# ---- smg_scan4_flat ----
Figure 1. Signal wires by layer (smg_scan4_flat).
Two of the layers only.
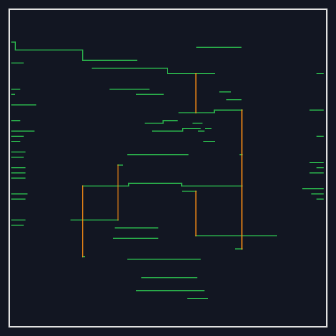

===== config.mk =====
export PLATFORM = sky130hd
export DESIGN_NAME = smg_scan4_flat
export DESIGN_NICKNAME = d
export VERILOG_FILES = /design/src/rtl/smg_scan4_pkg.sv /design/src/rtl/smg_scan4_if.sv /design/src/rtl/smg_scan4_hex_to_smg.sv /design/src/rtl/smg_scan4.sv /design/src/flat_wrapper.sv
export SDC_FILE = /design/constraint.sdc
export NUM_CORES = 1
export LEC_CHECK = 0
export CORE_MARGIN = 2
export CORE_UTILIZATION = 55
export CTS_BUF_LIST = sky130_fd_sc_hd__clkbuf_16
export DETAILED_ROUTE_END_ITERATION = 10
export PLACE_DENSITY = 0.82
export SETUP_SLACK_MARGIN = 0.02
export SYNTH_ARGS = -nofsm -noshare
export SYNTH_HDL_FRONTEND = slang
export SYNTH_SLANG_ARGS = --single-unit
export TNS_END_PERCENT = 5

===== constraint.sdc =====
create_clock -name clk_50M -period 4 [get_ports clk_50M]
set_clock_uncertainty 0.15 [all_clocks]
set_input_delay 1 -clock clk_50M [delete_from_list [all_inputs] [get_ports clk_50M]]
set_output_delay 1 -clock clk_50M [all_outputs]
set_load 0.01 [all_outputs]

===== src/rtl/smg_scan4_pkg.sv =====
// Shared types and constants for the 4-digit seven-segment scanner.
package smg_scan4_pkg;

  // Blank pattern for the whole digit, dp included (active-low).
  localparam logic [7:0] SEG_OFF = 8'hFF;

  // Active-low segments g..a for hex digits 0..F; dp is handled separately.
  localparam logic [6:0] SEG_TAB [16] = '{
    7'h40, 7'h79, 7'h24, 7'h30, 7'h19, 7'h12, 7'h02, 7'h78,
    7'h00, 7'h10, 7'h08, 7'h03, 7'h46, 7'h21, 7'h06, 7'h0E
  };

  typedef enum logic [1:0] {
    DIG0 = 2'd0,
    DIG1 = 2'd1,
    DIG2 = 2'd2,
    DIG3 = 2'd3
  } scan_state_e;

endpackage


===== src/rtl/smg_scan4_if.sv =====
// Host-side bus of the scanner: shadow-register load path and display pins.
interface smg_scan4_if;
  logic [15:0] value;
  logic        load;
  logic [3:0]  dp;
  logic        blank_lz;
  logic        load_ack;
  logic [7:0]  dataout;
  logic [3:0]  led_bit;

  modport master (
    output value, load, dp, blank_lz,
    input  load_ack, dataout, led_bit
  );

  modport slave (
    input  value, load, dp, blank_lz,
    output load_ack, dataout, led_bit
  );
endinterface


===== src/rtl/smg_scan4_hex_to_smg.sv =====
// Hex nibble to active-low seven-segment pattern (g..a), purely combinational.
module hex_to_smg
  import smg_scan4_pkg::*;
(
  input  logic [3:0] hex,
  output logic [6:0] seg_c
);

  // Table lookup.
  assign seg_c = SEG_TAB[hex];

endmodule


===== src/rtl/smg_scan4.sv =====
// Time-multiplexed driver for a 4-digit common-anode seven-segment display.
module smg_scan4
  import smg_scan4_pkg::*;
#(
  parameter int unsigned SCAN_DIV  = 50000,
  parameter int unsigned BLANK_CYC = 500
) (
  input  logic       clk_50M,
  input  logic       rst_n,
  smg_scan4_if.slave bus
);

  localparam int unsigned CNT_W     = (SCAN_DIV > 1) ? $clog2(SCAN_DIV) : 1;
  localparam logic [CNT_W-1:0] CNT_LAST  = CNT_W'(SCAN_DIV - 1);
  localparam logic [CNT_W-1:0] CNT_BLANK = CNT_W'(BLANK_CYC);

  logic [CNT_W-1:0] cnt_q, cnt_n;
  scan_state_e      state_q, state_n;
  logic             wrap_c;

  logic [15:0] val_q;
  logic [3:0]  dp_q;
  logic        blz_q;
  logic        load_ack_q;

  logic [3:0]  nib_c;
  logic        dp_bit_c;
  logic        blank_c;
  logic [3:0]  dig_c;
  logic [6:0]  dec_seg_c;
  logic [7:0]  snap_q, snap_n;
  logic [7:0]  dataout_q;
  logic [3:0]  led_bit_q;

  // Shadow register and load acknowledge; the last load of a burst wins.
  always_ff @(posedge clk_50M or negedge rst_n) begin
    if (!rst_n) begin
      val_q      <= '0;
      dp_q       <= '0;
      blz_q      <= 1'b0;
      load_ack_q <= 1'b0;
    end else begin
      load_ack_q <= bus.load;
      if (bus.load) begin
        val_q <= bus.value;
        dp_q  <= bus.dp;
        blz_q <= bus.blank_lz;
      end
    end
  end

  // Prescaler and scan state register.
  always_ff @(posedge clk_50M or negedge rst_n) begin
    if (!rst_n) begin
      cnt_q   <= '0;
      state_q <= DIG0;
    end else begin
      cnt_q   <= cnt_n;
      state_q <= state_n;
    end
  end

  // Next prescaler value and next digit; the digit only moves on a prescaler wrap.
  always_comb begin
    wrap_c  = (cnt_q == CNT_LAST);
    cnt_n   = wrap_c ? '0 : cnt_q + CNT_W'(1);
    state_n = state_q;
    if (wrap_c) begin
      case (state_q)
        DIG0:    state_n = DIG1;
        DIG1:    state_n = DIG2;
        DIG2:    state_n = DIG3;
        DIG3:    state_n = DIG0;
        default: state_n = DIG0;
      endcase
    end
  end

  // Select the upcoming digit's nibble, dp, leading-zero blank and anode.
  always_comb begin
    nib_c    = val_q[3:0];
    dp_bit_c = dp_q[0];
    blank_c  = 1'b0;
    dig_c    = 4'b1110;
    case (state_n)
      DIG1: begin
        nib_c    = val_q[7:4];
        dp_bit_c = dp_q[1];
        blank_c  = blz_q && (val_q[15:4] == 12'h000);
        dig_c    = 4'b1101;
      end
      DIG2: begin
        nib_c    = val_q[11:8];
        dp_bit_c = dp_q[2];
        blank_c  = blz_q && (val_q[15:8] == 8'h00);
        dig_c    = 4'b1011;
      end
      DIG3: begin
        nib_c    = val_q[15:12];
        dp_bit_c = dp_q[3];
        blank_c  = blz_q && (val_q[15:12] == 4'h0);
        dig_c    = 4'b0111;
      end
      default: ;
    endcase
  end

  hex_to_smg u_hex_to_smg (
    .hex   (nib_c),
    .seg_c (dec_seg_c)
  );

  // Snapshot is frozen for the whole slot so mid-slot loads never tear a digit.
  assign snap_n = wrap_c ? {~dp_bit_c, (blank_c ? 7'h7F : dec_seg_c)} : snap_q;

  // Registered pins, aligned with the prescaler value they belong to.
  always_ff @(posedge clk_50M or negedge rst_n) begin
    if (!rst_n) begin
      snap_q    <= {1'b1, SEG_TAB[0]};
      dataout_q <= SEG_OFF;
      led_bit_q <= 4'hF;
    end else begin
      snap_q <= snap_n;
      if (cnt_n < CNT_BLANK) begin
        dataout_q <= SEG_OFF;
        led_bit_q <= 4'hF;
      end else begin
        dataout_q <= snap_n;
        led_bit_q <= dig_c;
      end
    end
  end

  assign bus.dataout  = dataout_q;
  assign bus.led_bit  = led_bit_q;
  assign bus.load_ack = load_ack_q;

endmodule


===== src/flat_wrapper.sv =====
// flat-port wrapper written by rule: the top's interface ports become plain ports
module smg_scan4_flat import smg_scan4_pkg::*;
#(
  parameter int unsigned SCAN_DIV  = 50000,
  parameter int unsigned BLANK_CYC = 500
)
  (clk_50M, rst_n, bus_value, bus_load, bus_dp, bus_blank_lz, bus_load_ack, bus_dataout, bus_led_bit);
  smg_scan4_if bus_i ();
  input  logic clk_50M;
  input  logic rst_n;
  input wire logic [$bits(bus_i.value)-1:0] bus_value;
  input wire logic [$bits(bus_i.load)-1:0] bus_load;
  input wire logic [$bits(bus_i.dp)-1:0] bus_dp;
  input wire logic [$bits(bus_i.blank_lz)-1:0] bus_blank_lz;
  output wire logic [$bits(bus_i.load_ack)-1:0] bus_load_ack;
  output wire logic [$bits(bus_i.dataout)-1:0] bus_dataout;
  output wire logic [$bits(bus_i.led_bit)-1:0] bus_led_bit;
  assign bus_i.value = bus_value;
  assign bus_i.load = bus_load;
  assign bus_i.dp = bus_dp;
  assign bus_i.blank_lz = bus_blank_lz;
  assign bus_load_ack = bus_i.load_ack;
  assign bus_dataout = bus_i.dataout;
  assign bus_led_bit = bus_i.led_bit;
  smg_scan4 #(.SCAN_DIV(SCAN_DIV), .BLANK_CYC(BLANK_CYC)) u_core (.clk_50M(clk_50M), .rst_n(rst_n), .bus(bus_i));
endmodule

# ---- sio_word_rx ----
File: src/rtl/sio_pkg.sv
// Shared definitions for the serial word receiver: CRC-4 constants,
// receive FSM state encoding and the CRC-4 helper function.
package sio_pkg;

    localparam int CRC_W = 4;
    localparam logic [CRC_W-1:0] CRC_POLY = 4'h3;  // x^4 + x + 1

    // Widest payload crc4() accepts. Shorter payloads are zero-extended.
    // With a zero initial value, leading zero bits leave the remainder unchanged.
    localparam int CRC_MAX_PW = 60;

    typedef enum logic [1:0] {
        IDLE  = 2'd0,
        CHECK = 2'd1,
        REARM = 2'd2
    } state_e;

    // Computes payload * x^4 mod g. Bits are taken MSB first,
    // the initial value is zero and there is no final XOR.
    function automatic logic [CRC_W-1:0] crc4(input logic [CRC_MAX_PW-1:0] payload);
        logic [CRC_W-1:0] crc;
        logic             fb;
        crc = '0;
        for (int i = CRC_MAX_PW - 1; i >= 0; i--) begin
            fb  = crc[CRC_W-1] ^ payload[i];
            crc = {crc[CRC_W-2:0], 1'b0} ^ (fb ? CRC_POLY : '0);
        end
        return crc;
    endfunction

endpackage

File: src/rtl/sio_fifo.sv
// Synchronous FIFO with a registered head-of-queue output.
// Pointers are AW+1 bits wide. The extra MSB tells full apart from empty.
// A write to a full FIFO is accepted only when a pop happens in the same cycle.
// A pop from an empty FIFO is ignored.
module sio_fifo #(
    parameter int W  = 12,
    parameter int AW = 3
) (
    input  logic         c,
    input  logic         rn,
    input  logic         wr,
    input  logic [W-1:0] wdata,
    input  logic         rd,
    output logic [W-1:0] rdata,
    output logic         full,
    output logic         empty
);

    localparam int DEPTH = 1 << AW;

    logic [W-1:0]  mem_q [DEPTH];
    logic [AW:0]   wptr_q, wptr_d;
    logic [AW:0]   rptr_q, rptr_d;
    logic [AW:0]   rptr_inc;
    logic [W-1:0]  head_q, head_d;
    logic          wr_en;
    logic          rd_en;

    assign empty = (wptr_q == rptr_q);
    assign full  = (wptr_q[AW] != rptr_q[AW]) && (wptr_q[AW-1:0] == rptr_q[AW-1:0]);
    assign rd_en = rd && !empty;
    assign wr_en = wr && (!full || rd_en);
    assign rdata = head_q;

    // Pointer advance and next head value. The head is pre-fetched so rdata is a flop output.
    always_comb begin
        // NOTE: every variable gets a default first so no path leaves it unassigned (no latch).
        wptr_d   = wptr_q;
        rptr_d   = rptr_q;
        head_d   = head_q;
        rptr_inc = rptr_q + 1'b1;
        if (wr_en) begin
            wptr_d = wptr_q + 1'b1;
        end
        if (rd_en) begin
            rptr_d = rptr_inc;
            // The slot after the head is the one being written right now, so forward it.
            if (wr_en && (wptr_q == rptr_inc)) begin
                head_d = wdata;
            end else begin
                head_d = mem_q[rptr_inc[AW-1:0]];
            end
        end else if (wr_en && empty) begin
            head_d = wdata;
        end
    end

    // Pointer and head registers. An empty FIFO presents zero after reset.
    always_ff @(posedge c or negedge rn) begin
        if (!rn) begin
            // NOTE: sequential state uses non-blocking assignments so all flops update together.
            wptr_q <= '0;
            rptr_q <= '0;
            head_q <= '0;
        end else begin
            wptr_q <= wptr_d;
            rptr_q <= rptr_d;
            head_q <= head_d;
        end
    end

    // Storage array.
    always_ff @(posedge c) begin
        // NOTE: the storage array is not reset. The pointers alone decide which entries are live.
        if (wr_en) begin
            mem_q[wptr_q[AW-1:0]] <= wdata;
        end
    end

endmodule

File: src/rtl/sio_word_rx.sv
// Receiver for words from the oversampled data recovery stage.
// It checks the CRC-4 of each word and queues good payloads in sio_fifo.
// After every word it holds the recovery stage in re-arm reset (dru_r).
// Optional build macro SIO_RX_STATS_EN adds the saturating counters n_good, n_crc and n_ovf.
module sio_word_rx
    import sio_pkg::*;
#(
    parameter int NBO       = 16,
    parameter int AW        = 3,
    parameter int REARM_CYC = 4
) (
    input  logic             c,
    input  logic             rn,
    input  logic [NBO-1:0]   d,
    input  logic             v,
    output logic             dru_r,
    output logic [NBO-5:0]   o_data,
    output logic             o_valid,
    input  logic             o_ready,
    output logic             crc_err,
    output logic             ovf,
    input  logic             clr
`ifdef SIO_RX_STATS_EN
    ,
    output logic [15:0]      n_good,
    output logic [15:0]      n_crc,
    output logic [15:0]      n_ovf
`endif
);

    localparam int PW = NBO - CRC_W;
    localparam logic [3:0] REARM_INIT = 4'(REARM_CYC);

    state_e          state_q, state_d;
    logic [3:0]      cnt_q, cnt_d;
    logic [NBO-1:0]  word_q, word_d;
    logic            dru_r_q, dru_r_d;
    logic            crc_err_q, crc_err_d;
    logic            ovf_q, ovf_d;

    logic [CRC_W-1:0] crc_calc;
    logic             fifo_wr;
    logic             fifo_full;
    logic             fifo_empty;
    logic             pop;
    logic             crc_bad;
    logic             ovf_ev;
    logic             wr_ok;

    assign crc_calc = crc4(CRC_MAX_PW'(word_q[NBO-1:CRC_W]));
    assign o_valid  = !fifo_empty;
    assign pop      = o_valid && o_ready;
    assign wr_ok    = fifo_wr && (!fifo_full || pop);
    assign dru_r    = dru_r_q;
    assign crc_err  = crc_err_q;
    assign ovf      = ovf_q;

    sio_fifo #(
        .W  (PW),
        .AW (AW)
    ) u_fifo (
        .c     (c),
        .rn    (rn),
        .wr    (fifo_wr),
        .wdata (word_q[NBO-1:CRC_W]),
        .rd    (pop),
        .rdata (o_data),
        .full  (fifo_full),
        .empty (fifo_empty)
    );

    // Receive FSM: latch a word, check its CRC, then hold the recovery stage in re-arm.
    always_comb begin
        state_d = state_q;
        cnt_d   = cnt_q;
        word_d  = word_q;
        fifo_wr = 1'b0;
        crc_bad = 1'b0;
        case (state_q)
            IDLE: begin
                if (v) begin
                    word_d  = d;
                    state_d = CHECK;
                end
            end
            CHECK: begin
                if (crc_calc == word_q[CRC_W-1:0]) begin
                    fifo_wr = 1'b1;
                end else begin
                    crc_bad = 1'b1;
                end
                cnt_d   = REARM_INIT;
                state_d = REARM;
            end
            REARM: begin
                if (cnt_q <= 4'd1) begin
                    state_d = IDLE;
                end else begin
                    cnt_d = cnt_q - 4'd1;
                end
            end
            default: begin
                cnt_d   = REARM_INIT;
                state_d = REARM;
            end
        endcase
    end

    // Overflow and error flags. Re-arm is driven low only while idle,
    // so a packet in progress is never aborted.
    always_comb begin
        // A word is lost if it arrives outside IDLE, or is checked good while the FIFO is full and not popping.
        ovf_ev    = (v && (state_q != IDLE)) || (fifo_wr && fifo_full && !pop);
        dru_r_d   = (state_d != IDLE);
        crc_err_d = crc_bad;
        ovf_d     = ovf_q;
        if (clr) begin
            ovf_d = 1'b0;
        end
        if (ovf_ev) begin
            ovf_d = 1'b1;
        end
    end

    // FSM and flag registers. Reset parks the FSM in REARM with dru_r high.
    always_ff @(posedge c or negedge rn) begin
        if (!rn) begin
            state_q   <= REARM;
            cnt_q     <= REARM_INIT;
            word_q    <= '0;
            dru_r_q   <= 1'b1;
            crc_err_q <= 1'b0;
            ovf_q     <= 1'b0;
        end else begin
            state_q   <= state_d;
            cnt_q     <= cnt_d;
            word_q    <= word_d;
            dru_r_q   <= dru_r_d;
            crc_err_q <= crc_err_d;
            ovf_q     <= ovf_d;
        end
    end

`ifdef SIO_RX_STATS_EN
    logic [15:0] n_good_q, n_good_d;
    logic [15:0] n_crc_q,  n_crc_d;
    logic [15:0] n_ovf_q,  n_ovf_d;

    assign n_good = n_good_q;
    assign n_crc  = n_crc_q;
    assign n_ovf  = n_ovf_q;

    // Saturating event counters. clr takes priority over an increment in the same cycle.
    always_comb begin
        n_good_d = n_good_q;
        n_crc_d  = n_crc_q;
        n_ovf_d  = n_ovf_q;
        if (clr) begin
            n_good_d = '0;
            n_crc_d  = '0;
            n_ovf_d  = '0;
        end else begin
            if (wr_ok   && (n_good_q != 16'hFFFF)) n_good_d = n_good_q + 16'd1;
            if (crc_bad && (n_crc_q  != 16'hFFFF)) n_crc_d  = n_crc_q  + 16'd1;
            if (ovf_ev  && (n_ovf_q  != 16'hFFFF)) n_ovf_d  = n_ovf_q  + 16'd1;
        end
    end

    // Counter registers.
    always_ff @(posedge c or negedge rn) begin
        if (!rn) begin
            n_good_q <= '0;
            n_crc_q  <= '0;
            n_ovf_q  <= '0;
        end else begin
            n_good_q <= n_good_d;
            n_crc_q  <= n_crc_d;
            n_ovf_q  <= n_ovf_d;
        end
    end
`else
    // Accepted-write strobe only feeds the counters.
    logic unused_wr_ok;
    assign unused_wr_ok = wr_ok;
`endif

endmodule

File: config.mk
export PLATFORM = sky130hd
export DESIGN_NAME = sio_word_rx
export DESIGN_NICKNAME = d
export VERILOG_FILES = /design/src/rtl/sio_pkg.sv /design/src/rtl/sio_fifo.sv /design/src/rtl/sio_word_rx.sv
export SDC_FILE = /design/constraint.sdc
export NUM_CORES = 1
export LEC_CHECK = 0
export ABC_AREA = 0
export CORE_ASPECT_RATIO = 1.75
export CORE_UTILIZATION = 60
export CTS_BUF_LIST = sky130_fd_sc_hd__clkbuf_2 sky130_fd_sc_hd__clkbuf_4 sky130_fd_sc_hd__clkbuf_8
export CTS_CLUSTER_DIAMETER = 50
export DETAILED_ROUTE_END_ITERATION = 8
export PLACE_DENSITY = 0.9
export SLEW_MARGIN = 5
export SYNTH_ARGS = -nofsm -noshare
export SYNTH_HDL_FRONTEND = slang
export SYNTH_SLANG_ARGS = --single-unit
File: constraint.sdc
create_clock -name c -period 6.5 [get_ports c]
set_input_delay 1.95 -clock c [delete_from_list [all_inputs] [get_ports c]]
set_output_delay 1.95 -clock c [all_outputs]
set_load 0.05 [all_outputs]
# ---- cell_stim_gen ----
<file path="src/rtl/cell_stim_pkg.sv">
// Shared types for the cell tester stimulus engine:
// run-mode and FSM state enums, synchroniser depth.
package cell_stim_pkg;

  typedef enum logic [1:0] {
    MODE_OFF   = 2'd0,
    MODE_CONT  = 2'd1,
    MODE_BURST = 2'd2,
    MODE_STEP  = 2'd3
  } mode_e;

  typedef enum logic [1:0] {
    ST_IDLE = 2'd0,
    ST_RUN  = 2'd1,
    ST_DONE = 2'd2
  } state_e;

  localparam int SYNC_DEPTH = 2;

endpackage

</file>
<file path="src/rtl/edge_sync.sv">
// Multi-flop synchroniser plus rising-edge detect for an async pin.
// Ports: clk, rst (async high), din (async pin), pulse (1-cycle rise).
module edge_sync
  import cell_stim_pkg::*;
#(
  parameter int DEPTH = SYNC_DEPTH
) (
  input  logic clk,
  input  logic rst,
  input  logic din,
  output logic pulse
);

  logic [DEPTH-1:0] sync_q;
  logic             last_q;

  always_ff @(posedge clk or posedge rst) begin
    if (rst) begin
      sync_q <= '0;
      last_q <= 1'b0;
    end else begin
      sync_q <= {sync_q[DEPTH-2:0], din};
      last_q <= sync_q[DEPTH-1];
    end
  end

  assign pulse = sync_q[DEPTH-1] & ~last_q;

endmodule

</file>
<file path="src/rtl/cell_stim_gen.sv">
// Square-wave stimulus engine: continuous, counted burst, single step.
// Ports: clk, rst, mode, trigger, div, source, burst_len, clr_cnt
//        -> drive (one-hot wave), busy, done, pulse_cnt.
module cell_stim_gen
  import cell_stim_pkg::*;
#(
  parameter int CHANNELS = 8,
  parameter int SRC_W    = 3,
  parameter int DIV_W    = 3,
  parameter int BURST_W  = 8,
  parameter int CNT_W    = 16
) (
  input  logic               clk,
  input  logic               rst,
  input  logic [1:0]         mode,
  input  logic               trigger,
  input  logic [DIV_W-1:0]   div,
  input  logic [SRC_W-1:0]   source,
  input  logic [BURST_W-1:0] burst_len,
  input  logic               clr_cnt,
  output logic [CHANNELS-1:0] drive,
  output logic               busy,
  output logic               done,
  output logic [CNT_W-1:0]   pulse_cnt
);

  // Largest half-period is 2^(2^DIV_W-1) cycles.
  localparam int PRE_W = (1 << DIV_W) - 1;
  localparam logic [PRE_W-1:0] PRE_ONES = '1;

  mode_e              mode_in;
  mode_e              run_mode_q, run_mode_d;
  state_e             state_q, state_d;
  logic               wave_q, wave_d;
  logic [PRE_W-1:0]   pre_q, pre_d;
  logic [PRE_W-1:0]   pre_max;
  logic [BURST_W-1:0] rem_q, rem_d;
  logic [DIV_W-1:0]   div_q, div_d;
  logic [SRC_W-1:0]   src_q, src_d;
  logic [CHANNELS-1:0] drive_q, drive_d;
  logic [CNT_W-1:0]   cnt_q, cnt_d;
  logic               trig_pulse;
  logic               tick;
  logic               fall;

  edge_sync #(
    .DEPTH(SYNC_DEPTH)
  ) u_trig (
    .clk  (clk),
    .rst  (rst),
    .din  (trigger),
    .pulse(trig_pulse)
  );

  assign mode_in = mode_e'(mode);
  assign pre_max = ~(PRE_ONES << div_q);
  assign tick    = (pre_q == pre_max);

  always_ff @(posedge clk or posedge rst) begin
    if (rst) begin
      state_q    <= ST_IDLE;
      run_mode_q <= MODE_OFF;
      wave_q     <= 1'b0;
      pre_q      <= '0;
      rem_q      <= '0;
      div_q      <= '0;
      src_q      <= '0;
      drive_q    <= '0;
      cnt_q      <= '0;
    end else begin
      state_q    <= state_d;
      run_mode_q <= run_mode_d;
      wave_q     <= wave_d;
      pre_q      <= pre_d;
      rem_q      <= rem_d;
      div_q      <= div_d;
      src_q      <= src_d;
      drive_q    <= drive_d;
      cnt_q      <= cnt_d;
    end
  end

  always_comb begin
    state_d    = state_q;
    run_mode_d = run_mode_q;
    wave_d     = wave_q;
    pre_d      = pre_q;
    rem_d      = rem_q;
    div_d      = div_q;
    src_d      = src_q;
    unique case (state_q)
      ST_IDLE: begin
        // Only STEP may hold the wave high while idle.
        wave_d = 1'b0;
        pre_d  = '0;
        if (mode_in == MODE_CONT) begin
          state_d    = ST_RUN;
          run_mode_d = mode_in;
          div_d      = div;
          src_d      = source;
        end else if (mode_in == MODE_BURST && trig_pulse) begin
          if (burst_len == '0) begin
            state_d = ST_DONE;
          end else begin
            state_d    = ST_RUN;
            run_mode_d = mode_in;
            div_d      = div;
            src_d      = source;
            rem_d      = burst_len;
          end
        end else if (mode_in == MODE_STEP) begin
          wave_d = wave_q ^ trig_pulse;
          if (trig_pulse) src_d = source;
        end
      end
      ST_RUN: begin
        if (mode_in != run_mode_q) begin
          state_d = ST_IDLE;
          wave_d  = 1'b0;
        end else begin
          pre_d = tick ? '0 : pre_q + PRE_W'(1);
          if (tick) begin
            wave_d = ~wave_q;
            // A burst pulse ends on its falling toggle.
            if (run_mode_q == MODE_BURST && wave_q) begin
              rem_d = rem_q - BURST_W'(1);
              if (rem_q == BURST_W'(1)) state_d = ST_DONE;
            end
          end
        end
      end
      ST_DONE: begin
        state_d = ST_IDLE;
      end
      default: begin
        state_d = ST_IDLE;
        wave_d  = 1'b0;
      end
    endcase
  end

  assign fall = wave_q & ~wave_d;

  always_comb begin
    drive_d = '0;
    for (int i = 0; i < CHANNELS; i++) begin
      drive_d[i] = wave_q & (src_q == SRC_W'(i));
    end
  end

  always_comb begin
    cnt_d = clr_cnt ? '0 : cnt_q + CNT_W'(fall);
  end

  assign drive     = drive_q;
  assign busy      = (state_q == ST_RUN);
  assign done      = (state_q == ST_DONE);
  assign pulse_cnt = cnt_q;

endmodule

</file>
<file path="config.mk">
export PLATFORM = sky130hd
export DESIGN_NAME = cell_stim_gen
export DESIGN_NICKNAME = d
export VERILOG_FILES = /design/src/rtl/cell_stim_pkg.sv /design/src/rtl/edge_sync.sv /design/src/rtl/cell_stim_gen.sv
export SDC_FILE = /design/constraint.sdc
export NUM_CORES = 1
export LEC_CHECK = 0
export CAP_MARGIN = 10
export CELL_PAD_IN_SITES_DETAIL_PLACEMENT = 0
export CELL_PAD_IN_SITES_GLOBAL_PLACEMENT = 1
export CORE_MARGIN = 3
export CORE_UTILIZATION = 27
export CTS_CLUSTER_DIAMETER = 50
export CTS_CLUSTER_SIZE = 28
export DETAILED_ROUTE_END_ITERATION = 10
export GPL_TIMING_DRIVEN = 0
export PLACE_DENSITY_LB_ADDON = 0.08
export SLEW_MARGIN = 20
export SYNTH_ARGS = -nofsm -noshare
export SYNTH_HDL_FRONTEND = slang
export SYNTH_SLANG_ARGS = --single-unit
</file>
<file path="constraint.sdc">
create_clock -name clk -period 2.85 [get_ports clk]
set_input_delay 0.4275 -clock clk [delete_from_list [all_inputs] [get_ports clk]]
set_output_delay 0.4275 -clock clk [all_outputs]
set_load 0.1 [all_outputs]
</file>
Figure 2. Clock distribution (sio_word_rx).
The bar under the picture is 20 um long.
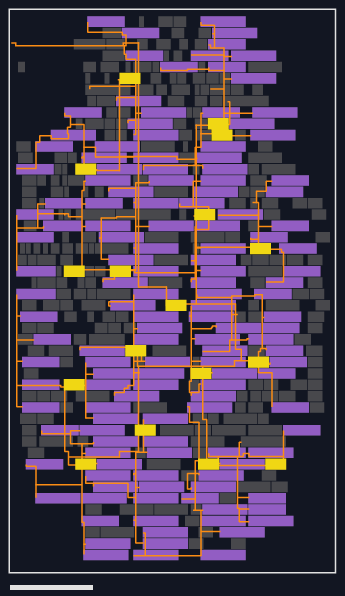
[clock-net drivers] yellow | count: 17
[clock wires] orange | length: 1420 um
[flip-flops] purple | count: 141
routed clock nets	18

==> impl_table.tex, sio_word_rx <==
% Generated from flow reports
\begin{tabular}{lr}
\hline
Metric & Value \\
\hline
\multicolumn{2}{l}{\textbf{Global route}} \\
\quad GR met2 Demand/Resource & 40.8\% \\
\multicolumn{2}{l}{\textbf{Yosys}} \\
\quad Number of cells in the yosys synthesis report & 344 \\
\quad Most popular library cell in the synthesized design by count & edfxtp\_1 \\
\quad Synth area leader & edfxtp\_1 \\
\quad Tally of unique sky130hd cells used after synthesis & 45 \\
\quad Number of flip-flops and latches in the synthesized netlist & 141 \\
\quad Post-Syn Area & 6040 um2 \\
\multicolumn{2}{l}{\textbf{Timing}} \\
\quad Final setup skew & 0.0102 ns \\
\multicolumn{2}{l}{\textbf{Cells and area}} \\
\quad Seq Cell Count & 141 \\
\quad Layout non-clock buf frac & 6.07\% \\
\quad Fillers & 633 \\
\quad Layout multi-input combinational cell count & 171 \\
\quad Final-layout clock buffer total & 24 \\
\quad Clock network share of area & 5.94\% \\
\quad Footprint of the multi-input gates & 1930 um2 \\
\quad Fraction of standard cell area in multi-input logic & 27.7\% \\
\quad Summed area of non-filler cells in the final layout & 6970 um2 \\
\quad Most common logic cells in the final layout & edfxtp\_1 (96), dfrtp\_1 (42), clkdlybuf4s50\_1 (35) \\
\multicolumn{2}{l}{\textbf{Setup path}} \\
\quad Reg2Reg Depth & 9 \\
\quad Arrival time at the worst endpoint & 2.71 ns \\
\quad Buffers \& Inverters on Critical Path & 2 \\
\quad Register-to-register setup slack & 2.47 ns \\
\quad Largest stage delay, worst path & 0.74 ns \\
\quad Crit path capture type & primary output \\
\quad Top delay family on crit path & buffers and inverters \\
\multicolumn{2}{l}{\textbf{Drt}} \\
\quad Wire length on met1 & 4410 um \\
\quad Total iterations of the first detailed-routing run & 5 \\
\quad Vias after detailed routing & 3222 \\
\multicolumn{2}{l}{\textbf{CTS}} \\
\quad Number of H-tree levels & 4 \\
\quad Source-to-sink clock delay at the later pin of the worst-skew pair & 0.44 ns \\
\quad Post-CTS Setup Repair Bufs & 0 \\
\quad Cell at the root of the clock tree & clkbuf\_8 \\
\quad Clock transition at the registers of the reported paths & 0.07 ns \\
\quad Hold bufs inserted after CTS & 0 \\
\multicolumn{2}{l}{\textbf{Floorplan}} \\
\quad Total number of tap cells & 125 \\
\quad Core footprint & 9850 um2 \\
\quad Placement row count & 48 \\
\multicolumn{2}{l}{\textbf{Outcome}} \\
\quad Status & completed \\
\multicolumn{2}{l}{\textbf{Pwr}} \\
\quad Sequential logic power & 1.46 mW \\
\quad Net load switching power & 1.54 mW \\
\quad Proportion of power drawn by the clock network & 17.7\% \\
\multicolumn{2}{l}{\textbf{Placed design}} \\
\quad Placed wire-length estimate & 7950 um \\
\quad \# placed instances & 491 \\
\multicolumn{2}{l}{\textbf{Min path}} \\
\quad Min-delay worst type & reg2reg \\
\hline
\end{tabular}
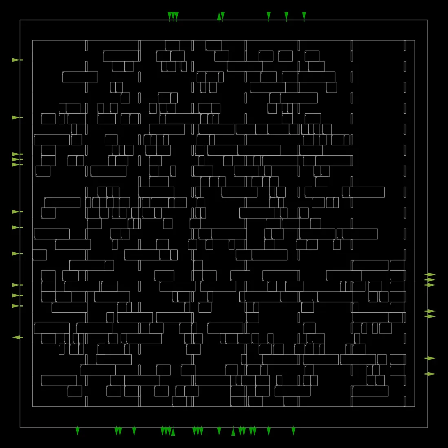
Figure 3: cell_stim_gen, cell outlines without signal wires.
placement row count: 35
final standard cell count with taps included and fillers excluded: 459
Seq Cell Count: 53

==> impl_table.tex, cell_stim_gen <==
% Generated from flow reports
\begin{tabular}{lr}
\hline
Metric & Value \\
\hline
\multicolumn{2}{l}{\textbf{Timing}} \\
\quad Slew @ Worst Pin & 0.993 ns \\
\quad Post-layout min period & 2.67 ns \\
\multicolumn{2}{l}{\textbf{Setup path}} \\
\quad Arrival time at the worst endpoint & 2.90 ns \\
\quad Crit path capture & pulse\_cnt[13] \\
\quad Worst path required time & 3.08 ns \\
\multicolumn{2}{l}{\textbf{Yosys}} \\
\quad Most popular library cell in the synthesized design by count & dfrtp\_1 \\
\quad Number of flip-flops and latches in the synthesized netlist & 53 \\
\quad Mean instance size in the synthesized netlist & 9.80 um2 \\
\quad Largest logic family & simple AND/OR/NAND/NOR gates \\
\quad FA/HA/MAJ Cells, Area Fraction & 2.74\% \\
\quad Yosys aoi share & 14.2\% \\
\quad Top FF cell, synth & dfrtp\_1 \\
\quad Number of cells in the yosys synthesis report & 275 \\
\quad Synth area leader & dfrtp\_1 \\
\multicolumn{2}{l}{\textbf{Cells and area}} \\
\quad Number of nets in the layout & 355 \\
\quad Biggest Area Class & logic gates \\
\quad Footprint of the multi-input gates & 1350 um2 \\
\multicolumn{2}{l}{\textbf{CTS}} \\
\quad Buffer levels on the longest clock path & 2 \\
\quad Cell at the root of the clock tree & clkbuf\_8 \\
\quad Sink count of the clock tree & 53 \\
\multicolumn{2}{l}{\textbf{Global route}} \\
\quad Overall routing resource usage & 12.0\% \\
\quad GR met2 Demand/Resource & 19.4\% \\
\quad Via count of the first global-routing pass & 2223 \\
\quad Number of antenna violations at the first check in global routing & 0 \\
\quad Overflow left after global routing & 0 \\
\quad Wire length of the first global-routing pass & 11000 um \\
\multicolumn{2}{l}{\textbf{Pwr}} \\
\quad Combinational-cell power consumption & 0.449 mW \\
\quad Logic gate share of total power & 23.7\% \\
\quad Top power group & sequential cells \\
\quad Peak supply drop & 187 uV \\
\multicolumn{2}{l}{\textbf{Drt}} \\
\quad WL met2 & 3000 um \\
\quad DR WL/cell & 14.0 um \\
\multicolumn{2}{l}{\textbf{Placed design}} \\
\quad Placed wire-length estimate & 4620 um \\
\multicolumn{2}{l}{\textbf{Outcome}} \\
\quad Status & completed \\
\hline
\end{tabular}
Figure 4. Clock distribution (smg_scan4_flat).
The bar under the picture is 20 um long.
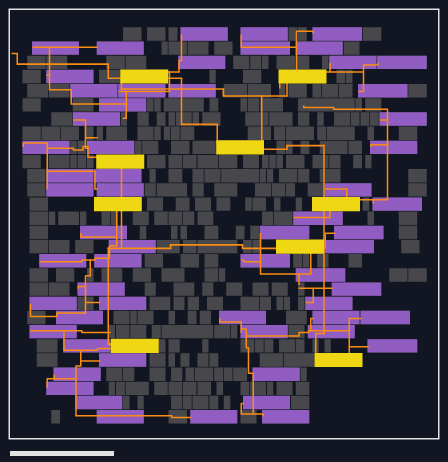
[clock-net drivers] yellow | count: 9
[flip-flops] purple | count: 60
[clock wires] orange | length: 772 um
flops lie	widely spread
routed clock nets	10

Figure 5. Placed cells, one colour a class (smg_scan4_flat).
The bar under the picture is 20 um long.
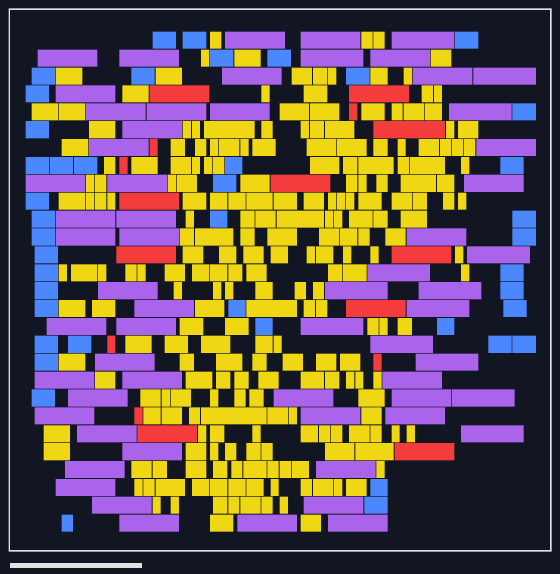
class	colour	cells
registers	purple	60
remaining buffers and delay cells	blue	42
clock drivers and dummy loads	red	16
remaining logic cells	yellow	233

About Figure 1:
layer	colour	wire length
M4	orange	90.4 um
M3	green	409 um

==> impl_table.tex, smg_scan4_flat <==
% Generated from flow reports
\begin{tabular}{lr}
\hline
Metric & Value \\
\hline
\multicolumn{2}{l}{\textbf{Setup path}} \\
\quad Arrival time at the worst endpoint & 3.68 ns \\
\quad Crit path capture type & flop \\
\quad Register-to-register setup slack & 0.36 ns \\
\quad Startpoint of the worst-slack reg-to-reg timing path & u\_core.cnt\_q[0] \\
\quad Buffers \& Inverters on Critical Path & 2 \\
\multicolumn{2}{l}{\textbf{CTS}} \\
\quad Post-CTS resize count & 0 \\
\quad Buffer levels on the longest clock path & 2 \\
\multicolumn{2}{l}{\textbf{Timing}} \\
\quad Setup TNS after final layout & 0 ns \\
\multicolumn{2}{l}{\textbf{Yosys}} \\
\quad Mapped Nets & 341 \\
\quad Post-Syn Area & 3360 um2 \\
\quad Top area cell types & dfrtp\_1 (34\%), dfstp\_2 (11\%), mux2\_2 (5.4\%) \\
\quad Xor+xnor area frac & 4.70\% \\
\quad Largest logic family & simple AND/OR/NAND/NOR gates \\
\multicolumn{2}{l}{\textbf{Global route}} \\
\quad Met1 GRT Util & 33.3\% \\
\multicolumn{2}{l}{\textbf{Cells and area}} \\
\quad Area occupied by registers & 1520 um2 \\
\quad Largest regs & u\_core.cnt\_q x16, u\_core.val\_q x16 \\
\quad Layout non-clock buf frac & 9.97\% \\
\multicolumn{2}{l}{\textbf{Outcome}} \\
\quad Status & completed \\
\multicolumn{2}{l}{\textbf{Pwr}} \\
\quad Sequential logic power & 0.652 mW \\
\multicolumn{2}{l}{\textbf{Floorplan}} \\
\quad Floorplan core density & 56.7\% \\
\multicolumn{2}{l}{\textbf{Drt}} \\
\quad Total length of routed met3 wires & 409 um \\
\multicolumn{2}{l}{\textbf{Placed design}} \\
\quad Count of port buffers added during placement & 36 \\
\hline
\end{tabular}

# ---- if_id_queue ----
--- config.mk ---
export PLATFORM = sky130hd
export DESIGN_NAME = if_id_queue
export DESIGN_NICKNAME = d
export VERILOG_FILES = /design/src/rtl/if_id_queue_pkg.sv /design/src/rtl/if_id_queue_mem.sv /design/src/rtl/if_id_queue.sv
export SDC_FILE = /design/constraint.sdc
export NUM_CORES = 1
export LEC_CHECK = 0
export ABC_AREA = 1
export ABC_CLOCK_PERIOD_IN_PS = 14330
export CAP_MARGIN = 20
export CELL_PAD_IN_SITES_DETAIL_PLACEMENT = 1
export CELL_PAD_IN_SITES_GLOBAL_PLACEMENT = 1
export CORE_AREA = 2 2 109 122
export CTS_BUF_LIST = sky130_fd_sc_hd__clkbuf_4
export DETAILED_ROUTE_END_ITERATION = 10
export DIE_AREA = 0 0 111 124
export PLACE_DENSITY_LB_ADDON = 0.1
export SETUP_SLACK_MARGIN = 0.02
export SYNTH_ARGS = -nofsm -noshare
export SYNTH_HDL_FRONTEND = slang
export SYNTH_SLANG_ARGS = --single-unit
--- constraint.sdc ---
create_clock -name clk -period 14.33 [get_ports clk]
set_input_delay 1.433 -clock clk [delete_from_list [all_inputs] [get_ports clk]]
set_output_delay 1.433 -clock clk [all_outputs]
set_load 0.01 [all_outputs]
--- src/rtl/if_id_queue_pkg.sv ---
// Shared widths, constants and the queue entry type for the IF/ID instruction buffer.
package if_id_queue_pkg;

    localparam int unsigned INST_W = 32;
    localparam int unsigned PC_W   = 32;

    // addi x0,x0,0: decodes to a harmless instruction while the buffer has no valid head
    localparam logic [INST_W-1:0] NOP_INST = 32'h00000013;

    // pc and inst travel as one word so an entry can never be split
    typedef struct packed {
        logic [PC_W-1:0]   pc;
        logic [INST_W-1:0] inst;
    } entry_t;

endpackage : if_id_queue_pkg

--- src/rtl/if_id_queue_mem.sv ---
// DEPTH x entry storage for the IF/ID queue: one synchronous write port, one async read port.
module if_id_queue_mem
    import if_id_queue_pkg::*;
#(
    parameter int unsigned DEPTH = 2,
    parameter int unsigned AW    = (DEPTH > 1) ? $clog2(DEPTH) : 1
) (
    input  logic          clk,
    input  logic          we,
    input  logic [AW-1:0] waddr,
    input  entry_t        wdata,
    input  logic [AW-1:0] raddr,
    output entry_t        rdata
);

    entry_t mem [DEPTH];

    // Write the offered entry on the rising edge when enabled.
    // NOTE: storage has no reset; validity is tracked by the control counters, so stale data is never presented.
    always_ff @(posedge clk) begin
        if (we) begin
            mem[waddr] <= wdata;
        end
    end

    // Asynchronous read gives first-word fall-through at the head.
    assign rdata = mem[raddr];

endmodule : if_id_queue_mem

--- src/rtl/if_id_queue.sv ---
// IF/ID instruction buffer: FIFO of {pc, inst} between fetch and decode with flush and NOP padding.
module if_id_queue
    import if_id_queue_pkg::*;
#(
    parameter int unsigned       DEPTH    = 2,
    parameter logic [INST_W-1:0] NOP_INST = if_id_queue_pkg::NOP_INST
) (
    input  logic              clk,
    input  logic              rst_n,
    input  logic [PC_W-1:0]   if_pc_i,
    input  logic [INST_W-1:0] if_inst_i,
    input  logic              if_valid_i,
    output logic              if_ready_o,
    input  logic              ctrl_flush_i,
    input  logic              id_ready_i,
    output logic [PC_W-1:0]   ifid_pc_o,
    output logic [INST_W-1:0] ifid_inst_o,
    output logic              ifid_valid_o
);

    localparam int unsigned AW = $clog2(DEPTH);
    localparam int unsigned CW = AW + 1;

    logic [AW-1:0] rd_ptr;
    logic [AW-1:0] wr_ptr;
    logic [CW-1:0] count;

    logic   full;
    logic   empty;
    logic   push;
    logic   pop;
    entry_t wr_entry;
    entry_t head;

    assign full  = (count == CW'(DEPTH));
    assign empty = (count == '0);

    // Ready depends on state only, so a full queue refuses a push even when a pop coincides.
    assign if_ready_o   = ~full;
    assign ifid_valid_o = ~empty & ~ctrl_flush_i;

    assign push = if_valid_i & ~full & ~ctrl_flush_i;
    assign pop  = ifid_valid_o & id_ready_i;

    assign wr_entry = '{pc: if_pc_i, inst: if_inst_i};

    if_id_queue_mem #(
        .DEPTH (DEPTH),
        .AW    (AW)
    ) u_mem (
        .clk   (clk),
        .we    (push),
        .waddr (wr_ptr),
        .wdata (wr_entry),
        .raddr (rd_ptr),
        .rdata (head)
    );

    // Pointer and occupancy update; flush empties the queue and rewinds both pointers.
    // NOTE: sequential state uses non-blocking assignments so every register samples pre-edge values.
    always_ff @(posedge clk or negedge rst_n) begin
        if (!rst_n) begin
            rd_ptr <= '0;
            wr_ptr <= '0;
            count  <= '0;
        end else if (ctrl_flush_i) begin
            rd_ptr <= '0;
            wr_ptr <= '0;
            count  <= '0;
        end else begin
            if (push) begin
                wr_ptr <= wr_ptr + AW'(1);
            end
            if (pop) begin
                rd_ptr <= rd_ptr + AW'(1);
            end
            case ({push, pop})
                2'b10:   count <= count + CW'(1);
                2'b01:   count <= count - CW'(1);
                default: count <= count;
            endcase
        end
    end

    // Present the head entry when valid, otherwise a NOP with pc 0.
    // NOTE: outputs get defaults first so every path assigns them and no latch is inferred.
    always_comb begin
        ifid_pc_o   = '0;
        ifid_inst_o = NOP_INST;
        if (ifid_valid_o) begin
            ifid_pc_o   = head.pc;
            ifid_inst_o = head.inst;
        end
    end

    a_count_bound : assert property (@(posedge clk) disable iff (!rst_n) count <= CW'(DEPTH));
    a_no_push_full : assert property (@(posedge clk) disable iff (!rst_n) !(push && full));
    a_no_pop_empty : assert property (@(posedge clk) disable iff (!rst_n) !(pop && empty));

endmodule : if_id_queue

# ---- cfu_l2_initiator ----
### config.mk
export PLATFORM = sky130hd
export DESIGN_NAME = cfu_l2_initiator
export DESIGN_NICKNAME = d
export VERILOG_FILES = /design/src/rtl/cfu_pkg.sv /design/src/rtl/cfu_tag_fifo.sv /design/src/rtl/cfu_l2_initiator.sv
export SDC_FILE = /design/constraint.sdc
export NUM_CORES = 1
export LEC_CHECK = 0
export CAP_MARGIN = 20
export CORE_MARGIN = 4
export CORE_UTILIZATION = 30
export DETAILED_ROUTE_END_ITERATION = 8
export GPL_TIMING_DRIVEN = 0
export HOLD_SLACK_MARGIN = 0.03
export PLACE_DENSITY = 0.63
export SYNTH_ARGS = -nofsm -noshare
export SYNTH_HDL_FRONTEND = slang
export SYNTH_SLANG_ARGS = --single-unit
export TNS_END_PERCENT = 10
### constraint.sdc
create_clock -name clk -period 8.8 [get_ports clk]
set_clock_uncertainty 0.1 [all_clocks]
set_input_delay 0.88 -clock clk [delete_from_list [all_inputs] [get_ports clk]]
set_output_delay 0.88 -clock clk [all_outputs]
set_load 0.03 [all_outputs]
### src/rtl/cfu_pkg.sv
// Shared CFU-L2 types: response status codes, function id,
// and the initiator error-counter width with its saturating step.
package cfu_pkg;

    localparam int CFU_STATUS_W = 2;

    typedef enum logic [CFU_STATUS_W-1:0] {
        CFU_OK           = 2'd0,
        CFU_ERROR_CFU    = 2'd1,
        CFU_ERROR_OP     = 2'd2,
        CFU_ERROR_CUSTOM = 2'd3
    } cfu_status_t;

    typedef logic [2:0] cfid_t;

    localparam int CFU_L2_INIT_ERR_W = 16;

    function automatic logic [CFU_L2_INIT_ERR_W-1:0] sat_inc(
        input logic [CFU_L2_INIT_ERR_W-1:0] v
    );
        return (&v) ? v : v + 1'b1;
    endfunction

endpackage

### src/rtl/cfu_tag_fifo.sv
// Tag FIFO with arbitrary depth; pointers wrap modulo DEPTH.
// A push and pop together on a full FIFO is accepted.
module cfu_tag_fifo #(
    parameter int W     = 4,
    parameter int DEPTH = 5
) (
    input  logic         clk,
    input  logic         rst,
    input  logic         push,
    input  logic         pop,
    input  logic [W-1:0] din,
    output logic         full,
    output logic         empty,
    output logic [W-1:0] head
);

    localparam int PW = (DEPTH > 1) ? $clog2(DEPTH) : 1;
    localparam int CW = $clog2(DEPTH + 1);

    logic [W-1:0]  mem [DEPTH];
    logic [PW-1:0] wr_ptr;
    logic [PW-1:0] rd_ptr;
    logic [CW-1:0] count;
    logic          do_push;
    logic          do_pop;

    function automatic logic [PW-1:0] nxt(input logic [PW-1:0] p);
        return (p == PW'(DEPTH - 1)) ? '0 : p + 1'b1;
    endfunction

    assign full    = (count == CW'(DEPTH));
    assign empty   = (count == '0);
    assign head    = mem[rd_ptr];
    assign do_pop  = pop && !empty;
    assign do_push = push && (!full || do_pop);

    always_ff @(posedge clk or posedge rst) begin
        if (rst) begin
            wr_ptr <= '0;
            rd_ptr <= '0;
            count  <= '0;
            for (int i = 0; i < DEPTH; i++) begin
                mem[i] <= '0;
            end
        end else begin
            if (do_push) begin
                mem[wr_ptr] <= din;
                wr_ptr      <= nxt(wr_ptr);
            end
            if (do_pop) begin
                rd_ptr <= nxt(rd_ptr);
            end
            case ({do_push, do_pop})
                2'b10:   count <= count + 1'b1;
                2'b01:   count <= count - 1'b1;
                default: ;
            endcase
        end
    end

endmodule

### src/rtl/cfu_l2_initiator.sv
// CFU-L2 initiator: registered request slot, in-order tagged
// response slot, bounded in-flight count and saturating error tally.
module cfu_l2_initiator
    import cfu_pkg::*;
#(
    parameter int N_CFUS     = 2,
    parameter int N_STATES   = 1,
    parameter int FUNC_ID_W  = $bits(cfid_t),
    parameter int INSN_W     = 0,
    parameter int DATA_W     = 32,
    parameter int TAG_W      = 4,
    parameter int MAX_OUT    = 4,
    parameter int CFU_ID_W   = (N_CFUS > 1) ? $clog2(N_CFUS) : 1,
    parameter int STATE_ID_W = (N_STATES > 1) ? $clog2(N_STATES) : 1,
    parameter int INSN_PW    = (INSN_W > 0) ? INSN_W : 1,
    parameter int OUT_W      = $clog2(MAX_OUT) + 1
) (
    input  logic                         clk,
    input  logic                         rst,
    input  logic                         clk_en,
    input  logic                         cmd_valid,
    output logic                         cmd_ready,
    input  logic [CFU_ID_W-1:0]          cmd_cfu,
    input  logic [STATE_ID_W-1:0]        cmd_state,
    input  logic [FUNC_ID_W-1:0]         cmd_func,
    input  logic [INSN_PW-1:0]           cmd_insn,
    input  logic [DATA_W-1:0]            cmd_data0,
    input  logic [DATA_W-1:0]            cmd_data1,
    input  logic [TAG_W-1:0]             cmd_tag,
    output logic                         req_valid,
    input  logic                         req_ready,
    output logic [CFU_ID_W-1:0]          req_cfu,
    output logic [STATE_ID_W-1:0]        req_state,
    output logic [FUNC_ID_W-1:0]         req_func,
    output logic [INSN_PW-1:0]           req_insn,
    output logic [DATA_W-1:0]            req_data0,
    output logic [DATA_W-1:0]            req_data1,
    input  logic                         resp_valid,
    output logic                         resp_ready,
    input  logic [CFU_STATUS_W-1:0]      resp_status,
    input  logic [DATA_W-1:0]            resp_data,
    output logic                         rsp_valid,
    input  logic                         rsp_ready,
    output logic [TAG_W-1:0]             rsp_tag,
    output logic [CFU_STATUS_W-1:0]      rsp_status,
    output logic [DATA_W-1:0]            rsp_data,
    output logic [OUT_W-1:0]             outstanding,
    output logic [CFU_L2_INIT_ERR_W-1:0] err_count,
    output logic                         idle
);

    localparam int CNT_W = OUT_W + 1;

    logic             credit;
    logic [CNT_W-1:0] inflight;
    logic             cmd_fire;
    logic             req_fire;
    logic             resp_fire;
    logic             host_fire;
    logic             fifo_full;
    logic             fifo_empty;
    logic [TAG_W-1:0] fifo_head;

    // The slot counts against the budget, so an empty slot still
    // needs a free credit before it may take a command.
    assign inflight   = CNT_W'(outstanding) + CNT_W'(req_valid);
    assign credit     = inflight < CNT_W'(MAX_OUT);
    assign cmd_ready  = credit && (!req_valid || req_ready);
    assign resp_ready = !rsp_valid || rsp_ready;

    assign cmd_fire  = clk_en && cmd_valid && cmd_ready;
    assign req_fire  = clk_en && req_valid && req_ready;
    assign resp_fire = clk_en && resp_valid && resp_ready;
    assign host_fire = clk_en && rsp_valid && rsp_ready;

    assign idle = !req_valid && (outstanding == '0) && !rsp_valid;

    cfu_tag_fifo #(
        .W     (TAG_W),
        .DEPTH (MAX_OUT + 1)
    ) u_tag_fifo (
        .clk   (clk),
        .rst   (rst),
        .push  (cmd_fire),
        .pop   (resp_fire),
        .din   (cmd_tag),
        .full  (fifo_full),
        .empty (fifo_empty),
        .head  (fifo_head)
    );

    always_ff @(posedge clk or posedge rst) begin
        if (rst) begin
            req_valid <= 1'b0;
            req_cfu   <= '0;
            req_state <= '0;
            req_func  <= '0;
            req_data0 <= '0;
            req_data1 <= '0;
        end else if (cmd_fire) begin
            req_valid <= 1'b1;
            req_cfu   <= cmd_cfu;
            req_state <= cmd_state;
            req_func  <= cmd_func;
            req_data0 <= cmd_data0;
            req_data1 <= cmd_data1;
        end else if (req_fire) begin
            req_valid <= 1'b0;
        end
    end

    if (INSN_W > 0) begin : g_insn
        always_ff @(posedge clk or posedge rst) begin
            if (rst) begin
                req_insn <= '0;
            end else if (cmd_fire) begin
                req_insn <= cmd_insn;
            end
        end
    end else begin : g_no_insn
        logic unused_insn;
        assign unused_insn = ^cmd_insn;
        assign req_insn    = '0;
    end

    always_ff @(posedge clk or posedge rst) begin
        if (rst) begin
            rsp_valid  <= 1'b0;
            rsp_tag    <= '0;
            rsp_status <= '0;
            rsp_data   <= '0;
        end else if (resp_fire) begin
            rsp_valid  <= 1'b1;
            rsp_tag    <= fifo_head;
            rsp_status <= resp_status;
            rsp_data   <= resp_data;
        end else if (host_fire) begin
            rsp_valid  <= 1'b0;
        end
    end

    always_ff @(posedge clk or posedge rst) begin
        if (rst) begin
            outstanding <= '0;
        end else begin
            case ({req_fire, host_fire})
                2'b10:   outstanding <= outstanding + 1'b1;
                2'b01:   outstanding <= outstanding - 1'b1;
                default: ;
            endcase
        end
    end

    always_ff @(posedge clk or posedge rst) begin
        if (rst) begin
            err_count <= '0;
        end else if (resp_fire && (resp_status != CFU_OK)) begin
            err_count <= sat_inc(err_count);
        end
    end

`ifndef SYNTHESIS
    a_resp_without_req: assert property (
        @(posedge clk) disable iff (rst)
        resp_valid |-> !fifo_empty);

    a_out_bound: assert property (
        @(posedge clk) disable iff (rst)
        outstanding <= OUT_W'(MAX_OUT));

    a_req_stable: assert property (
        @(posedge clk) disable iff (rst)
        (req_valid && !req_ready) |=>
        $stable({req_cfu, req_state, req_func,
                 req_insn, req_data0, req_data1}));

    a_fifo_room: assert property (
        @(posedge clk) disable iff (rst)
        cmd_fire |-> (!fifo_full || resp_fire));
`endif

endmodule

# ---- sum_block_averager ----
## config.mk

```make
export PLATFORM = sky130hd
export DESIGN_NAME = sum_block_averager
export DESIGN_NICKNAME = d
export VERILOG_FILES = /design/src/rtl/sum_block_averager.sv
export SDC_FILE = /design/constraint.sdc
export NUM_CORES = 1
export LEC_CHECK = 0
export ABC_CLOCK_PERIOD_IN_PS = 2170
export CORE_MARGIN = 10
export CORE_UTILIZATION = 45
export CTS_CLUSTER_DIAMETER = 100
export DETAILED_ROUTE_END_ITERATION = 16
export GPL_TIMING_DRIVEN = 0
export PLACE_DENSITY_LB_ADDON = 0.3
export REMOVE_ABC_BUFFERS = 1
export SLEW_MARGIN = 20
export SYNTH_ARGS = -nofsm -noshare
export SYNTH_HDL_FRONTEND = slang
export SYNTH_SLANG_ARGS = --single-unit
```

## constraint.sdc

```tcl
create_clock -name clk -period 2.17 [get_ports clk]
set_clock_uncertainty 0.05 [all_clocks]
set_input_delay 0.434 -clock clk [delete_from_list [all_inputs] [get_ports clk]]
set_output_delay 0.434 -clock clk [all_outputs]
set_load 0.01 [all_outputs]
```

## src/rtl/sum_block_averager.sv

```systemverilog
// Block accumulator for the adder-stage sum stream.
// Emits block sum and truncated mean on a valid/ready port.
module sum_block_averager #(
    parameter int DATA_W = 8,
    parameter int LOG2_N = 2
) (
    input  logic                     clk,
    input  logic                     rst_n,
    input  logic                     clear,
    input  logic [DATA_W-1:0]        in_data,
    input  logic                     in_valid,
    output logic                     in_ready,
    output logic [DATA_W+LOG2_N-1:0] out_sum,
    output logic [DATA_W-1:0]        out_mean,
    output logic                     out_valid,
    input  logic                     out_ready,
    output logic [LOG2_N-1:0]        sample_cnt
);

    localparam int SUM_W = DATA_W + LOG2_N;

    typedef enum logic [0:0] {
        ST_ACCUM = 1'b0,
        ST_HOLD  = 1'b1
    } state_t;

    state_t              r_state;
    logic [SUM_W-1:0]    r_acc;
    logic [LOG2_N-1:0]   r_cnt;
    logic [SUM_W-1:0]    r_sum;
    logic [DATA_W-1:0]   r_mean;
    logic                r_valid;

    logic                w_in_ready;
    logic                w_accept;
    logic                w_last;
    logic [SUM_W-1:0]    w_acc_next;
    logic [DATA_W-1:0]   w_mean_next;

    // Handshake and next-sum decode; the Nth sample closes the block.
    always_comb begin
        w_in_ready  = (r_state == ST_ACCUM) && !clear;
        w_accept    = in_valid && w_in_ready;
        w_last      = (r_cnt == {LOG2_N{1'b1}});
        w_acc_next  = r_acc + {{LOG2_N{1'b0}}, in_data};
        w_mean_next = w_acc_next[SUM_W-1:LOG2_N];
    end

    // Block FSM: clear overrides everything, HOLD waits for the consumer.
    always_ff @(posedge clk or negedge rst_n) begin
        if (!rst_n) begin
            r_state <= ST_ACCUM;
            r_acc   <= '0;
            r_cnt   <= '0;
            r_sum   <= '0;
            r_mean  <= '0;
            r_valid <= 1'b0;
        end else if (clear) begin
            r_state <= ST_ACCUM;
            r_acc   <= '0;
            r_cnt   <= '0;
            r_sum   <= '0;
            r_mean  <= '0;
            r_valid <= 1'b0;
        end else begin
            case (r_state)
                ST_ACCUM: begin
                    if (w_accept) begin
                        if (w_last) begin
                            r_sum   <= w_acc_next;
                            r_mean  <= w_mean_next;
                            r_valid <= 1'b1;
                            r_acc   <= '0;
                            r_cnt   <= '0;
                            r_state <= ST_HOLD;
                        end else begin
                            r_acc <= w_acc_next;
                            r_cnt <= r_cnt + LOG2_N'(1);
                        end
                    end
                end
                ST_HOLD: begin
                    if (out_ready) begin
                        r_valid <= 1'b0;
                        r_state <= ST_ACCUM;
                    end
                end
                default: begin
                    r_state <= ST_ACCUM;
                end
            endcase
        end
    end

    assign in_ready   = w_in_ready;
    assign out_sum    = r_sum;
    assign out_mean   = r_mean;
    assign out_valid  = r_valid;
    assign sample_cnt = r_cnt;

endmodule

```

# ---- fetch_stage ----
## src/rtl/fetch_stage.sv

```systemverilog
// fetch_stage: MIPS IF stage owning PC and cycle counter, registering fetched words into IF/ID with stall, redirect and halt/resume
module fetch_stage #(
  parameter int PC_WIDTH = 16,
  parameter logic [PC_WIDTH-1:0] RESET_PC = '0,
  parameter logic [31:0] HALT_INSTR = 32'hFFFF_FFFF,
  parameter logic [31:0] NOP_INSTR = 32'h0000_0000
) (
  input  logic                clock,
  input  logic                reset,
  input  logic                stall,
  input  logic                redirect_valid,
  input  logic [PC_WIDTH-1:0] redirect_pc,
  input  logic                resume,
  output logic [PC_WIDTH-1:0] imem_addr,
  input  logic [31:0]         imem_data,
  output logic [31:0]         id_instr,
  output logic [PC_WIDTH-1:0] id_pc_plus4,
  output logic                id_valid,
  output logic                halted,
  output logic [PC_WIDTH-1:0] pc,
  output logic [15:0]         cc
);
  typedef enum logic {RUN, HALT} state_t;
  state_t state, state_n;
  logic [PC_WIDTH-1:0] pc_n, p4_n, pc_inc;
  logic [31:0] instr_n;
  logic valid_n;
  assign pc_inc = pc + PC_WIDTH'(4);
  assign imem_addr = pc;
  assign halted = state == HALT;
  // next PC, IF/ID contents and state: redirect > stall > halt-detect > normal fetch; HALT only listens to resume
  always_comb begin
    state_n = state;
    pc_n = pc;
    instr_n = id_instr;
    p4_n = id_pc_plus4;
    valid_n = id_valid;
    if (state == HALT) begin
      if (resume) begin
        pc_n = pc_inc;
        state_n = RUN;
      end
    end else if (redirect_valid) begin
      pc_n = {redirect_pc[PC_WIDTH-1:2], 2'b00};
      instr_n = NOP_INSTR;
      p4_n = '0;
      valid_n = 1'b0;
    end else if (!stall) begin
      if (imem_data == HALT_INSTR) begin
        instr_n = NOP_INSTR;
        p4_n = '0;
        valid_n = 1'b0;
        state_n = HALT;
      end else begin
        pc_n = pc_inc;
        instr_n = imem_data;
        p4_n = pc_inc;
        valid_n = 1'b1;
      end
    end
  end
  // state registers; the cycle counter only advances while running
  always_ff @(posedge clock) begin
    if (reset) begin
      state <= RUN;
      pc <= RESET_PC;
      id_instr <= NOP_INSTR;
      id_pc_plus4 <= '0;
      id_valid <= 1'b0;
      cc <= '0;
    end else begin
      state <= state_n;
      pc <= pc_n;
      id_instr <= instr_n;
      id_pc_plus4 <= p4_n;
      id_valid <= valid_n;
      if (state == RUN) cc <= cc + 16'd1;
    end
  end
endmodule

```

## config.mk

```make
export PLATFORM = sky130hd
export DESIGN_NAME = fetch_stage
export DESIGN_NICKNAME = d
export VERILOG_FILES = /design/src/rtl/fetch_stage.sv
export SDC_FILE = /design/constraint.sdc
export NUM_CORES = 1
export LEC_CHECK = 0
export CAP_MARGIN = 20
export CORE_MARGIN = 3
export CORE_UTILIZATION = 47
export CTS_CLUSTER_SIZE = 25
export DETAILED_ROUTE_END_ITERATION = 16
export PLACE_DENSITY = 0.93
export SLEW_MARGIN = 0
export SYNTH_ARGS = -nofsm -noshare
export SYNTH_HDL_FRONTEND = slang
export SYNTH_SLANG_ARGS = --single-unit
```

## constraint.sdc

```tcl
create_clock -name clock -period 3.6 [get_ports clock]
set_clock_uncertainty 0.05 [all_clocks]
set_input_delay 0.72 -clock clock [delete_from_list [all_inputs] [get_ports clock]]
set_output_delay 0.72 -clock clock [all_outputs]
set_load 0.02 [all_outputs]
```


==> screenshots <==
Clock distribution.
shot_01.png
The bar under the picture is 20 um long.
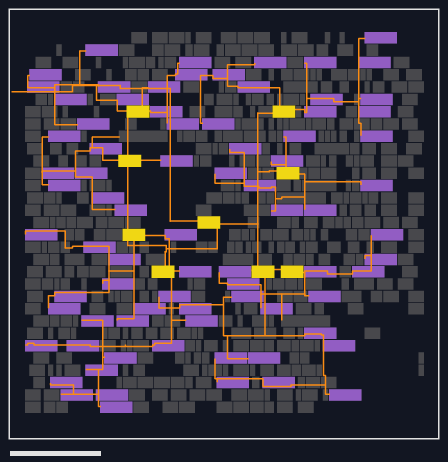
shot_02.png
The bar under the picture is 20 um long.
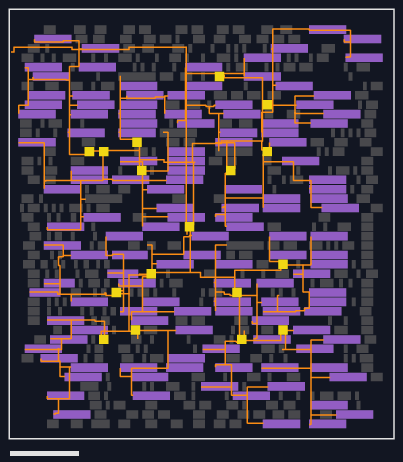
shot_03.png
The bar under the picture is 20 um long.
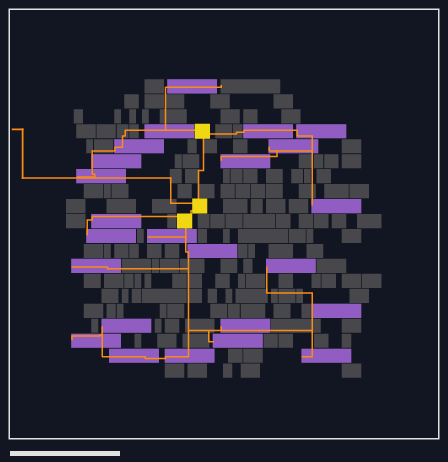
shot_04.png
The bar under the picture is 50 um long.
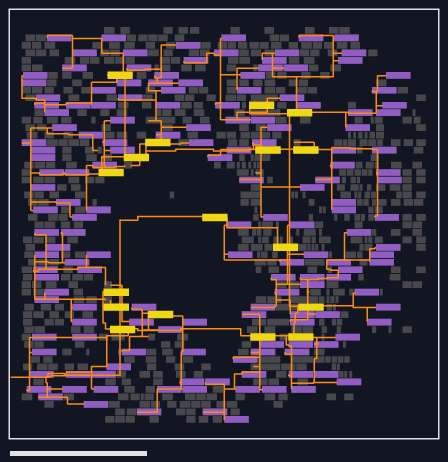
- sum_block_averager = shot_03.png
- if_id_queue = shot_02.png
- cfu_l2_initiator = shot_04.png
- fetch_stage = shot_01.png
The one with the smallest die is shot_03.png.
The one with the largest die is shot_04.png.

Figure 6. Supply network (sum_block_averager).
The bar under the picture is 20 um long. Pins as bars on the die edge.
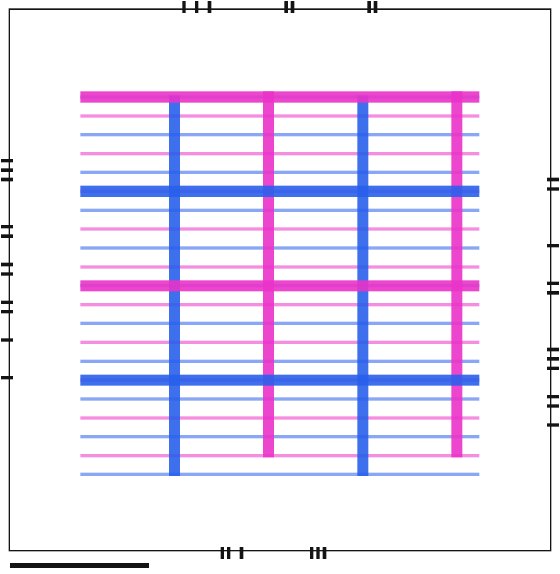
net	colour
VDD	magenta
VSS	blue
met1 rails	21
met4 straps	4
rows	20
signal pins	35
met5 straps	4

Figure 7. Placed cells, one colour a class (sum_block_averager).
The bar under the picture is 20 um long.
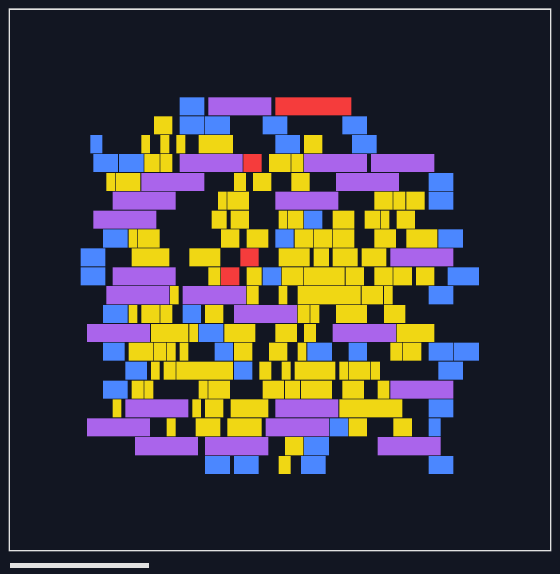
class	colour	cells
clock drivers and dummy loads	red	4
registers	purple	24
remaining buffers and delay cells	blue	42
remaining logic cells	yellow	110

==> impl_table.tex, sum_block_averager <==
% Generated from flow reports
\begin{tabular}{lr}
\hline
Metric & Value \\
\hline
\multicolumn{2}{l}{\textbf{Floorplan}} \\
\quad Vertical die dimension & 77.8 um \\
\quad Floorplan core density & 48.1\% \\
\multicolumn{2}{l}{\textbf{Global route}} \\
\quad Met1 GRT Util & 15.5\% \\
\quad Number of antenna violations at the first check in global routing & 0 \\
\multicolumn{2}{l}{\textbf{Cells and area}} \\
\quad Footprint of the multi-input gates & 840 um2 \\
\quad Most frequent logic cell in the layout & clkdlybuf4s50\_1 \\
\quad Seq Cell Count & 24 \\
\quad Layout cells sized above 1 & 18.9\% \\
\quad Fraction of standard cell area in multi-input logic & 43.1\% \\
\multicolumn{2}{l}{\textbf{Timing}} \\
\quad Setup TNS after final layout & 0 ns \\
\quad Slew @ Worst Pin & 0.542 ns \\
\quad Worst slew margin & 63.9\% \\
\quad Post-layout min period & 2.09 ns \\
\quad Final Hold Violation Tally & 0 \\
\multicolumn{2}{l}{\textbf{CTS}} \\
\quad Post-CTS resize count & 12 \\
\quad Buffer levels on the longest clock path & 2 \\
\quad Post-CTS Setup Repair Bufs & 5 \\
\multicolumn{2}{l}{\textbf{Pwr}} \\
\quad Static leakage & 0.849 nW \\
\quad Net load switching power & 0.341 mW \\
\quad Top power group & sequential cells \\
\quad Total Power & 1.18 mW \\
\quad Internal power component & 0.840 mW \\
\multicolumn{2}{l}{\textbf{Placed design}} \\
\quad \# placed instances & 212 \\
\quad Count of port buffers added during placement & 34 \\
\multicolumn{2}{l}{\textbf{Drt}} \\
\quad WL met2 & 1680 um \\
\quad Vias after detailed routing & 1197 \\
\quad Top routing layer in use & met4 \\
\multicolumn{2}{l}{\textbf{Yosys}} \\
\quad Largest logic family & simple AND/OR/NAND/NOR gates \\
\multicolumn{2}{l}{\textbf{Setup path}} \\
\quad Start-to-end type of the worst setup path & reg2reg \\
\quad Critical Path Stages & 8 \\
\quad Startpoint of the worst-slack reg-to-reg timing path & r\_acc[0] \\
\multicolumn{2}{l}{\textbf{Job}} \\
\quad Number of max-capacitance violations reported & 0 \\
\multicolumn{2}{l}{\textbf{Outcome}} \\
\quad Status & completed \\
\hline
\end{tabular}
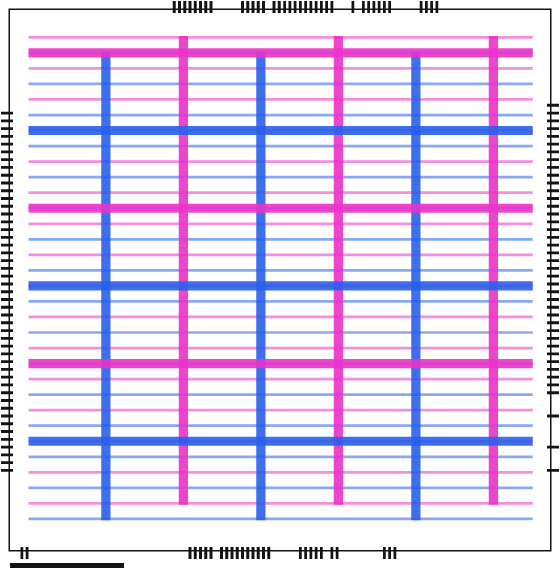
Figure 8: fetch_stage, supply network.
The bar under the picture is 20 um long. Pins as bars on the die edge.
net	colour
VSS	blue
VDD	magenta
met4 straps	6
rows	31
met5 straps	6
met1 rails	32

Figure 9. Signal wires by layer (fetch_stage).
Two of the layers only.
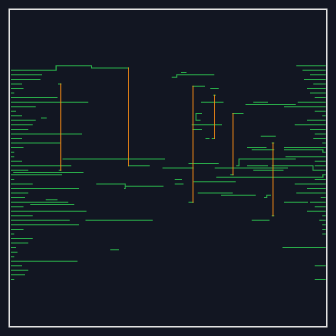
layer	colour	wire length
M4	orange	143 um
M3	green	959 um

==> impl_table.tex, fetch_stage <==
% Generated from flow reports
\begin{tabular}{lr}
\hline
Metric & Value \\
\hline
\multicolumn{2}{l}{\textbf{Global route}} \\
\quad Grt met3 use & 7.17\% \\
\quad Layer carrying the most global-route usage & met2 \\
\multicolumn{2}{l}{\textbf{Outcome}} \\
\quad Status & completed \\
\multicolumn{2}{l}{\textbf{Placed design}} \\
\quad DP Area & 5030 um2 \\
\multicolumn{2}{l}{\textbf{Setup path}} \\
\quad Sort of element at the start of the critical path & primary input \\
\quad Start-to-end type of the worst setup path & in2reg \\
\quad Largest stage delay, worst path & 0.57 ns \\
\quad Worst path required time & 3.81 ns \\
\quad Top delay family on crit path & buffers and inverters \\
\quad Buffers \& Inverters on Critical Path & 2 \\
\multicolumn{2}{l}{\textbf{Cells and area}} \\
\quad Clock network share of area & 4.65\% \\
\quad Inverters excl. clock & 4 \\
\multicolumn{2}{l}{\textbf{Drt}} \\
\quad Number of nets with antenna violations after detailed routing & 0 \\
\quad Vias after detailed routing & 3655 \\
\multicolumn{2}{l}{\textbf{CTS}} \\
\quad Number of buffers created by CTS & 9 \\
\quad Post-CTS resize count & 0 \\
\quad Buffer levels on the longest clock path & 2 \\
\multicolumn{2}{l}{\textbf{Yosys}} \\
\quad Yosys aoi share & 17.7\% \\
\quad Fraction of post-synthesis cell area in the top cell type by area & 42.9\% \\
\multicolumn{2}{l}{\textbf{Timing}} \\
\quad Setup TNS after final layout & 0 ns \\
\quad Final worst slack & 0.814 ns \\
\quad Number of setup violations in the final report & 0 \\
\multicolumn{2}{l}{\textbf{Pwr}} \\
\quad Peak supply drop & 214 uV \\
\hline
\end{tabular}
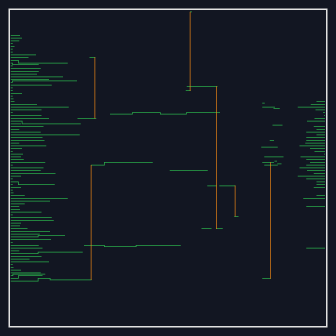
Figure 10: cfu_l2_initiator, signal wires by layer.
Two of the layers only.
layer	colour	wire length
M4	orange	267 um
M3	green	1540 um

==> impl_table.tex, cfu_l2_initiator <==
% Generated from flow reports
\begin{tabular}{lr}
\hline
Metric & Value \\
\hline
\multicolumn{2}{l}{\textbf{Cells and area}} \\
\quad Footprint of the multi-input gates & 2470 um2 \\
\multicolumn{2}{l}{\textbf{Pwr}} \\
\quad Sw Share & 36.9\% \\
\quad Sequential share of power & 33.7\% \\
\quad Logic gate share of total power & 44.1\% \\
\quad Sequential logic power & 1.19 mW \\
\multicolumn{2}{l}{\textbf{Placed design}} \\
\quad DP Area & 9360 um2 \\
\quad Placed wire-length estimate & 13200 um \\
\multicolumn{2}{l}{\textbf{Timing}} \\
\quad Maximum clock rate & 0.272 GHz \\
\quad Fin Hold WS & 0.399 ns \\
\multicolumn{2}{l}{\textbf{Floorplan}} \\
\quad Core footprint & 21200 um2 \\
\multicolumn{2}{l}{\textbf{Setup path}} \\
\quad Register-to-register setup slack & 5.88 ns \\
\quad Critical Path Stages & 6 \\
\quad Buffers \& Inverters on Critical Path & 4 \\
\multicolumn{2}{l}{\textbf{Global route}} \\
\quad Met1 GRT Util & 16.8\% \\
\quad Wire length of the first global-routing pass & 27800 um \\
\quad Number of antenna violations at the first check in global routing & 0 \\
\multicolumn{2}{l}{\textbf{Outcome}} \\
\quad Status & completed \\
\multicolumn{2}{l}{\textbf{Drt}} \\
\quad Vias after detailed routing & 4734 \\
\quad Final wirelength & 17400 um \\
\multicolumn{2}{l}{\textbf{CTS}} \\
\quad Clock transition at the registers of the reported paths & 0.06 ns \\
\quad Buffer levels on the longest clock path & 2 \\
\hline
\end{tabular}
Figure 11. Placed cells, one colour a class (if_id_queue).
The bar under the picture is 20 um long.
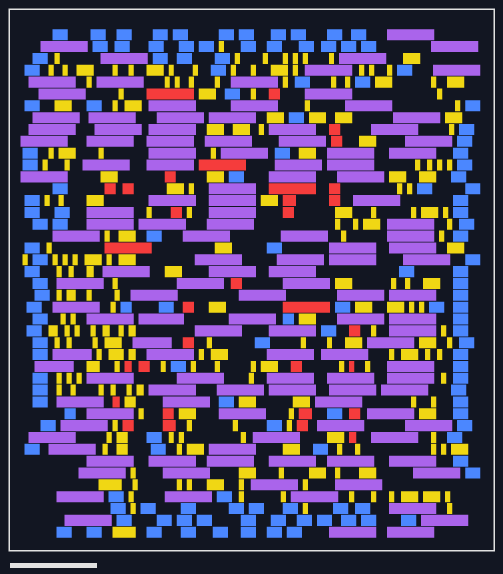
class	colour	cells
clock drivers and dummy loads	red	32
registers	purple	132
remaining logic cells	yellow	227
remaining buffers and delay cells	blue	137

==> impl_table.tex, if_id_queue <==
% Generated from flow reports
\begin{tabular}{lr}
\hline
Metric & Value \\
\hline
\multicolumn{2}{l}{\textbf{Outcome}} \\
\quad Status & completed \\
\multicolumn{2}{l}{\textbf{Yosys}} \\
\quad Most popular library cell in the synthesized design by count & edfxtp\_1 \\
\quad Mapped Nets & 443 \\
\quad Mean instance size in the synthesized netlist & 14.4 um2 \\
\quad Number of cells in the yosys synthesis report & 374 \\
\quad Sequential area share after synthesis & 73.1\% \\
\quad Synthesized instance count & 374 \\
\quad Xor+xnor area frac & 0\% \\
\quad Share of synthesized registers carrying an async set or reset & 3.03\% \\
\multicolumn{2}{l}{\textbf{CTS}} \\
\quad Sink count of the clock tree & 132 \\
\quad Cell at the root of the clock tree & clkbuf\_4 \\
\quad Number of H-tree levels & 4 \\
\quad Clock tree from TritonCTS & built \\
\quad Number of buffers created by CTS & 17 \\
\quad Post-CTS resize count & 0 \\
\multicolumn{2}{l}{\textbf{Timing}} \\
\quad Worst slew margin & 36.9\% \\
\quad Crit share post-route & 37.2\% \\
\quad Fin Hold WS & 0.573 ns \\
\multicolumn{2}{l}{\textbf{Floorplan}} \\
\quad Ports placed on the boundary & 135 \\
\quad Placement row count & 43 \\
\quad Vertical die dimension & 124 um \\
\multicolumn{2}{l}{\textbf{Global route}} \\
\quad Met1 GRT Util & 19.1\% \\
\quad Wire length of the first global-routing pass & 17700 um \\
\quad Grt met3 use & 5.01\% \\
\multicolumn{2}{l}{\textbf{Min path}} \\
\quad Hold depth & 2 \\
\multicolumn{2}{l}{\textbf{Drt}} \\
\quad Final wirelength & 11200 um \\
\quad DRC violation count after routing & 0 \\
\multicolumn{2}{l}{\textbf{Cells and area}} \\
\quad Fraction of standard cell area in multi-input logic & 15.1\% \\
\quad Layout multi-input combinational cell count & 156 \\
\quad Sequential portion of the cell area & 54.7\% \\
\quad Seq Cell Count & 132 \\
\multicolumn{2}{l}{\textbf{Placed design}} \\
\quad Global placer's final weighted congestion & 0.778 \\
\quad Placed wire-length estimate & 7190 um \\
\multicolumn{2}{l}{\textbf{Pwr}} \\
\quad Static leakage & 2.90 nW \\
\quad Clk pwr & 0.288 mW \\
\multicolumn{2}{l}{\textbf{Setup path}} \\
\quad Cell seen most often among critical-path stages & clkdlybuf4s50\_1 \\
\multicolumn{2}{l}{\textbf{Job}} \\
\quad Number of max-capacitance violations reported & 0 \\
\hline
\end{tabular}

# ---- pcounter_stack ----
Figure 12. Signal wires by layer (pcounter_stack).
Two of the layers only.
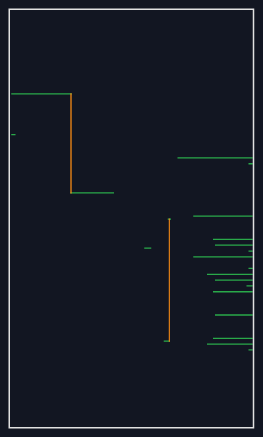

==> src/rtl/pcounter_pkg.sv <==
// Shared op encodings for the program counter with return-address stack.
package pcounter_pkg;
    localparam int OP_W = 3;

    typedef enum logic [OP_W-1:0] {
        OP_NOP    = 3'd0,
        OP_INC    = 3'd1,
        OP_JUMP   = 3'd2,
        OP_BRANCH = 3'd3,
        OP_CALL   = 3'd4,
        OP_RET    = 3'd5
    } op_e;
endpackage

==> src/rtl/ret_stack.sv <==
// LIFO of return addresses; only the occupancy count is reset, contents are don't-care.
module ret_stack #(
    parameter int DATA_W = 4,
    parameter int DEPTH  = 4,
    localparam int SPW   = $clog2(DEPTH + 1)
) (
    input  logic              clk,
    input  logic              rst_n,
    input  logic              push,
    input  logic              pop,
    input  logic [DATA_W-1:0] din,
    output logic [DATA_W-1:0] dout,
    output logic [SPW-1:0]    sp,
    output logic              full,
    output logic              empty
);
    localparam int IW = (DEPTH > 1) ? $clog2(DEPTH) : 1;

    logic [DATA_W-1:0] mem [2**IW];
    logic [SPW-1:0]    sp_m1;
    logic              do_push;
    logic              do_pop;

    assign full    = (sp == SPW'(DEPTH));
    assign empty   = (sp == '0);
    assign do_push = push && !full;
    assign do_pop  = pop && !empty;
    assign sp_m1   = sp - 1'b1;
    assign dout    = empty ? '0 : mem[sp_m1[IW-1:0]];

    always_ff @(posedge clk or negedge rst_n) begin
        if (!rst_n)       sp <= '0;
        else if (do_push) sp <= sp + 1'b1;
        else if (do_pop)  sp <= sp_m1;
    end

    // Gated by rst_n so a push coinciding with reset leaves no trace.
    always_ff @(posedge clk) begin
        if (rst_n && do_push) mem[sp[IW-1:0]] <= din;
    end
endmodule

==> src/rtl/pcounter_stack.sv <==
// Program counter with inc/jump/relative branch and call/return via ret_stack.
module pcounter_stack
    import pcounter_pkg::*;
#(
    parameter int          ADDRESS_WIDTH = 4,
    parameter int          STACK_DEPTH   = 4,
    parameter int unsigned RESET_ADDR    = 0,
    localparam int         SPW           = $clog2(STACK_DEPTH + 1)
) (
    input  logic                     clk,
    input  logic                     rst_n,
    input  logic [OP_W-1:0]          op,
    input  logic                     out_enable,
    input  logic [ADDRESS_WIDTH-1:0] bus_in,
    input  logic                     clr_err,
    output logic [ADDRESS_WIDTH-1:0] bus_out,
    output logic [ADDRESS_WIDTH-1:0] pc,
    output logic [SPW-1:0]           sp,
    output logic                     stack_full,
    output logic                     stack_empty,
    output logic                     err_overflow,
    output logic                     err_underflow
);
    localparam int AW = ADDRESS_WIDTH;

    logic [AW-1:0] pc_inc;
    logic [AW-1:0] pc_next;
    logic [AW-1:0] ret_addr;
    logic          push;
    logic          pop;
    logic          set_ovf;
    logic          set_unf;

    assign pc_inc  = pc + 1'b1;
    assign push    = (op == OP_CALL) && !stack_full;
    assign pop     = (op == OP_RET) && !stack_empty;
    assign set_ovf = (op == OP_CALL) && stack_full;
    assign set_unf = (op == OP_RET) && stack_empty;
    assign bus_out = out_enable ? pc : '0;

    ret_stack #(
        .DATA_W (AW),
        .DEPTH  (STACK_DEPTH)
    ) u_stack (
        .clk   (clk),
        .rst_n (rst_n),
        .push  (push),
        .pop   (pop),
        .din   (pc_inc),
        .dout  (ret_addr),
        .sp    (sp),
        .full  (stack_full),
        .empty (stack_empty)
    );

    always_comb begin
        pc_next = pc;
        case (op)
            OP_INC:    pc_next = pc_inc;
            OP_JUMP:   pc_next = bus_in;
            // Offset already spans the full PC width, so the modular add is the signed add.
            OP_BRANCH: pc_next = pc + bus_in;
            OP_CALL:   if (push) pc_next = bus_in;
            OP_RET:    if (pop)  pc_next = ret_addr;
            default:   pc_next = pc;
        endcase
    end

    always_ff @(posedge clk or negedge rst_n) begin
        if (!rst_n) begin
            pc            <= AW'(RESET_ADDR);
            err_overflow  <= 1'b0;
            err_underflow <= 1'b0;
        end else begin
            pc            <= pc_next;
            err_overflow  <= set_ovf | (err_overflow & ~clr_err);
            err_underflow <= set_unf | (err_underflow & ~clr_err);
        end
    end
endmodule

==> config.mk <==
export PLATFORM = sky130hd
export DESIGN_NAME = pcounter_stack
export DESIGN_NICKNAME = d
export VERILOG_FILES = /design/src/rtl/pcounter_pkg.sv /design/src/rtl/ret_stack.sv /design/src/rtl/pcounter_stack.sv
export SDC_FILE = /design/constraint.sdc
export NUM_CORES = 1
export LEC_CHECK = 0
export CORE_ASPECT_RATIO = 2
export CORE_MARGIN = 8
export CORE_UTILIZATION = 45
export CTS_CLUSTER_SIZE = 40
export DETAILED_ROUTE_END_ITERATION = 10
export PLACE_DENSITY_LB_ADDON = 0.1
export REMOVE_ABC_BUFFERS = 1
export SLEW_MARGIN = 20
export SYNTH_ARGS = -nofsm -noshare
export SYNTH_HDL_FRONTEND = slang
export SYNTH_HIERARCHICAL = 1
export SYNTH_SLANG_ARGS = --single-unit
==> constraint.sdc <==
create_clock -name clk -period 4.7 [get_ports clk]
set_input_delay 0.47 -clock clk [delete_from_list [all_inputs] [get_ports clk]]
set_output_delay 0.47 -clock clk [all_outputs]
set_load 0.02 [all_outputs]
# ---- sigma_delta_adc ----
<file path="src/rtl/sd_audio_pkg.sv">
// Shared constants and helpers for the 1-bit audio path.
//   PCM_W      : PCM sample width (16-bit signed, two's complement)
//   CIC_ORDER  : order of the decimating CIC filter
//   PCM_MAX/MIN: clipping limits of the PCM format
//   cic_width  : integrator/comb width for a given log2 decimation ratio
//   cic_shift  : arithmetic right shift that maps full scale onto PCM
//                (negative means a left shift, for small ratios)
package sd_audio_pkg;
  localparam int PCM_W     = 16;
  localparam int CIC_ORDER = 3;

  localparam logic signed [PCM_W-1:0] PCM_MAX = 16'sh7FFF;
  localparam logic signed [PCM_W-1:0] PCM_MIN = 16'sh8000;

  // Full-scale CIC gain is DECIM^ORDER; two extra bits hold the sign and the
  // +/- full-scale endpoint.
  function automatic int cic_width(input int log2_decim);
    return CIC_ORDER * log2_decim + 2;
  endfunction

  // Full scale 2^(ORDER*log2) must land on 2^(PCM_W-1).
  function automatic int cic_shift(input int log2_decim);
    return CIC_ORDER * log2_decim - (PCM_W - 1);
  endfunction
endpackage

</file>
<file path="src/rtl/cic_decimator.sv">
// Third-order CIC decimator turning a 1-bit stream into 16-bit signed PCM.
// Ports:
//   clk, reset  : clock, asynchronous active-high reset
//   ce          : clock enable; all filter state frozen while low
//   bit_in      : stream bit (1 -> +1, 0 -> -1)
//   data_out    : PCM sample, updated the clk after each decimation tick
//   data_valid  : one-clk pulse after each tick once the filter has filled
//   sat         : one-clk pulse alongside data_valid when the sample clipped
// Handshake: data_valid is a pure strobe with no ready; data_out holds its
// value until the next tick, so a consumer may sample it any time after the
// strobe.
module cic_decimator
  import sd_audio_pkg::*;
#(
  parameter int LOG2_DECIM = 8
) (
  input  logic             clk,
  input  logic             reset,
  input  logic             ce,
  input  logic             bit_in,
  output logic [PCM_W-1:0] data_out,
  output logic             data_valid,
  output logic             sat
);
  localparam int W   = cic_width(LOG2_DECIM);
  localparam int SH  = cic_shift(LOG2_DECIM);
  localparam int SHR = (SH > 0) ? SH : 0;
  localparam int SHL = (SH < 0) ? -SH : 0;
  // Scaling width: room for a left shift plus at least one bit above the
  // PCM sign bit so clipping can be detected.
  localparam int XW0 = W + SHL + 1;
  localparam int XW  = (XW0 > PCM_W + 1) ? XW0 : PCM_W + 1;

  logic [LOG2_DECIM-1:0] cnt;
  logic                  tick;
  logic [1:0]            warm_cnt;
  logic                  warm_done;

  logic signed [W-1:0]   x;
  logic signed [W-1:0]   i1, i2, i3;
  logic signed [W-1:0]   c0_d, c1_d, c2_d;
  logic signed [W-1:0]   c1, c2, c3;
  logic signed [XW-1:0]  c3_x, y_x;
  logic                  sat_hi, sat_lo;
  logic [PCM_W-1:0]      y_sat;

  // DECIM is a power of two, so the counter wraps on its own and the last
  // count is all ones.
  assign tick      = ce && (&cnt);
  assign warm_done = (warm_cnt == 2'd3);

  assign x = bit_in ? W'(1) : {W{1'b1}};

  // Combs evaluated in the tick cycle; result is registered on the next edge.
  assign c1 = i3 - c0_d;
  assign c2 = c1 - c1_d;
  assign c3 = c2 - c2_d;

  assign c3_x = {{(XW-W){c3[W-1]}}, c3};
  assign y_x  = (c3_x >>> SHR) <<< SHL;

  // Clipped when the bits above the PCM sign bit are not a pure sign extension.
  assign sat_hi = ~y_x[XW-1] & (|y_x[XW-2:PCM_W-1]);
  assign sat_lo =  y_x[XW-1] & ~(&y_x[XW-2:PCM_W-1]);
  assign y_sat  = sat_hi ? PCM_MAX : (sat_lo ? PCM_MIN : y_x[PCM_W-1:0]);

  always_ff @(posedge clk or posedge reset) begin
    if (reset) begin
      cnt        <= '0;
      warm_cnt   <= '0;
      i1         <= '0;
      i2         <= '0;
      i3         <= '0;
      c0_d       <= '0;
      c1_d       <= '0;
      c2_d       <= '0;
      data_out   <= '0;
      data_valid <= 1'b0;
      sat        <= 1'b0;
    end else begin
      // Registered every clk so a tick from the previous cycle still strobes
      // even if ce has dropped.
      data_valid <= tick && warm_done;
      sat        <= tick && warm_done && (sat_hi || sat_lo);
      if (ce) begin
        cnt <= cnt + LOG2_DECIM'(1);
        // Registered cascade; wrap-around is intentional and cancels in the combs.
        i1  <= i1 + x;
        i2  <= i2 + i1;
        i3  <= i3 + i2;
      end
      if (tick) begin
        c0_d     <= i3;
        c1_d     <= c1;
        c2_d     <= c2;
        data_out <= y_sat;
        if (!warm_done) warm_cnt <= warm_cnt + 2'd1;
      end
    end
  end
endmodule

</file>
<file path="src/rtl/sigma_delta_adc.sv">
// Receive side of the 1-bit audio path: sigma-delta ADC front end.
// The external comparator output is synchronised, returned as the feedback
// bit for the RC network, and decimated to 16-bit signed PCM (same format as
// the DAC's data_in, so the two can be looped back).
// Ports:
//   clk        : system clock, also the bitstream sample clock
//   reset      : asynchronous active-high reset
//   ce         : clock enable; all state frozen while low
//   comp_in    : raw comparator output, asynchronous to clk
//   fb_out     : feedback bit (second synchroniser flop, no further logic)
//   data_out   : signed PCM sample
//   data_valid : one-clk strobe, data_out new
//   sat        : one-clk strobe alongside data_valid when the sample clipped
module sigma_delta_adc
  import sd_audio_pkg::*;
#(
  parameter int DECIM      = 256,
  parameter int LOG2_DECIM = $clog2(DECIM)
) (
  input  logic             clk,
  input  logic             reset,
  input  logic             ce,
  input  logic             comp_in,
  output logic             fb_out,
  output logic [PCM_W-1:0] data_out,
  output logic             data_valid,
  output logic             sat
);
  if (DECIM < 16 || DECIM > 1024 || (DECIM & (DECIM - 1)) != 0) begin : g_bad_decim
    $error("sigma_delta_adc: DECIM must be a power of two in 16..1024");
  end
  if ((1 << LOG2_DECIM) != DECIM) begin : g_bad_log2
    $error("sigma_delta_adc: LOG2_DECIM does not match DECIM");
  end

  logic s1, s2;

  // s1 may go metastable on the asynchronous comparator edge; s2 is the
  // clean bit used both for feedback and as the filter input.
  always_ff @(posedge clk or posedge reset) begin
    if (reset) begin
      s1 <= 1'b0;
      s2 <= 1'b0;
    end else if (ce) begin
      s1 <= comp_in;
      s2 <= s1;
    end
  end

  assign fb_out = s2;

  cic_decimator #(
    .LOG2_DECIM (LOG2_DECIM)
  ) u_cic (
    .clk        (clk),
    .reset      (reset),
    .ce         (ce),
    .bit_in     (s2),
    .data_out   (data_out),
    .data_valid (data_valid),
    .sat        (sat)
  );
endmodule

</file>
<file path="config.mk">
export PLATFORM = sky130hd
export DESIGN_NAME = sigma_delta_adc
export DESIGN_NICKNAME = d
export VERILOG_FILES = /design/src/rtl/sd_audio_pkg.sv /design/src/rtl/cic_decimator.sv /design/src/rtl/sigma_delta_adc.sv
export SDC_FILE = /design/constraint.sdc
export NUM_CORES = 1
export LEC_CHECK = 0
export ABC_AREA = 1
export CAP_MARGIN = 20
export CORE_MARGIN = 2
export CORE_UTILIZATION = 58
export CTS_CLUSTER_DIAMETER = 100
export CTS_CLUSTER_SIZE = 8
export DETAILED_ROUTE_END_ITERATION = 7
export GPL_ROUTABILITY_DRIVEN = 1
export GPL_TIMING_DRIVEN = 0
export HOLD_SLACK_MARGIN = 0.08
export PLACE_DENSITY = 0.81
export SKIP_CTS_REPAIR_TIMING = 1
export SLEW_MARGIN = 5
export SYNTH_ARGS = -nofsm -noshare
export SYNTH_HDL_FRONTEND = slang
export SYNTH_SLANG_ARGS = --single-unit
export TNS_END_PERCENT = 20
</file>
<file path="constraint.sdc">
create_clock -name clk -period 7.4 [get_ports clk]
set_clock_uncertainty 0.2 [all_clocks]
set_input_delay 1.85 -clock clk [delete_from_list [all_inputs] [get_ports clk]]
set_output_delay 1.85 -clock clk [all_outputs]
set_load 0.02 [all_outputs]
</file>

==> notes/layouts.md <==
Pictures saved along the way, in no particular order.

Clock distribution.
image #1
The bar under the picture is 50 um long.
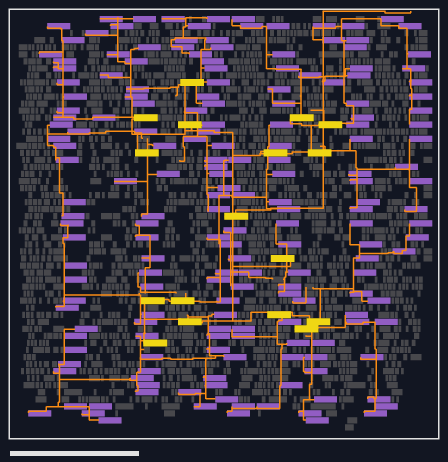
image #2
The bar under the picture is 20 um long.
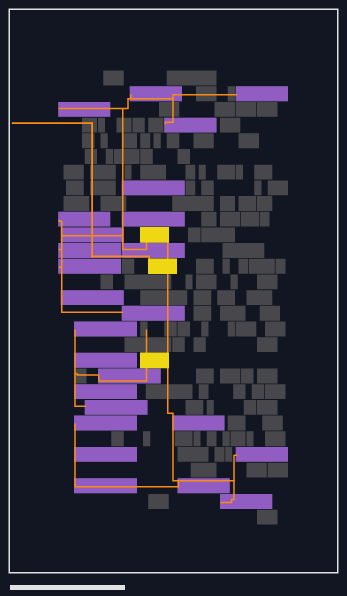
- image #1 = sigma_delta_adc
- image #2 = pcounter_stack

Figure 13. Signal wires by layer (sigma_delta_adc).
Two of the layers only.
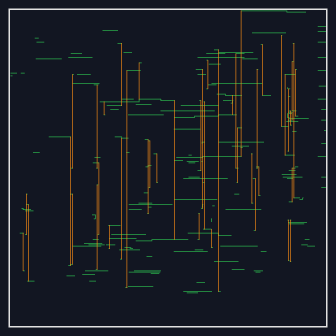
layer	colour	wire length
M4	orange	1740 um
M3	green	1210 um

==> impl_table.tex, sigma_delta_adc <==
% Generated from flow reports
\begin{tabular}{lr}
\hline
Metric & Value \\
\hline
\multicolumn{2}{l}{\textbf{Global route}} \\
\quad Overflow left after global routing & 0 \\
\quad Layer carrying the most global-route usage & met2 \\
\quad Overall routing resource usage & 30.2\% \\
\multicolumn{2}{l}{\textbf{Timing}} \\
\quad Number of setup violations in the final report & 0 \\
\quad Crit share post-route & 90.4\% \\
\quad Post-layout min period & 6.69 ns \\
\quad Maximum clock rate & 0.149 GHz \\
\quad Setup TNS after final layout & 0 ns \\
\multicolumn{2}{l}{\textbf{Yosys}} \\
\quad Top FF cell, synth & dfrtp\_1 \\
\quad Xor+xnor area frac & 3.89\% \\
\multicolumn{2}{l}{\textbf{Placed design}} \\
\quad \# placed instances & 2450 \\
\multicolumn{2}{l}{\textbf{Min path}} \\
\quad Min-delay worst type & reg2reg \\
\multicolumn{2}{l}{\textbf{Drt}} \\
\quad Final wirelength & 40000 um \\
\quad DR WL/cell & 16.1 um \\
\quad Total length of routed met3 wires & 1210 um \\
\multicolumn{2}{l}{\textbf{CTS}} \\
\quad Sink count of the clock tree & 186 \\
\quad Number of buffers created by CTS & 17 \\
\quad Clock tree from TritonCTS & built \\
\multicolumn{2}{l}{\textbf{Setup path}} \\
\quad Largest fanout on the critical path & 10 \\
\quad Start-to-end type of the worst setup path & reg2reg \\
\quad Sort of element at the start of the critical path & flop \\
\quad Top delay family on crit path & AND-OR/OR-AND gates \\
\multicolumn{2}{l}{\textbf{Outcome}} \\
\quad Status & completed \\
\multicolumn{2}{l}{\textbf{Cells and area}} \\
\quad Seq Cell Count & 186 \\
\quad Layout multi-input combinational cell count & 1604 \\
\quad Layout cells sized above 1 & 6.94\% \\
\quad Layout non-clock buf frac & 2.63\% \\
\quad Area occupied by registers & 4650 um2 \\
\multicolumn{2}{l}{\textbf{Floorplan}} \\
\quad Total number of tap cells & 335 \\
\hline
\end{tabular}
Figure 14. Placed cells, one colour a class (pcounter_stack).
The bar under the picture is 20 um long.
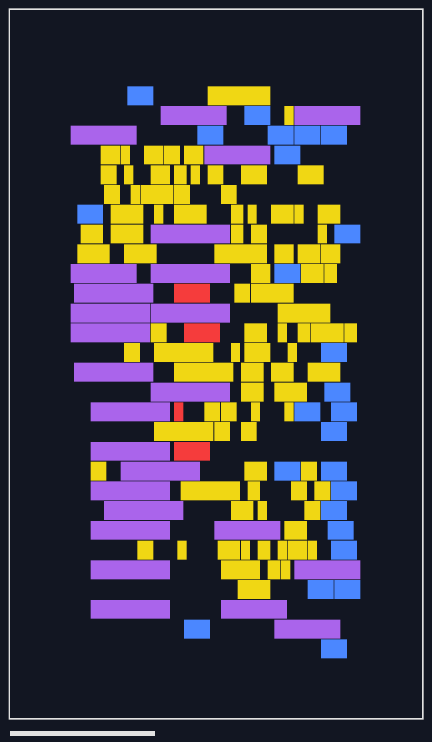
class	colour	cells
registers	purple	25
remaining logic cells	yellow	92
clock drivers and dummy loads	red	4
remaining buffers and delay cells	blue	25

Notes on Figure 12 above:
layer	colour	wire length
M4	orange	51.7 um
M3	green	149 um

==> impl_table.tex, pcounter_stack <==
% Generated from flow reports
\begin{tabular}{lr}
\hline
Metric & Value \\
\hline
\multicolumn{2}{l}{\textbf{Cells and area}} \\
\quad Most common logic cells in the final layout & clkdlybuf4s50\_1 (25), edfxtp\_1 (16), ha\_1 (10) \\
\quad Summed area of non-filler cells in the final layout & 1800 um2 \\
\quad Fraction of standard cell area in multi-input logic & 40.5\% \\
\quad Max reg flops & 16 \\
\quad Most frequent logic cell in the layout & clkdlybuf4s50\_1 \\
\quad Area occupied by registers & 706 um2 \\
\quad Number of diodes added for antenna fixing & 0 \\
\quad Number of nets in the layout & 169 \\
\quad Layout overhead on the synthesized area & 20.4\% \\
\multicolumn{2}{l}{\textbf{Global route}} \\
\quad Grt met3 use & 3.14\% \\
\quad Number of antenna violations at the first check in global routing & 0 \\
\multicolumn{2}{l}{\textbf{Floorplan}} \\
\quad Floorplan die area & 5530 um2 \\
\quad Vertical die dimension & 97.5 um \\
\quad Floorplan core density & 47.3\% \\
\multicolumn{2}{l}{\textbf{Placed design}} \\
\quad Global placer's final weighted congestion & 0.842 \\
\quad Count of port buffers added during placement & 25 \\
\multicolumn{2}{l}{\textbf{Drt}} \\
\quad WL met2 & 2030 um \\
\quad Total length of routed met3 wires & 148 um \\
\quad Total iterations of the first detailed-routing run & 4 \\
\quad Wire length on met1 & 1320 um \\
\quad Vias after detailed routing & 1034 \\
\quad DR WL/cell & 20.0 um \\
\multicolumn{2}{l}{\textbf{Min path}} \\
\quad Hold wc startpoint & err\_overflow \\
\multicolumn{2}{l}{\textbf{Yosys}} \\
\quad Yosys aoi share & 11.7\% \\
\quad Sequential area share after synthesis & 47.2\% \\
\quad Synth area leader & edfxtp\_1 \\
\quad Basic-gate share of the synthesized area counting and, or, nand and nor cells & 16.3\% \\
\quad Tally of unique sky130hd cells used after synthesis & 46 \\
\quad Post-Syn Area & 1490 um2 \\
\multicolumn{2}{l}{\textbf{Outcome}} \\
\quad Status & completed \\
\multicolumn{2}{l}{\textbf{Setup path}} \\
\quad Register-to-register setup slack & 1.84 ns \\
\quad Crit path capture type & flop \\
\quad Buffers \& Inverters on Critical Path & 1 \\
\quad Critical Path Stages & 6 \\
\multicolumn{2}{l}{\textbf{Timing}} \\
\quad Maximum clock rate & 0.350 GHz \\
\quad Slew @ Worst Pin & 0.719 ns \\
\quad Fin Hold WS & 0.506 ns \\
\quad Crit share post-route & 60.8\% \\
\multicolumn{2}{l}{\textbf{CTS}} \\
\quad Post-CTS resize count & 0 \\
\quad Number of buffers created by CTS & 3 \\
\quad Post-CTS Setup Repair Bufs & 0 \\
\hline
\end{tabular}

# ---- rr_arb2_flat ----
Figure 15. Placed cells, one colour a class (rr_arb2_flat).
The bar under the picture is 20 um long.
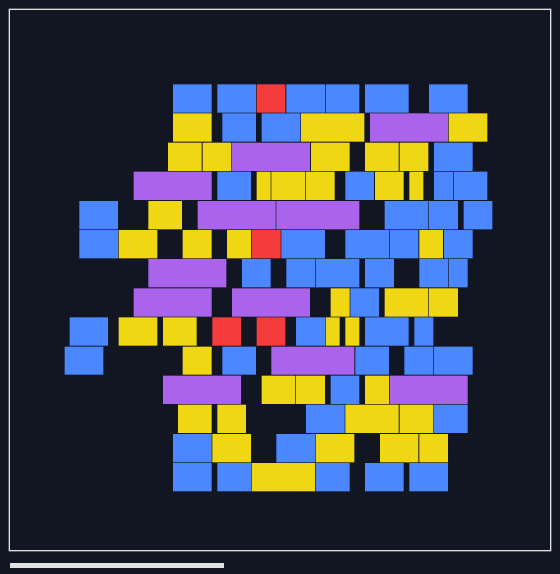

<file path="src/rtl/rr_arb2_if.sv">
// Handshake bundle for rr_arb2: two request channels (X, Y), mux select, output register port.
interface rr_arb2_if #(
    parameter int unsigned WIDTH = 8
);
    logic             x_valid;
    logic [WIDTH-1:0] x_data;
    logic             x_ready;
    logic             y_valid;
    logic [WIDTH-1:0] y_data;
    logic             y_ready;
    logic             sel;
    logic             out_valid;
    logic [WIDTH-1:0] out_data;
    logic             out_ready;

    // Sources and consumer side
    modport master (
        output x_valid, x_data, y_valid, y_data, out_ready,
        input  x_ready, y_ready, sel, out_valid, out_data
    );

    // Arbiter side
    modport slave (
        input  x_valid, x_data, y_valid, y_data, out_ready,
        output x_ready, y_ready, sel, out_valid, out_data
    );
endinterface

</file>
<file path="src/rtl/rr_arb2.sv">
// Two-channel round-robin arbiter feeding a one-entry output register and the 2:1 mux select.
// Optional grant counters enabled by defining RR_ARB2_STATS_EN.
module rr_arb2 #(
    parameter int unsigned WIDTH = 8
) (
    input  logic          clk,
    input  logic          rst,
    rr_arb2_if.slave      bus_io
`ifdef RR_ARB2_STATS_EN
    ,
    output logic [15:0]   x_grants,
    output logic [15:0]   y_grants
`endif
);

    typedef enum logic {
        EMPTY = 1'b0,
        FULL  = 1'b1
    } state_e;

    state_e             state_q, state_d;
    logic [WIDTH-1:0]   data_q, data_d;
    logic               prio_q, prio_d;
    logic               sel_q, sel_d;

    logic               grant_any;
    logic               grant_y;
    logic               accept;
    logic               xfer;

    always_comb begin
        grant_any = bus_io.x_valid | bus_io.y_valid;
        // Y wins when it is the only requester, or both request and Y holds priority
        grant_y   = bus_io.y_valid & (~bus_io.x_valid | prio_q);
        accept    = (state_q == EMPTY) | bus_io.out_ready;
        xfer      = ~rst & accept & grant_any;

        state_d = state_q;
        data_d  = data_q;
        prio_d  = prio_q;
        sel_d   = sel_q;

        if (grant_any) begin
            sel_d = grant_y;
        end

        if (xfer) begin
            data_d  = grant_y ? bus_io.y_data : bus_io.x_data;
            state_d = FULL;
            prio_d  = ~grant_y;
        end else if ((state_q == FULL) && bus_io.out_ready) begin
            state_d = EMPTY;
        end
    end

    always_ff @(posedge clk) begin
        if (rst) begin
            state_q <= EMPTY;
            data_q  <= '0;
            prio_q  <= 1'b0;
            sel_q   <= 1'b0;
        end else begin
            state_q <= state_d;
            data_q  <= data_d;
            prio_q  <= prio_d;
            sel_q   <= sel_d;
        end
    end

    assign bus_io.x_ready   = xfer & ~grant_y;
    assign bus_io.y_ready   = xfer & grant_y;
    assign bus_io.sel       = grant_any ? grant_y : sel_q;
    assign bus_io.out_valid = (state_q == FULL);
    assign bus_io.out_data  = data_q;

`ifdef RR_ARB2_STATS_EN
    logic [15:0] x_cnt_q, y_cnt_q;

    // Saturating counters: hold at all-ones instead of wrapping
    always_ff @(posedge clk) begin
        if (rst) begin
            x_cnt_q <= '0;
            y_cnt_q <= '0;
        end else begin
            if (bus_io.x_ready && (x_cnt_q != '1)) begin
                x_cnt_q <= x_cnt_q + 16'd1;
            end
            if (bus_io.y_ready && (y_cnt_q != '1)) begin
                y_cnt_q <= y_cnt_q + 16'd1;
            end
        end
    end

    assign x_grants = x_cnt_q;
    assign y_grants = y_cnt_q;
`endif

endmodule

</file>
<file path="src/flat_wrapper.sv">
// flat-port wrapper written by rule: the top's interface ports become plain ports
module rr_arb2_flat 
#(
    parameter int unsigned WIDTH = 8
)
  (clk, rst, bus_io_x_valid, bus_io_x_data, bus_io_y_valid, bus_io_y_data, bus_io_out_ready, bus_io_x_ready, bus_io_y_ready, bus_io_sel, bus_io_out_valid, bus_io_out_data);
  rr_arb2_if #(.WIDTH(WIDTH)) bus_io_i ();
  input  logic clk;
  input  logic rst;
  input wire logic [$bits(bus_io_i.x_valid)-1:0] bus_io_x_valid;
  input wire logic [$bits(bus_io_i.x_data)-1:0] bus_io_x_data;
  input wire logic [$bits(bus_io_i.y_valid)-1:0] bus_io_y_valid;
  input wire logic [$bits(bus_io_i.y_data)-1:0] bus_io_y_data;
  input wire logic [$bits(bus_io_i.out_ready)-1:0] bus_io_out_ready;
  output wire logic [$bits(bus_io_i.x_ready)-1:0] bus_io_x_ready;
  output wire logic [$bits(bus_io_i.y_ready)-1:0] bus_io_y_ready;
  output wire logic [$bits(bus_io_i.sel)-1:0] bus_io_sel;
  output wire logic [$bits(bus_io_i.out_valid)-1:0] bus_io_out_valid;
  output wire logic [$bits(bus_io_i.out_data)-1:0] bus_io_out_data;
  assign bus_io_i.x_valid = bus_io_x_valid;
  assign bus_io_i.x_data = bus_io_x_data;
  assign bus_io_i.y_valid = bus_io_y_valid;
  assign bus_io_i.y_data = bus_io_y_data;
  assign bus_io_i.out_ready = bus_io_out_ready;
  assign bus_io_x_ready = bus_io_i.x_ready;
  assign bus_io_y_ready = bus_io_i.y_ready;
  assign bus_io_sel = bus_io_i.sel;
  assign bus_io_out_valid = bus_io_i.out_valid;
  assign bus_io_out_data = bus_io_i.out_data;
  rr_arb2 #(.WIDTH(WIDTH)) u_core (.clk(clk), .rst(rst), .bus_io(bus_io_i));
endmodule
</file>
<file path="config.mk">
export PLATFORM = sky130hd
export DESIGN_NAME = rr_arb2_flat
export DESIGN_NICKNAME = d
export VERILOG_FILES = /design/src/rtl/rr_arb2_if.sv /design/src/rtl/rr_arb2.sv /design/src/flat_wrapper.sv
export SDC_FILE = /design/constraint.sdc
export NUM_CORES = 1
export LEC_CHECK = 0
export CORE_MARGIN = 5
export CORE_UTILIZATION = 33
export CTS_BUF_LIST = sky130_fd_sc_hd__clkbuf_4
export DETAILED_ROUTE_END_ITERATION = 10
export PLACE_DENSITY = 0.78
export SYNTH_ARGS = -nofsm -noshare
export SYNTH_HDL_FRONTEND = slang
export SYNTH_SLANG_ARGS = --single-unit
</file>
<file path="constraint.sdc">
create_clock -name clk -period 1.5 [get_ports clk]
set_input_delay 0.45 -clock clk [delete_from_list [all_inputs] [get_ports clk]]
set_output_delay 0.45 -clock clk [all_outputs]
set_load 0.01 [all_outputs]
</file>
# ---- mc_ctrl_flat ----
[config.mk]
export PLATFORM = sky130hd
export DESIGN_NAME = mc_ctrl_flat
export DESIGN_NICKNAME = d
export VERILOG_FILES = /design/src/rtl/mc_ctrl_if.sv /design/src/rtl/mc_ctrl.sv /design/src/flat_wrapper.sv
export SDC_FILE = /design/constraint.sdc
export NUM_CORES = 1
export LEC_CHECK = 0
export ABC_AREA = 1
export CAP_MARGIN = 10
export CORE_MARGIN = 4
export CORE_UTILIZATION = 45
export DETAILED_ROUTE_END_ITERATION = 8
export GPL_TIMING_DRIVEN = 0
export PLACE_DENSITY = 0.86
export SYNTH_ARGS = -nofsm -noshare
export SYNTH_HDL_FRONTEND = slang
export SYNTH_SLANG_ARGS = --single-unit
[constraint.sdc]
create_clock -name clk -period 5.5 [get_ports clk]
set_input_delay 1.1 -clock clk [delete_from_list [all_inputs] [get_ports clk]]
set_output_delay 1.1 -clock clk [all_outputs]
set_load 0.05 [all_outputs]
[src/rtl/mc_ctrl_if.sv]
// Control bundle between the multi-cycle controller (master) and the
// datapath it sequences (slave): instruction fields in, enables/selects out.
interface mc_ctrl_if;
   logic [5:0]  Op;
   logic [5:0]  Funct;
   logic        Zero;
   logic        PCWr;
   logic        IRWr;
   logic        RFWr;
   logic        DMWr;
   logic        BSel;
   logic [1:0]  EXTOp;
   logic [1:0]  ALUOp;
   logic [1:0]  NPCOp;
   logic        RegDst;
   logic        WDSel;
   logic [3:0]  state;
   logic        halt;
   logic [31:0] instr_cnt;

   modport master (
      input  Op, Funct, Zero,
      output PCWr, IRWr, RFWr, DMWr, BSel, EXTOp, ALUOp, NPCOp,
             RegDst, WDSel, state, halt, instr_cnt
   );

   modport slave (
      output Op, Funct, Zero,
      input  PCWr, IRWr, RFWr, DMWr, BSel, EXTOp, ALUOp, NPCOp,
             RegDst, WDSel, state, halt, instr_cnt
   );
endinterface

[src/rtl/mc_ctrl.sv]
// Multi-cycle MIPS main controller: one instruction at a time, 2..5 cycles each.
// Illegal encodings park the FSM in TRAP with a sticky halt until reset.
module mc_ctrl (
   input  logic      clk,
   input  logic      rst,
   mc_ctrl_if.master bus
);

   typedef enum logic [3:0] {
      S_FETCH = 4'd0,
      S_DCD   = 4'd1,
      S_EXE   = 4'd2,
      S_ALUWB = 4'd3,
      S_MA    = 4'd4,
      S_MR    = 4'd5,
      S_MWB   = 4'd6,
      S_MW    = 4'd7,
      S_BR    = 4'd8,
      S_TRAP  = 4'd15
   } state_e;

   state_e      state_q, state_d;
   logic        halt_q, halt_d;
   logic [31:0] cnt_q, cnt_d;

   logic        is_r, is_addu, is_subu, is_ori, is_lui;
   logic        is_lw, is_sw, is_beq, is_j, is_alu, is_mem;

   logic        pcwr_c, irwr_c, rfwr_c, dmwr_c;
   logic        bsel_c, regdst_c, wdsel_c, retire;
   logic [1:0]  extop_c, aluop_c, npcop_c;

   logic        alu_bsel;
   logic [1:0]  alu_ext, alu_op;

   assign is_r    = (bus.Op == 6'b000000);
   assign is_addu = is_r && (bus.Funct == 6'b100001);
   assign is_subu = is_r && (bus.Funct == 6'b100011);
   assign is_ori  = (bus.Op == 6'b001101);
   assign is_lui  = (bus.Op == 6'b001111);
   assign is_lw   = (bus.Op == 6'b100011);
   assign is_sw   = (bus.Op == 6'b101011);
   assign is_beq  = (bus.Op == 6'b000100);
   assign is_j    = (bus.Op == 6'b000010);
   assign is_alu  = is_addu | is_subu | is_ori | is_lui;
   assign is_mem  = is_lw | is_sw;

   // EXE and ALUWB share these so the ALU result stays stable into write-back
   always_comb begin
      alu_bsel = 1'b0;
      alu_ext  = 2'b00;
      alu_op   = 2'b00;
      if (is_subu) begin
         alu_op   = 2'b01;
      end else if (is_ori) begin
         alu_bsel = 1'b1;
         alu_op   = 2'b10;
      end else if (is_lui) begin
         alu_bsel = 1'b1;
         alu_ext  = 2'b10;
         alu_op   = 2'b11;
      end
   end

   always_comb begin
      state_d  = state_q;
      pcwr_c   = 1'b0;
      irwr_c   = 1'b0;
      rfwr_c   = 1'b0;
      dmwr_c   = 1'b0;
      bsel_c   = 1'b0;
      extop_c  = 2'b00;
      aluop_c  = 2'b00;
      npcop_c  = 2'b00;
      regdst_c = 1'b0;
      wdsel_c  = 1'b0;
      retire   = 1'b0;
      case (state_q)
         S_FETCH: begin
            irwr_c  = 1'b1;
            pcwr_c  = 1'b1;
            state_d = S_DCD;
         end
         S_DCD: begin
            if (is_alu) begin
               state_d = S_EXE;
            end else if (is_mem) begin
               state_d = S_MA;
            end else if (is_beq) begin
               state_d = S_BR;
            end else if (is_j) begin
               pcwr_c  = 1'b1;
               npcop_c = 2'b10;
               retire  = 1'b1;
               state_d = S_FETCH;
            end else begin
               state_d = S_TRAP;
            end
         end
         S_EXE: begin
            bsel_c  = alu_bsel;
            extop_c = alu_ext;
            aluop_c = alu_op;
            state_d = S_ALUWB;
         end
         S_ALUWB: begin
            bsel_c   = alu_bsel;
            extop_c  = alu_ext;
            aluop_c  = alu_op;
            rfwr_c   = 1'b1;
            regdst_c = is_r;
            retire   = 1'b1;
            state_d  = S_FETCH;
         end
         S_MA: begin
            bsel_c  = 1'b1;
            extop_c = 2'b01;
            state_d = is_lw ? S_MR : S_MW;
         end
         S_MR: begin
            bsel_c  = 1'b1;
            extop_c = 2'b01;
            state_d = S_MWB;
         end
         S_MWB: begin
            bsel_c  = 1'b1;
            extop_c = 2'b01;
            rfwr_c  = 1'b1;
            wdsel_c = 1'b1;
            retire  = 1'b1;
            state_d = S_FETCH;
         end
         S_MW: begin
            bsel_c  = 1'b1;
            extop_c = 2'b01;
            dmwr_c  = 1'b1;
            retire  = 1'b1;
            state_d = S_FETCH;
         end
         S_BR: begin
            aluop_c = 2'b01;
            extop_c = 2'b01;
            if (bus.Zero) begin
               pcwr_c  = 1'b1;
               npcop_c = 2'b01;
            end
            retire  = 1'b1;
            state_d = S_FETCH;
         end
         S_TRAP: begin
            state_d = S_TRAP;
         end
         default: begin
            state_d = S_TRAP;
         end
      endcase
   end

   assign halt_d = halt_q | (state_d == S_TRAP);
   assign cnt_d  = cnt_q + {31'd0, retire};

   always_ff @(posedge clk or negedge rst) begin
      if (!rst) begin
         state_q <= S_FETCH;
         halt_q  <= 1'b0;
         cnt_q   <= 32'd0;
      end else begin
         state_q <= state_d;
         halt_q  <= halt_d;
         cnt_q   <= cnt_d;
      end
   end

   // Enables are gated by reset itself so an abort cannot leak a write pulse
   assign bus.PCWr      = pcwr_c & rst;
   assign bus.IRWr      = irwr_c & rst;
   assign bus.RFWr      = rfwr_c & rst;
   assign bus.DMWr      = dmwr_c & rst;
   assign bus.BSel      = bsel_c;
   assign bus.EXTOp     = extop_c;
   assign bus.ALUOp     = aluop_c;
   assign bus.NPCOp     = npcop_c;
   assign bus.RegDst    = regdst_c;
   assign bus.WDSel     = wdsel_c;
   assign bus.state     = state_q;
   assign bus.halt      = halt_q;
   assign bus.instr_cnt = cnt_q;

   a_one_mem_wr: assert property (@(posedge clk) disable iff (!rst)
      !(bus.RFWr && bus.DMWr));
   a_irwr_fetch: assert property (@(posedge clk) disable iff (!rst)
      bus.IRWr |-> (state_q == S_FETCH));
   a_pcwr_legal: assert property (@(posedge clk) disable iff (!rst)
      bus.PCWr |-> (state_q == S_FETCH || state_q == S_DCD || state_q == S_BR));

endmodule

[src/flat_wrapper.sv]
// flat-port wrapper written by rule: the top's interface ports become plain ports
module mc_ctrl_flat 
  (clk, rst, bus_Op, bus_Funct, bus_Zero, bus_PCWr, bus_IRWr, bus_RFWr, bus_DMWr, bus_BSel, bus_EXTOp, bus_ALUOp, bus_NPCOp, bus_RegDst, bus_WDSel, bus_state, bus_halt, bus_instr_cnt);
  mc_ctrl_if bus_i ();
  input  logic clk;
  input  logic rst;
  input wire logic [$bits(bus_i.Op)-1:0] bus_Op;
  input wire logic [$bits(bus_i.Funct)-1:0] bus_Funct;
  input wire logic [$bits(bus_i.Zero)-1:0] bus_Zero;
  output wire logic [$bits(bus_i.PCWr)-1:0] bus_PCWr;
  output wire logic [$bits(bus_i.IRWr)-1:0] bus_IRWr;
  output wire logic [$bits(bus_i.RFWr)-1:0] bus_RFWr;
  output wire logic [$bits(bus_i.DMWr)-1:0] bus_DMWr;
  output wire logic [$bits(bus_i.BSel)-1:0] bus_BSel;
  output wire logic [$bits(bus_i.EXTOp)-1:0] bus_EXTOp;
  output wire logic [$bits(bus_i.ALUOp)-1:0] bus_ALUOp;
  output wire logic [$bits(bus_i.NPCOp)-1:0] bus_NPCOp;
  output wire logic [$bits(bus_i.RegDst)-1:0] bus_RegDst;
  output wire logic [$bits(bus_i.WDSel)-1:0] bus_WDSel;
  output wire logic [$bits(bus_i.state)-1:0] bus_state;
  output wire logic [$bits(bus_i.halt)-1:0] bus_halt;
  output wire logic [$bits(bus_i.instr_cnt)-1:0] bus_instr_cnt;
  assign bus_i.Op = bus_Op;
  assign bus_i.Funct = bus_Funct;
  assign bus_i.Zero = bus_Zero;
  assign bus_PCWr = bus_i.PCWr;
  assign bus_IRWr = bus_i.IRWr;
  assign bus_RFWr = bus_i.RFWr;
  assign bus_DMWr = bus_i.DMWr;
  assign bus_BSel = bus_i.BSel;
  assign bus_EXTOp = bus_i.EXTOp;
  assign bus_ALUOp = bus_i.ALUOp;
  assign bus_NPCOp = bus_i.NPCOp;
  assign bus_RegDst = bus_i.RegDst;
  assign bus_WDSel = bus_i.WDSel;
  assign bus_state = bus_i.state;
  assign bus_halt = bus_i.halt;
  assign bus_instr_cnt = bus_i.instr_cnt;
  mc_ctrl u_core (.clk(clk), .rst(rst), .bus(bus_i));
endmodule
Figure 16. Signal wires by layer (mc_ctrl_flat).
Two of the layers only.
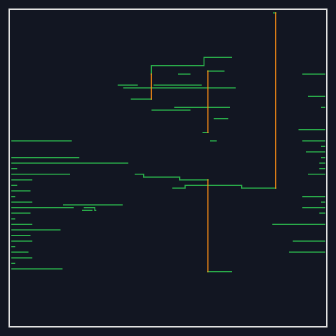
layer	colour	wire length
M3	green	411 um
M4	orange	86.4 um

Figure 17. Clock distribution (mc_ctrl_flat).
The bar under the picture is 20 um long.
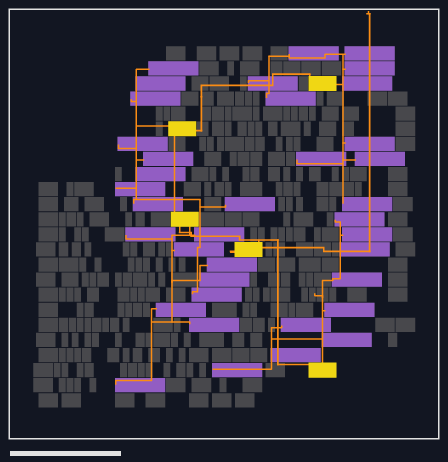
[clock wires] orange | length: 462 um
[flip-flops] purple | count: 37
[clock-net drivers] yellow | count: 5
routed clock nets	6

==> impl_table.tex, mc_ctrl_flat <==
% Generated from flow reports
\begin{tabular}{lr}
\hline
Metric & Value \\
\hline
\multicolumn{2}{l}{\textbf{Pwr}} \\
\quad Proportion of power drawn by the clock network & 39.0\% \\
\quad Sequential logic power & 0.272 mW \\
\quad Clk pwr & 0.188 mW \\
\quad Logic gate share of total power & 4.5\% \\
\quad Total Power & 0.482 mW \\
\quad Peak supply drop & 84.9 uV \\
\quad Power per cell area & 164 nW/um2 \\
\multicolumn{2}{l}{\textbf{Cells and area}} \\
\quad Layout non-clock buf frac & 21.6\% \\
\quad Most common logic cells in the final layout & clkdlybuf4s50\_1 (63), nand2\_1 (51), nor2\_1 (45) \\
\quad Final standard cell count with taps included and fillers excluded & 393 \\
\quad Seq Cell Count & 37 \\
\quad Fillers & 386 \\
\quad Area occupied by registers & 926 um2 \\
\quad Fraction of standard cell area in multi-input logic & 37.1\% \\
\quad Layout cells sized above 1 & 8.21\% \\
\quad Sequential portion of the cell area & 31.5\% \\
\multicolumn{2}{l}{\textbf{Setup path}} \\
\quad Slowest library cell on the worst path & clkdlybuf4s50\_1 \\
\quad Arrival time at the worst endpoint & 3.24 ns \\
\quad Worst path required time & 4.40 ns \\
\quad Critical Path Stages & 9 \\
\multicolumn{2}{l}{\textbf{Placed design}} \\
\quad DP Area & 2850 um2 \\
\multicolumn{2}{l}{\textbf{Global route}} \\
\quad Met1 GRT Util & 20.7\% \\
\quad Number of antenna violations at the first check in global routing & 0 \\
\multicolumn{2}{l}{\textbf{CTS}} \\
\quad Post-CTS Setup Repair Bufs & 0 \\
\quad Number of H-tree levels & 2 \\
\quad Cell at the root of the clock tree & clkbuf\_8 \\
\quad Source-to-sink clock delay at the later pin of the worst-skew pair & 0.29 ns \\
\multicolumn{2}{l}{\textbf{Yosys}} \\
\quad Number of flip-flops and latches in the synthesized netlist & 37 \\
\quad Tally of unique sky130hd cells used after synthesis & 28 \\
\quad Number of cells in the yosys synthesis report & 270 \\
\quad FA/HA/MAJ Cells, Area Fraction & 1.74\% \\
\quad Basic-gate share of the synthesized area counting and, or, nand and nor cells & 34.9\% \\
\quad Synth Warn \# & 0 \\
\quad Post-synthesis chip area from yosys & 2150 um2 \\
\quad Sequential area share after synthesis & 43.0\% \\
\quad Mapped Nets & 288 \\
\multicolumn{2}{l}{\textbf{Timing}} \\
\quad Fin Hold WS & 0.481 ns \\
\quad Post-layout min period & 4.34 ns \\
\multicolumn{2}{l}{\textbf{Drt}} \\
\quad Wire length on met1 & 2060 um \\
\multicolumn{2}{l}{\textbf{Outcome}} \\
\quad Status & completed \\
\hline
\end{tabular}
Figure 18. Cell outlines without signal wires (rr_arb2_flat).
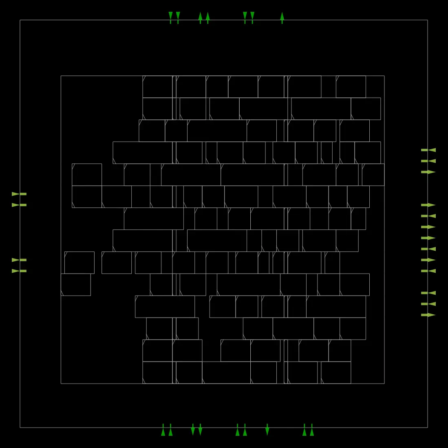
fillers: 121
Finished Core Util: 67.2%
Seq Cell Count: 11
sequential portion of the cell area: 21.8%
final standard cell count with taps included and fillers excluded: 117

## Picture notes: Figure 15
class	colour	cells
remaining buffers and delay cells	blue	48
clock drivers and dummy loads	red	4
registers	purple	11
remaining logic cells	yellow	38

==> impl_table.tex, rr_arb2_flat <==
% Generated from flow reports
\begin{tabular}{lr}
\hline
Metric & Value \\
\hline
\multicolumn{2}{l}{\textbf{Outcome}} \\
\quad Status & finished with violations \\
\quad Violations in the final reports & setup timing \\
\multicolumn{2}{l}{\textbf{Timing}} \\
\quad RSZ-0062 raised after global routing & true \\
\quad Final worst slack & -0.286 ns \\
\quad Maximum clock rate & 0.560 GHz \\
\quad Setup TNS after final layout & -0.556 ns \\
\quad Post-layout min period & 1.79 ns \\
\quad Number of setup violations in the final report & 3 \\
\multicolumn{2}{l}{\textbf{Pwr}} \\
\quad Static leakage & 0.487 nW \\
\quad Peak supply drop & 552 uV \\
\quad Top power group & sequential cells \\
\quad Net load switching power & 0.208 mW \\
\quad Proportion of power drawn by the clock network & 26.6\% \\
\multicolumn{2}{l}{\textbf{Cells and area}} \\
\quad Summed area of non-filler cells in the final layout & 1020 um2 \\
\quad Layout non-clock buf frac & 41.9\% \\
\quad Biggest Area Class & non-clock buffers \\
\quad Layout overhead on the synthesized area & 89.8\% \\
\multicolumn{2}{l}{\textbf{Drt}} \\
\quad Total length of routed met3 wires & 112 um \\
\quad Number of nets with antenna violations after detailed routing & 0 \\
\multicolumn{2}{l}{\textbf{Setup path}} \\
\quad Slowest library cell on the worst path & or3\_4 \\
\quad Top delay family on crit path & simple AND/OR/NAND/NOR gates \\
\quad Worst path required time & 1.05 ns \\
\quad Crit path capture & bus\_io\_x\_ready \\
\quad Startpoint of the worst-slack reg-to-reg timing path & u\_core.bus\_io.out\_valid \\
\quad Sort of element at the start of the critical path & primary input \\
\multicolumn{2}{l}{\textbf{Floorplan}} \\
\quad Die outline width & 50.4 um \\
\quad Total number of tap cells & 16 \\
\multicolumn{2}{l}{\textbf{CTS}} \\
\quad Number of H-tree levels & 1 \\
\quad Post-CTS Setup Repair Bufs & 4 \\
\quad Post-CTS resize count & 39 \\
\multicolumn{2}{l}{\textbf{Yosys}} \\
\quad Fraction of post-synthesis cell area in the top cell type by area & 40.8\% \\
\quad Post-synthesis chip area from yosys & 539 um2 \\
\quad Top area cell types & dfxtp\_1 (41\%), mux2i\_1 (15\%), o21ai\_2 (13\%) \\
\quad Mapped Nets & 74 \\
\multicolumn{2}{l}{\textbf{Placed design}} \\
\quad Post-place setup slack & -1.08 ns \\
\multicolumn{2}{l}{\textbf{Global route}} \\
\quad GR met2 Demand/Resource & 22.4\% \\
\quad Wire length of the first global-routing pass & 2440 um \\
\quad Overall routing resource usage & 12.5\% \\
\hline
\end{tabular}


==> notes/layouts.md <==
Pictures saved along the way, in no particular order.

Cell outlines without signal wires.
picture 1
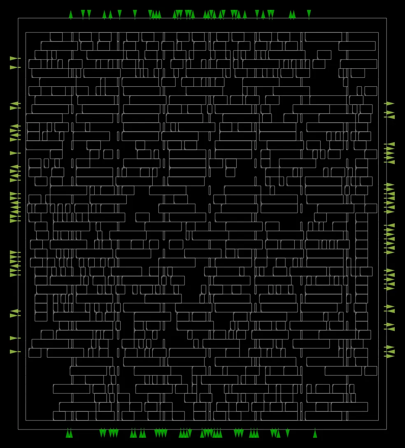
picture 2
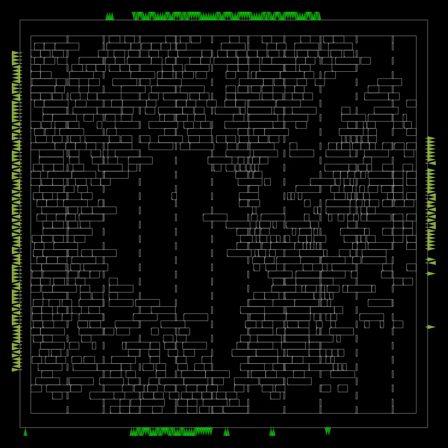
picture 3
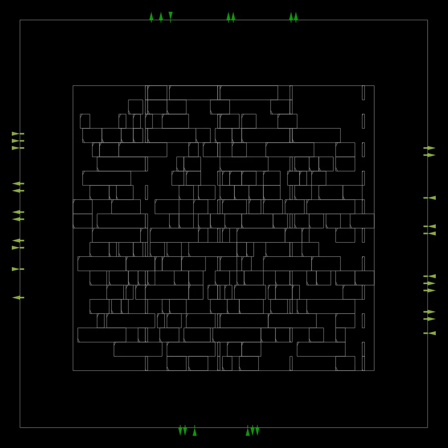
picture 4
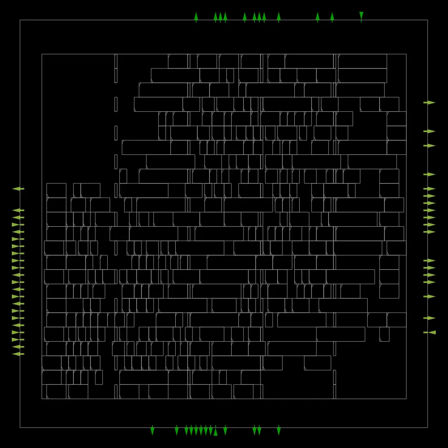
picture 5
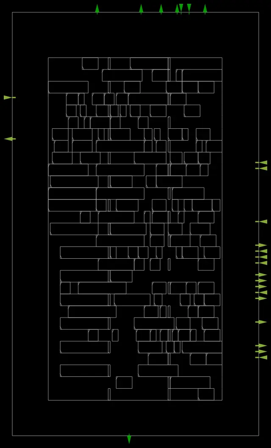
picture 6
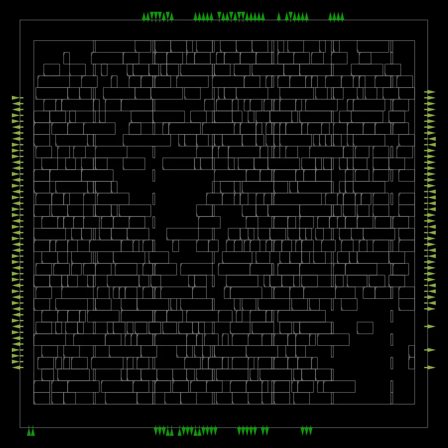
- sum_block_averager = picture 3
- mc_ctrl_flat = picture 4
- fetch_stage = picture 6
- pcounter_stack = picture 5
- cfu_l2_initiator = picture 2
- if_id_queue = picture 1


==> gallery <==
Supply network.
Plate I
The bar under the picture is 50 um long. Pins as bars on the die edge.
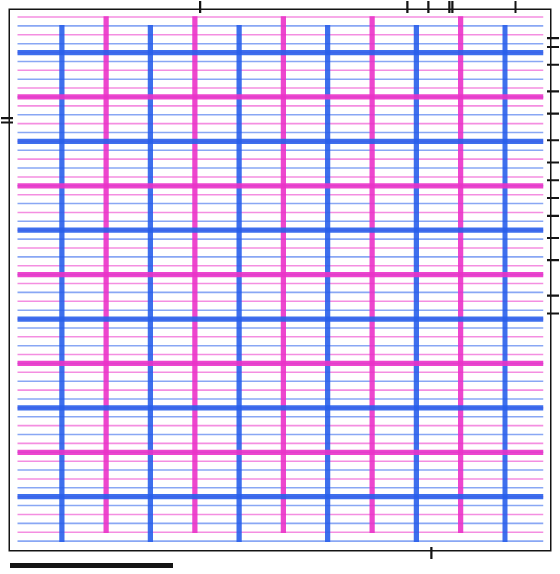
Plate II
The bar under the picture is 50 um long. Pins as bars on the die edge.
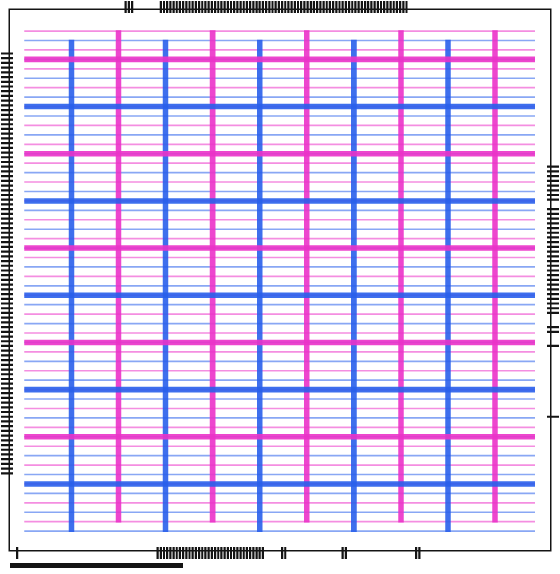
Plate III
The bar under the picture is 20 um long. Pins as bars on the die edge.
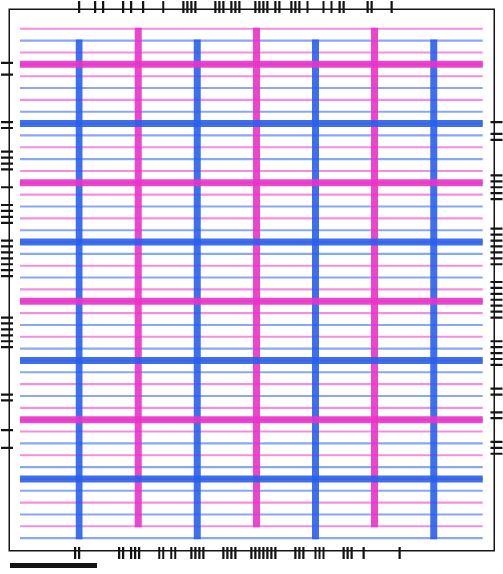
Plate IV
The bar under the picture is 20 um long. Pins as bars on the die edge.
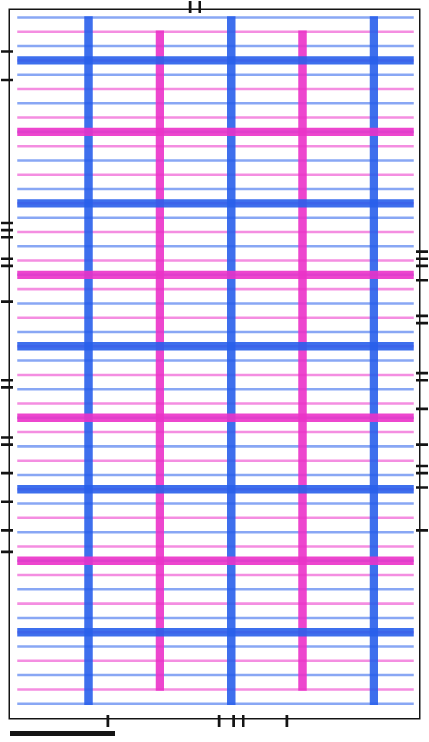
Plate V
The bar under the picture is 20 um long. Pins as bars on the die edge.
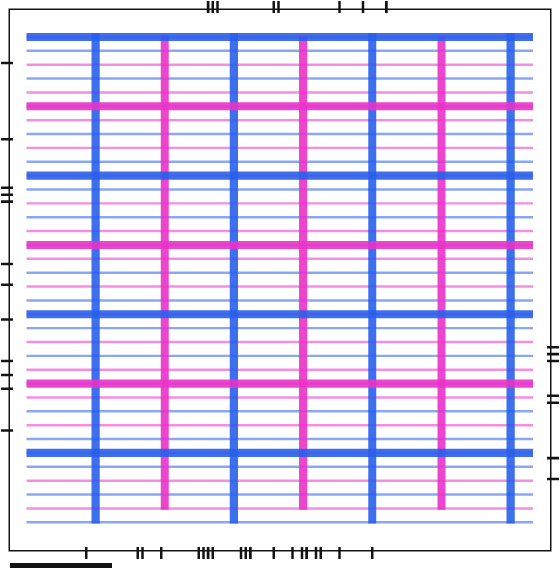
Plate VI
The bar under the picture is 20 um long. Pins as bars on the die edge.
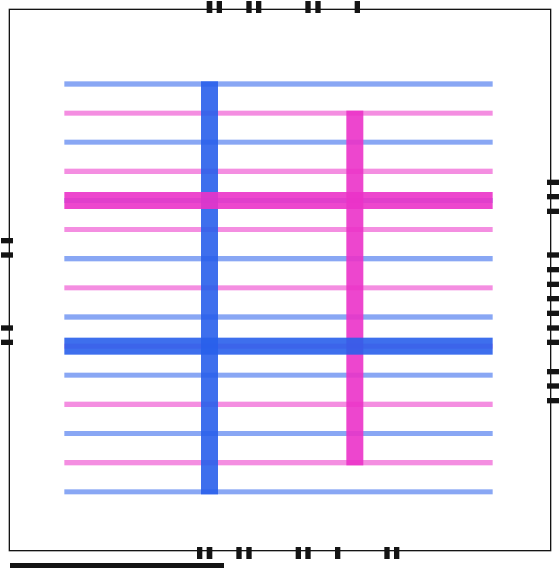
sigma_delta_adc -> Plate I
if_id_queue -> Plate III
rr_arb2_flat -> Plate VI
cfu_l2_initiator -> Plate II
sio_word_rx -> Plate IV
cell_stim_gen -> Plate V
- fewest pins: Plate I

Key to Plate IV:
net	colour
VDD	magenta
VSS	blue
met1 rails	49
rows	48
signal pins	37
met4 straps	5

Power and IR drop assume default switching activity.
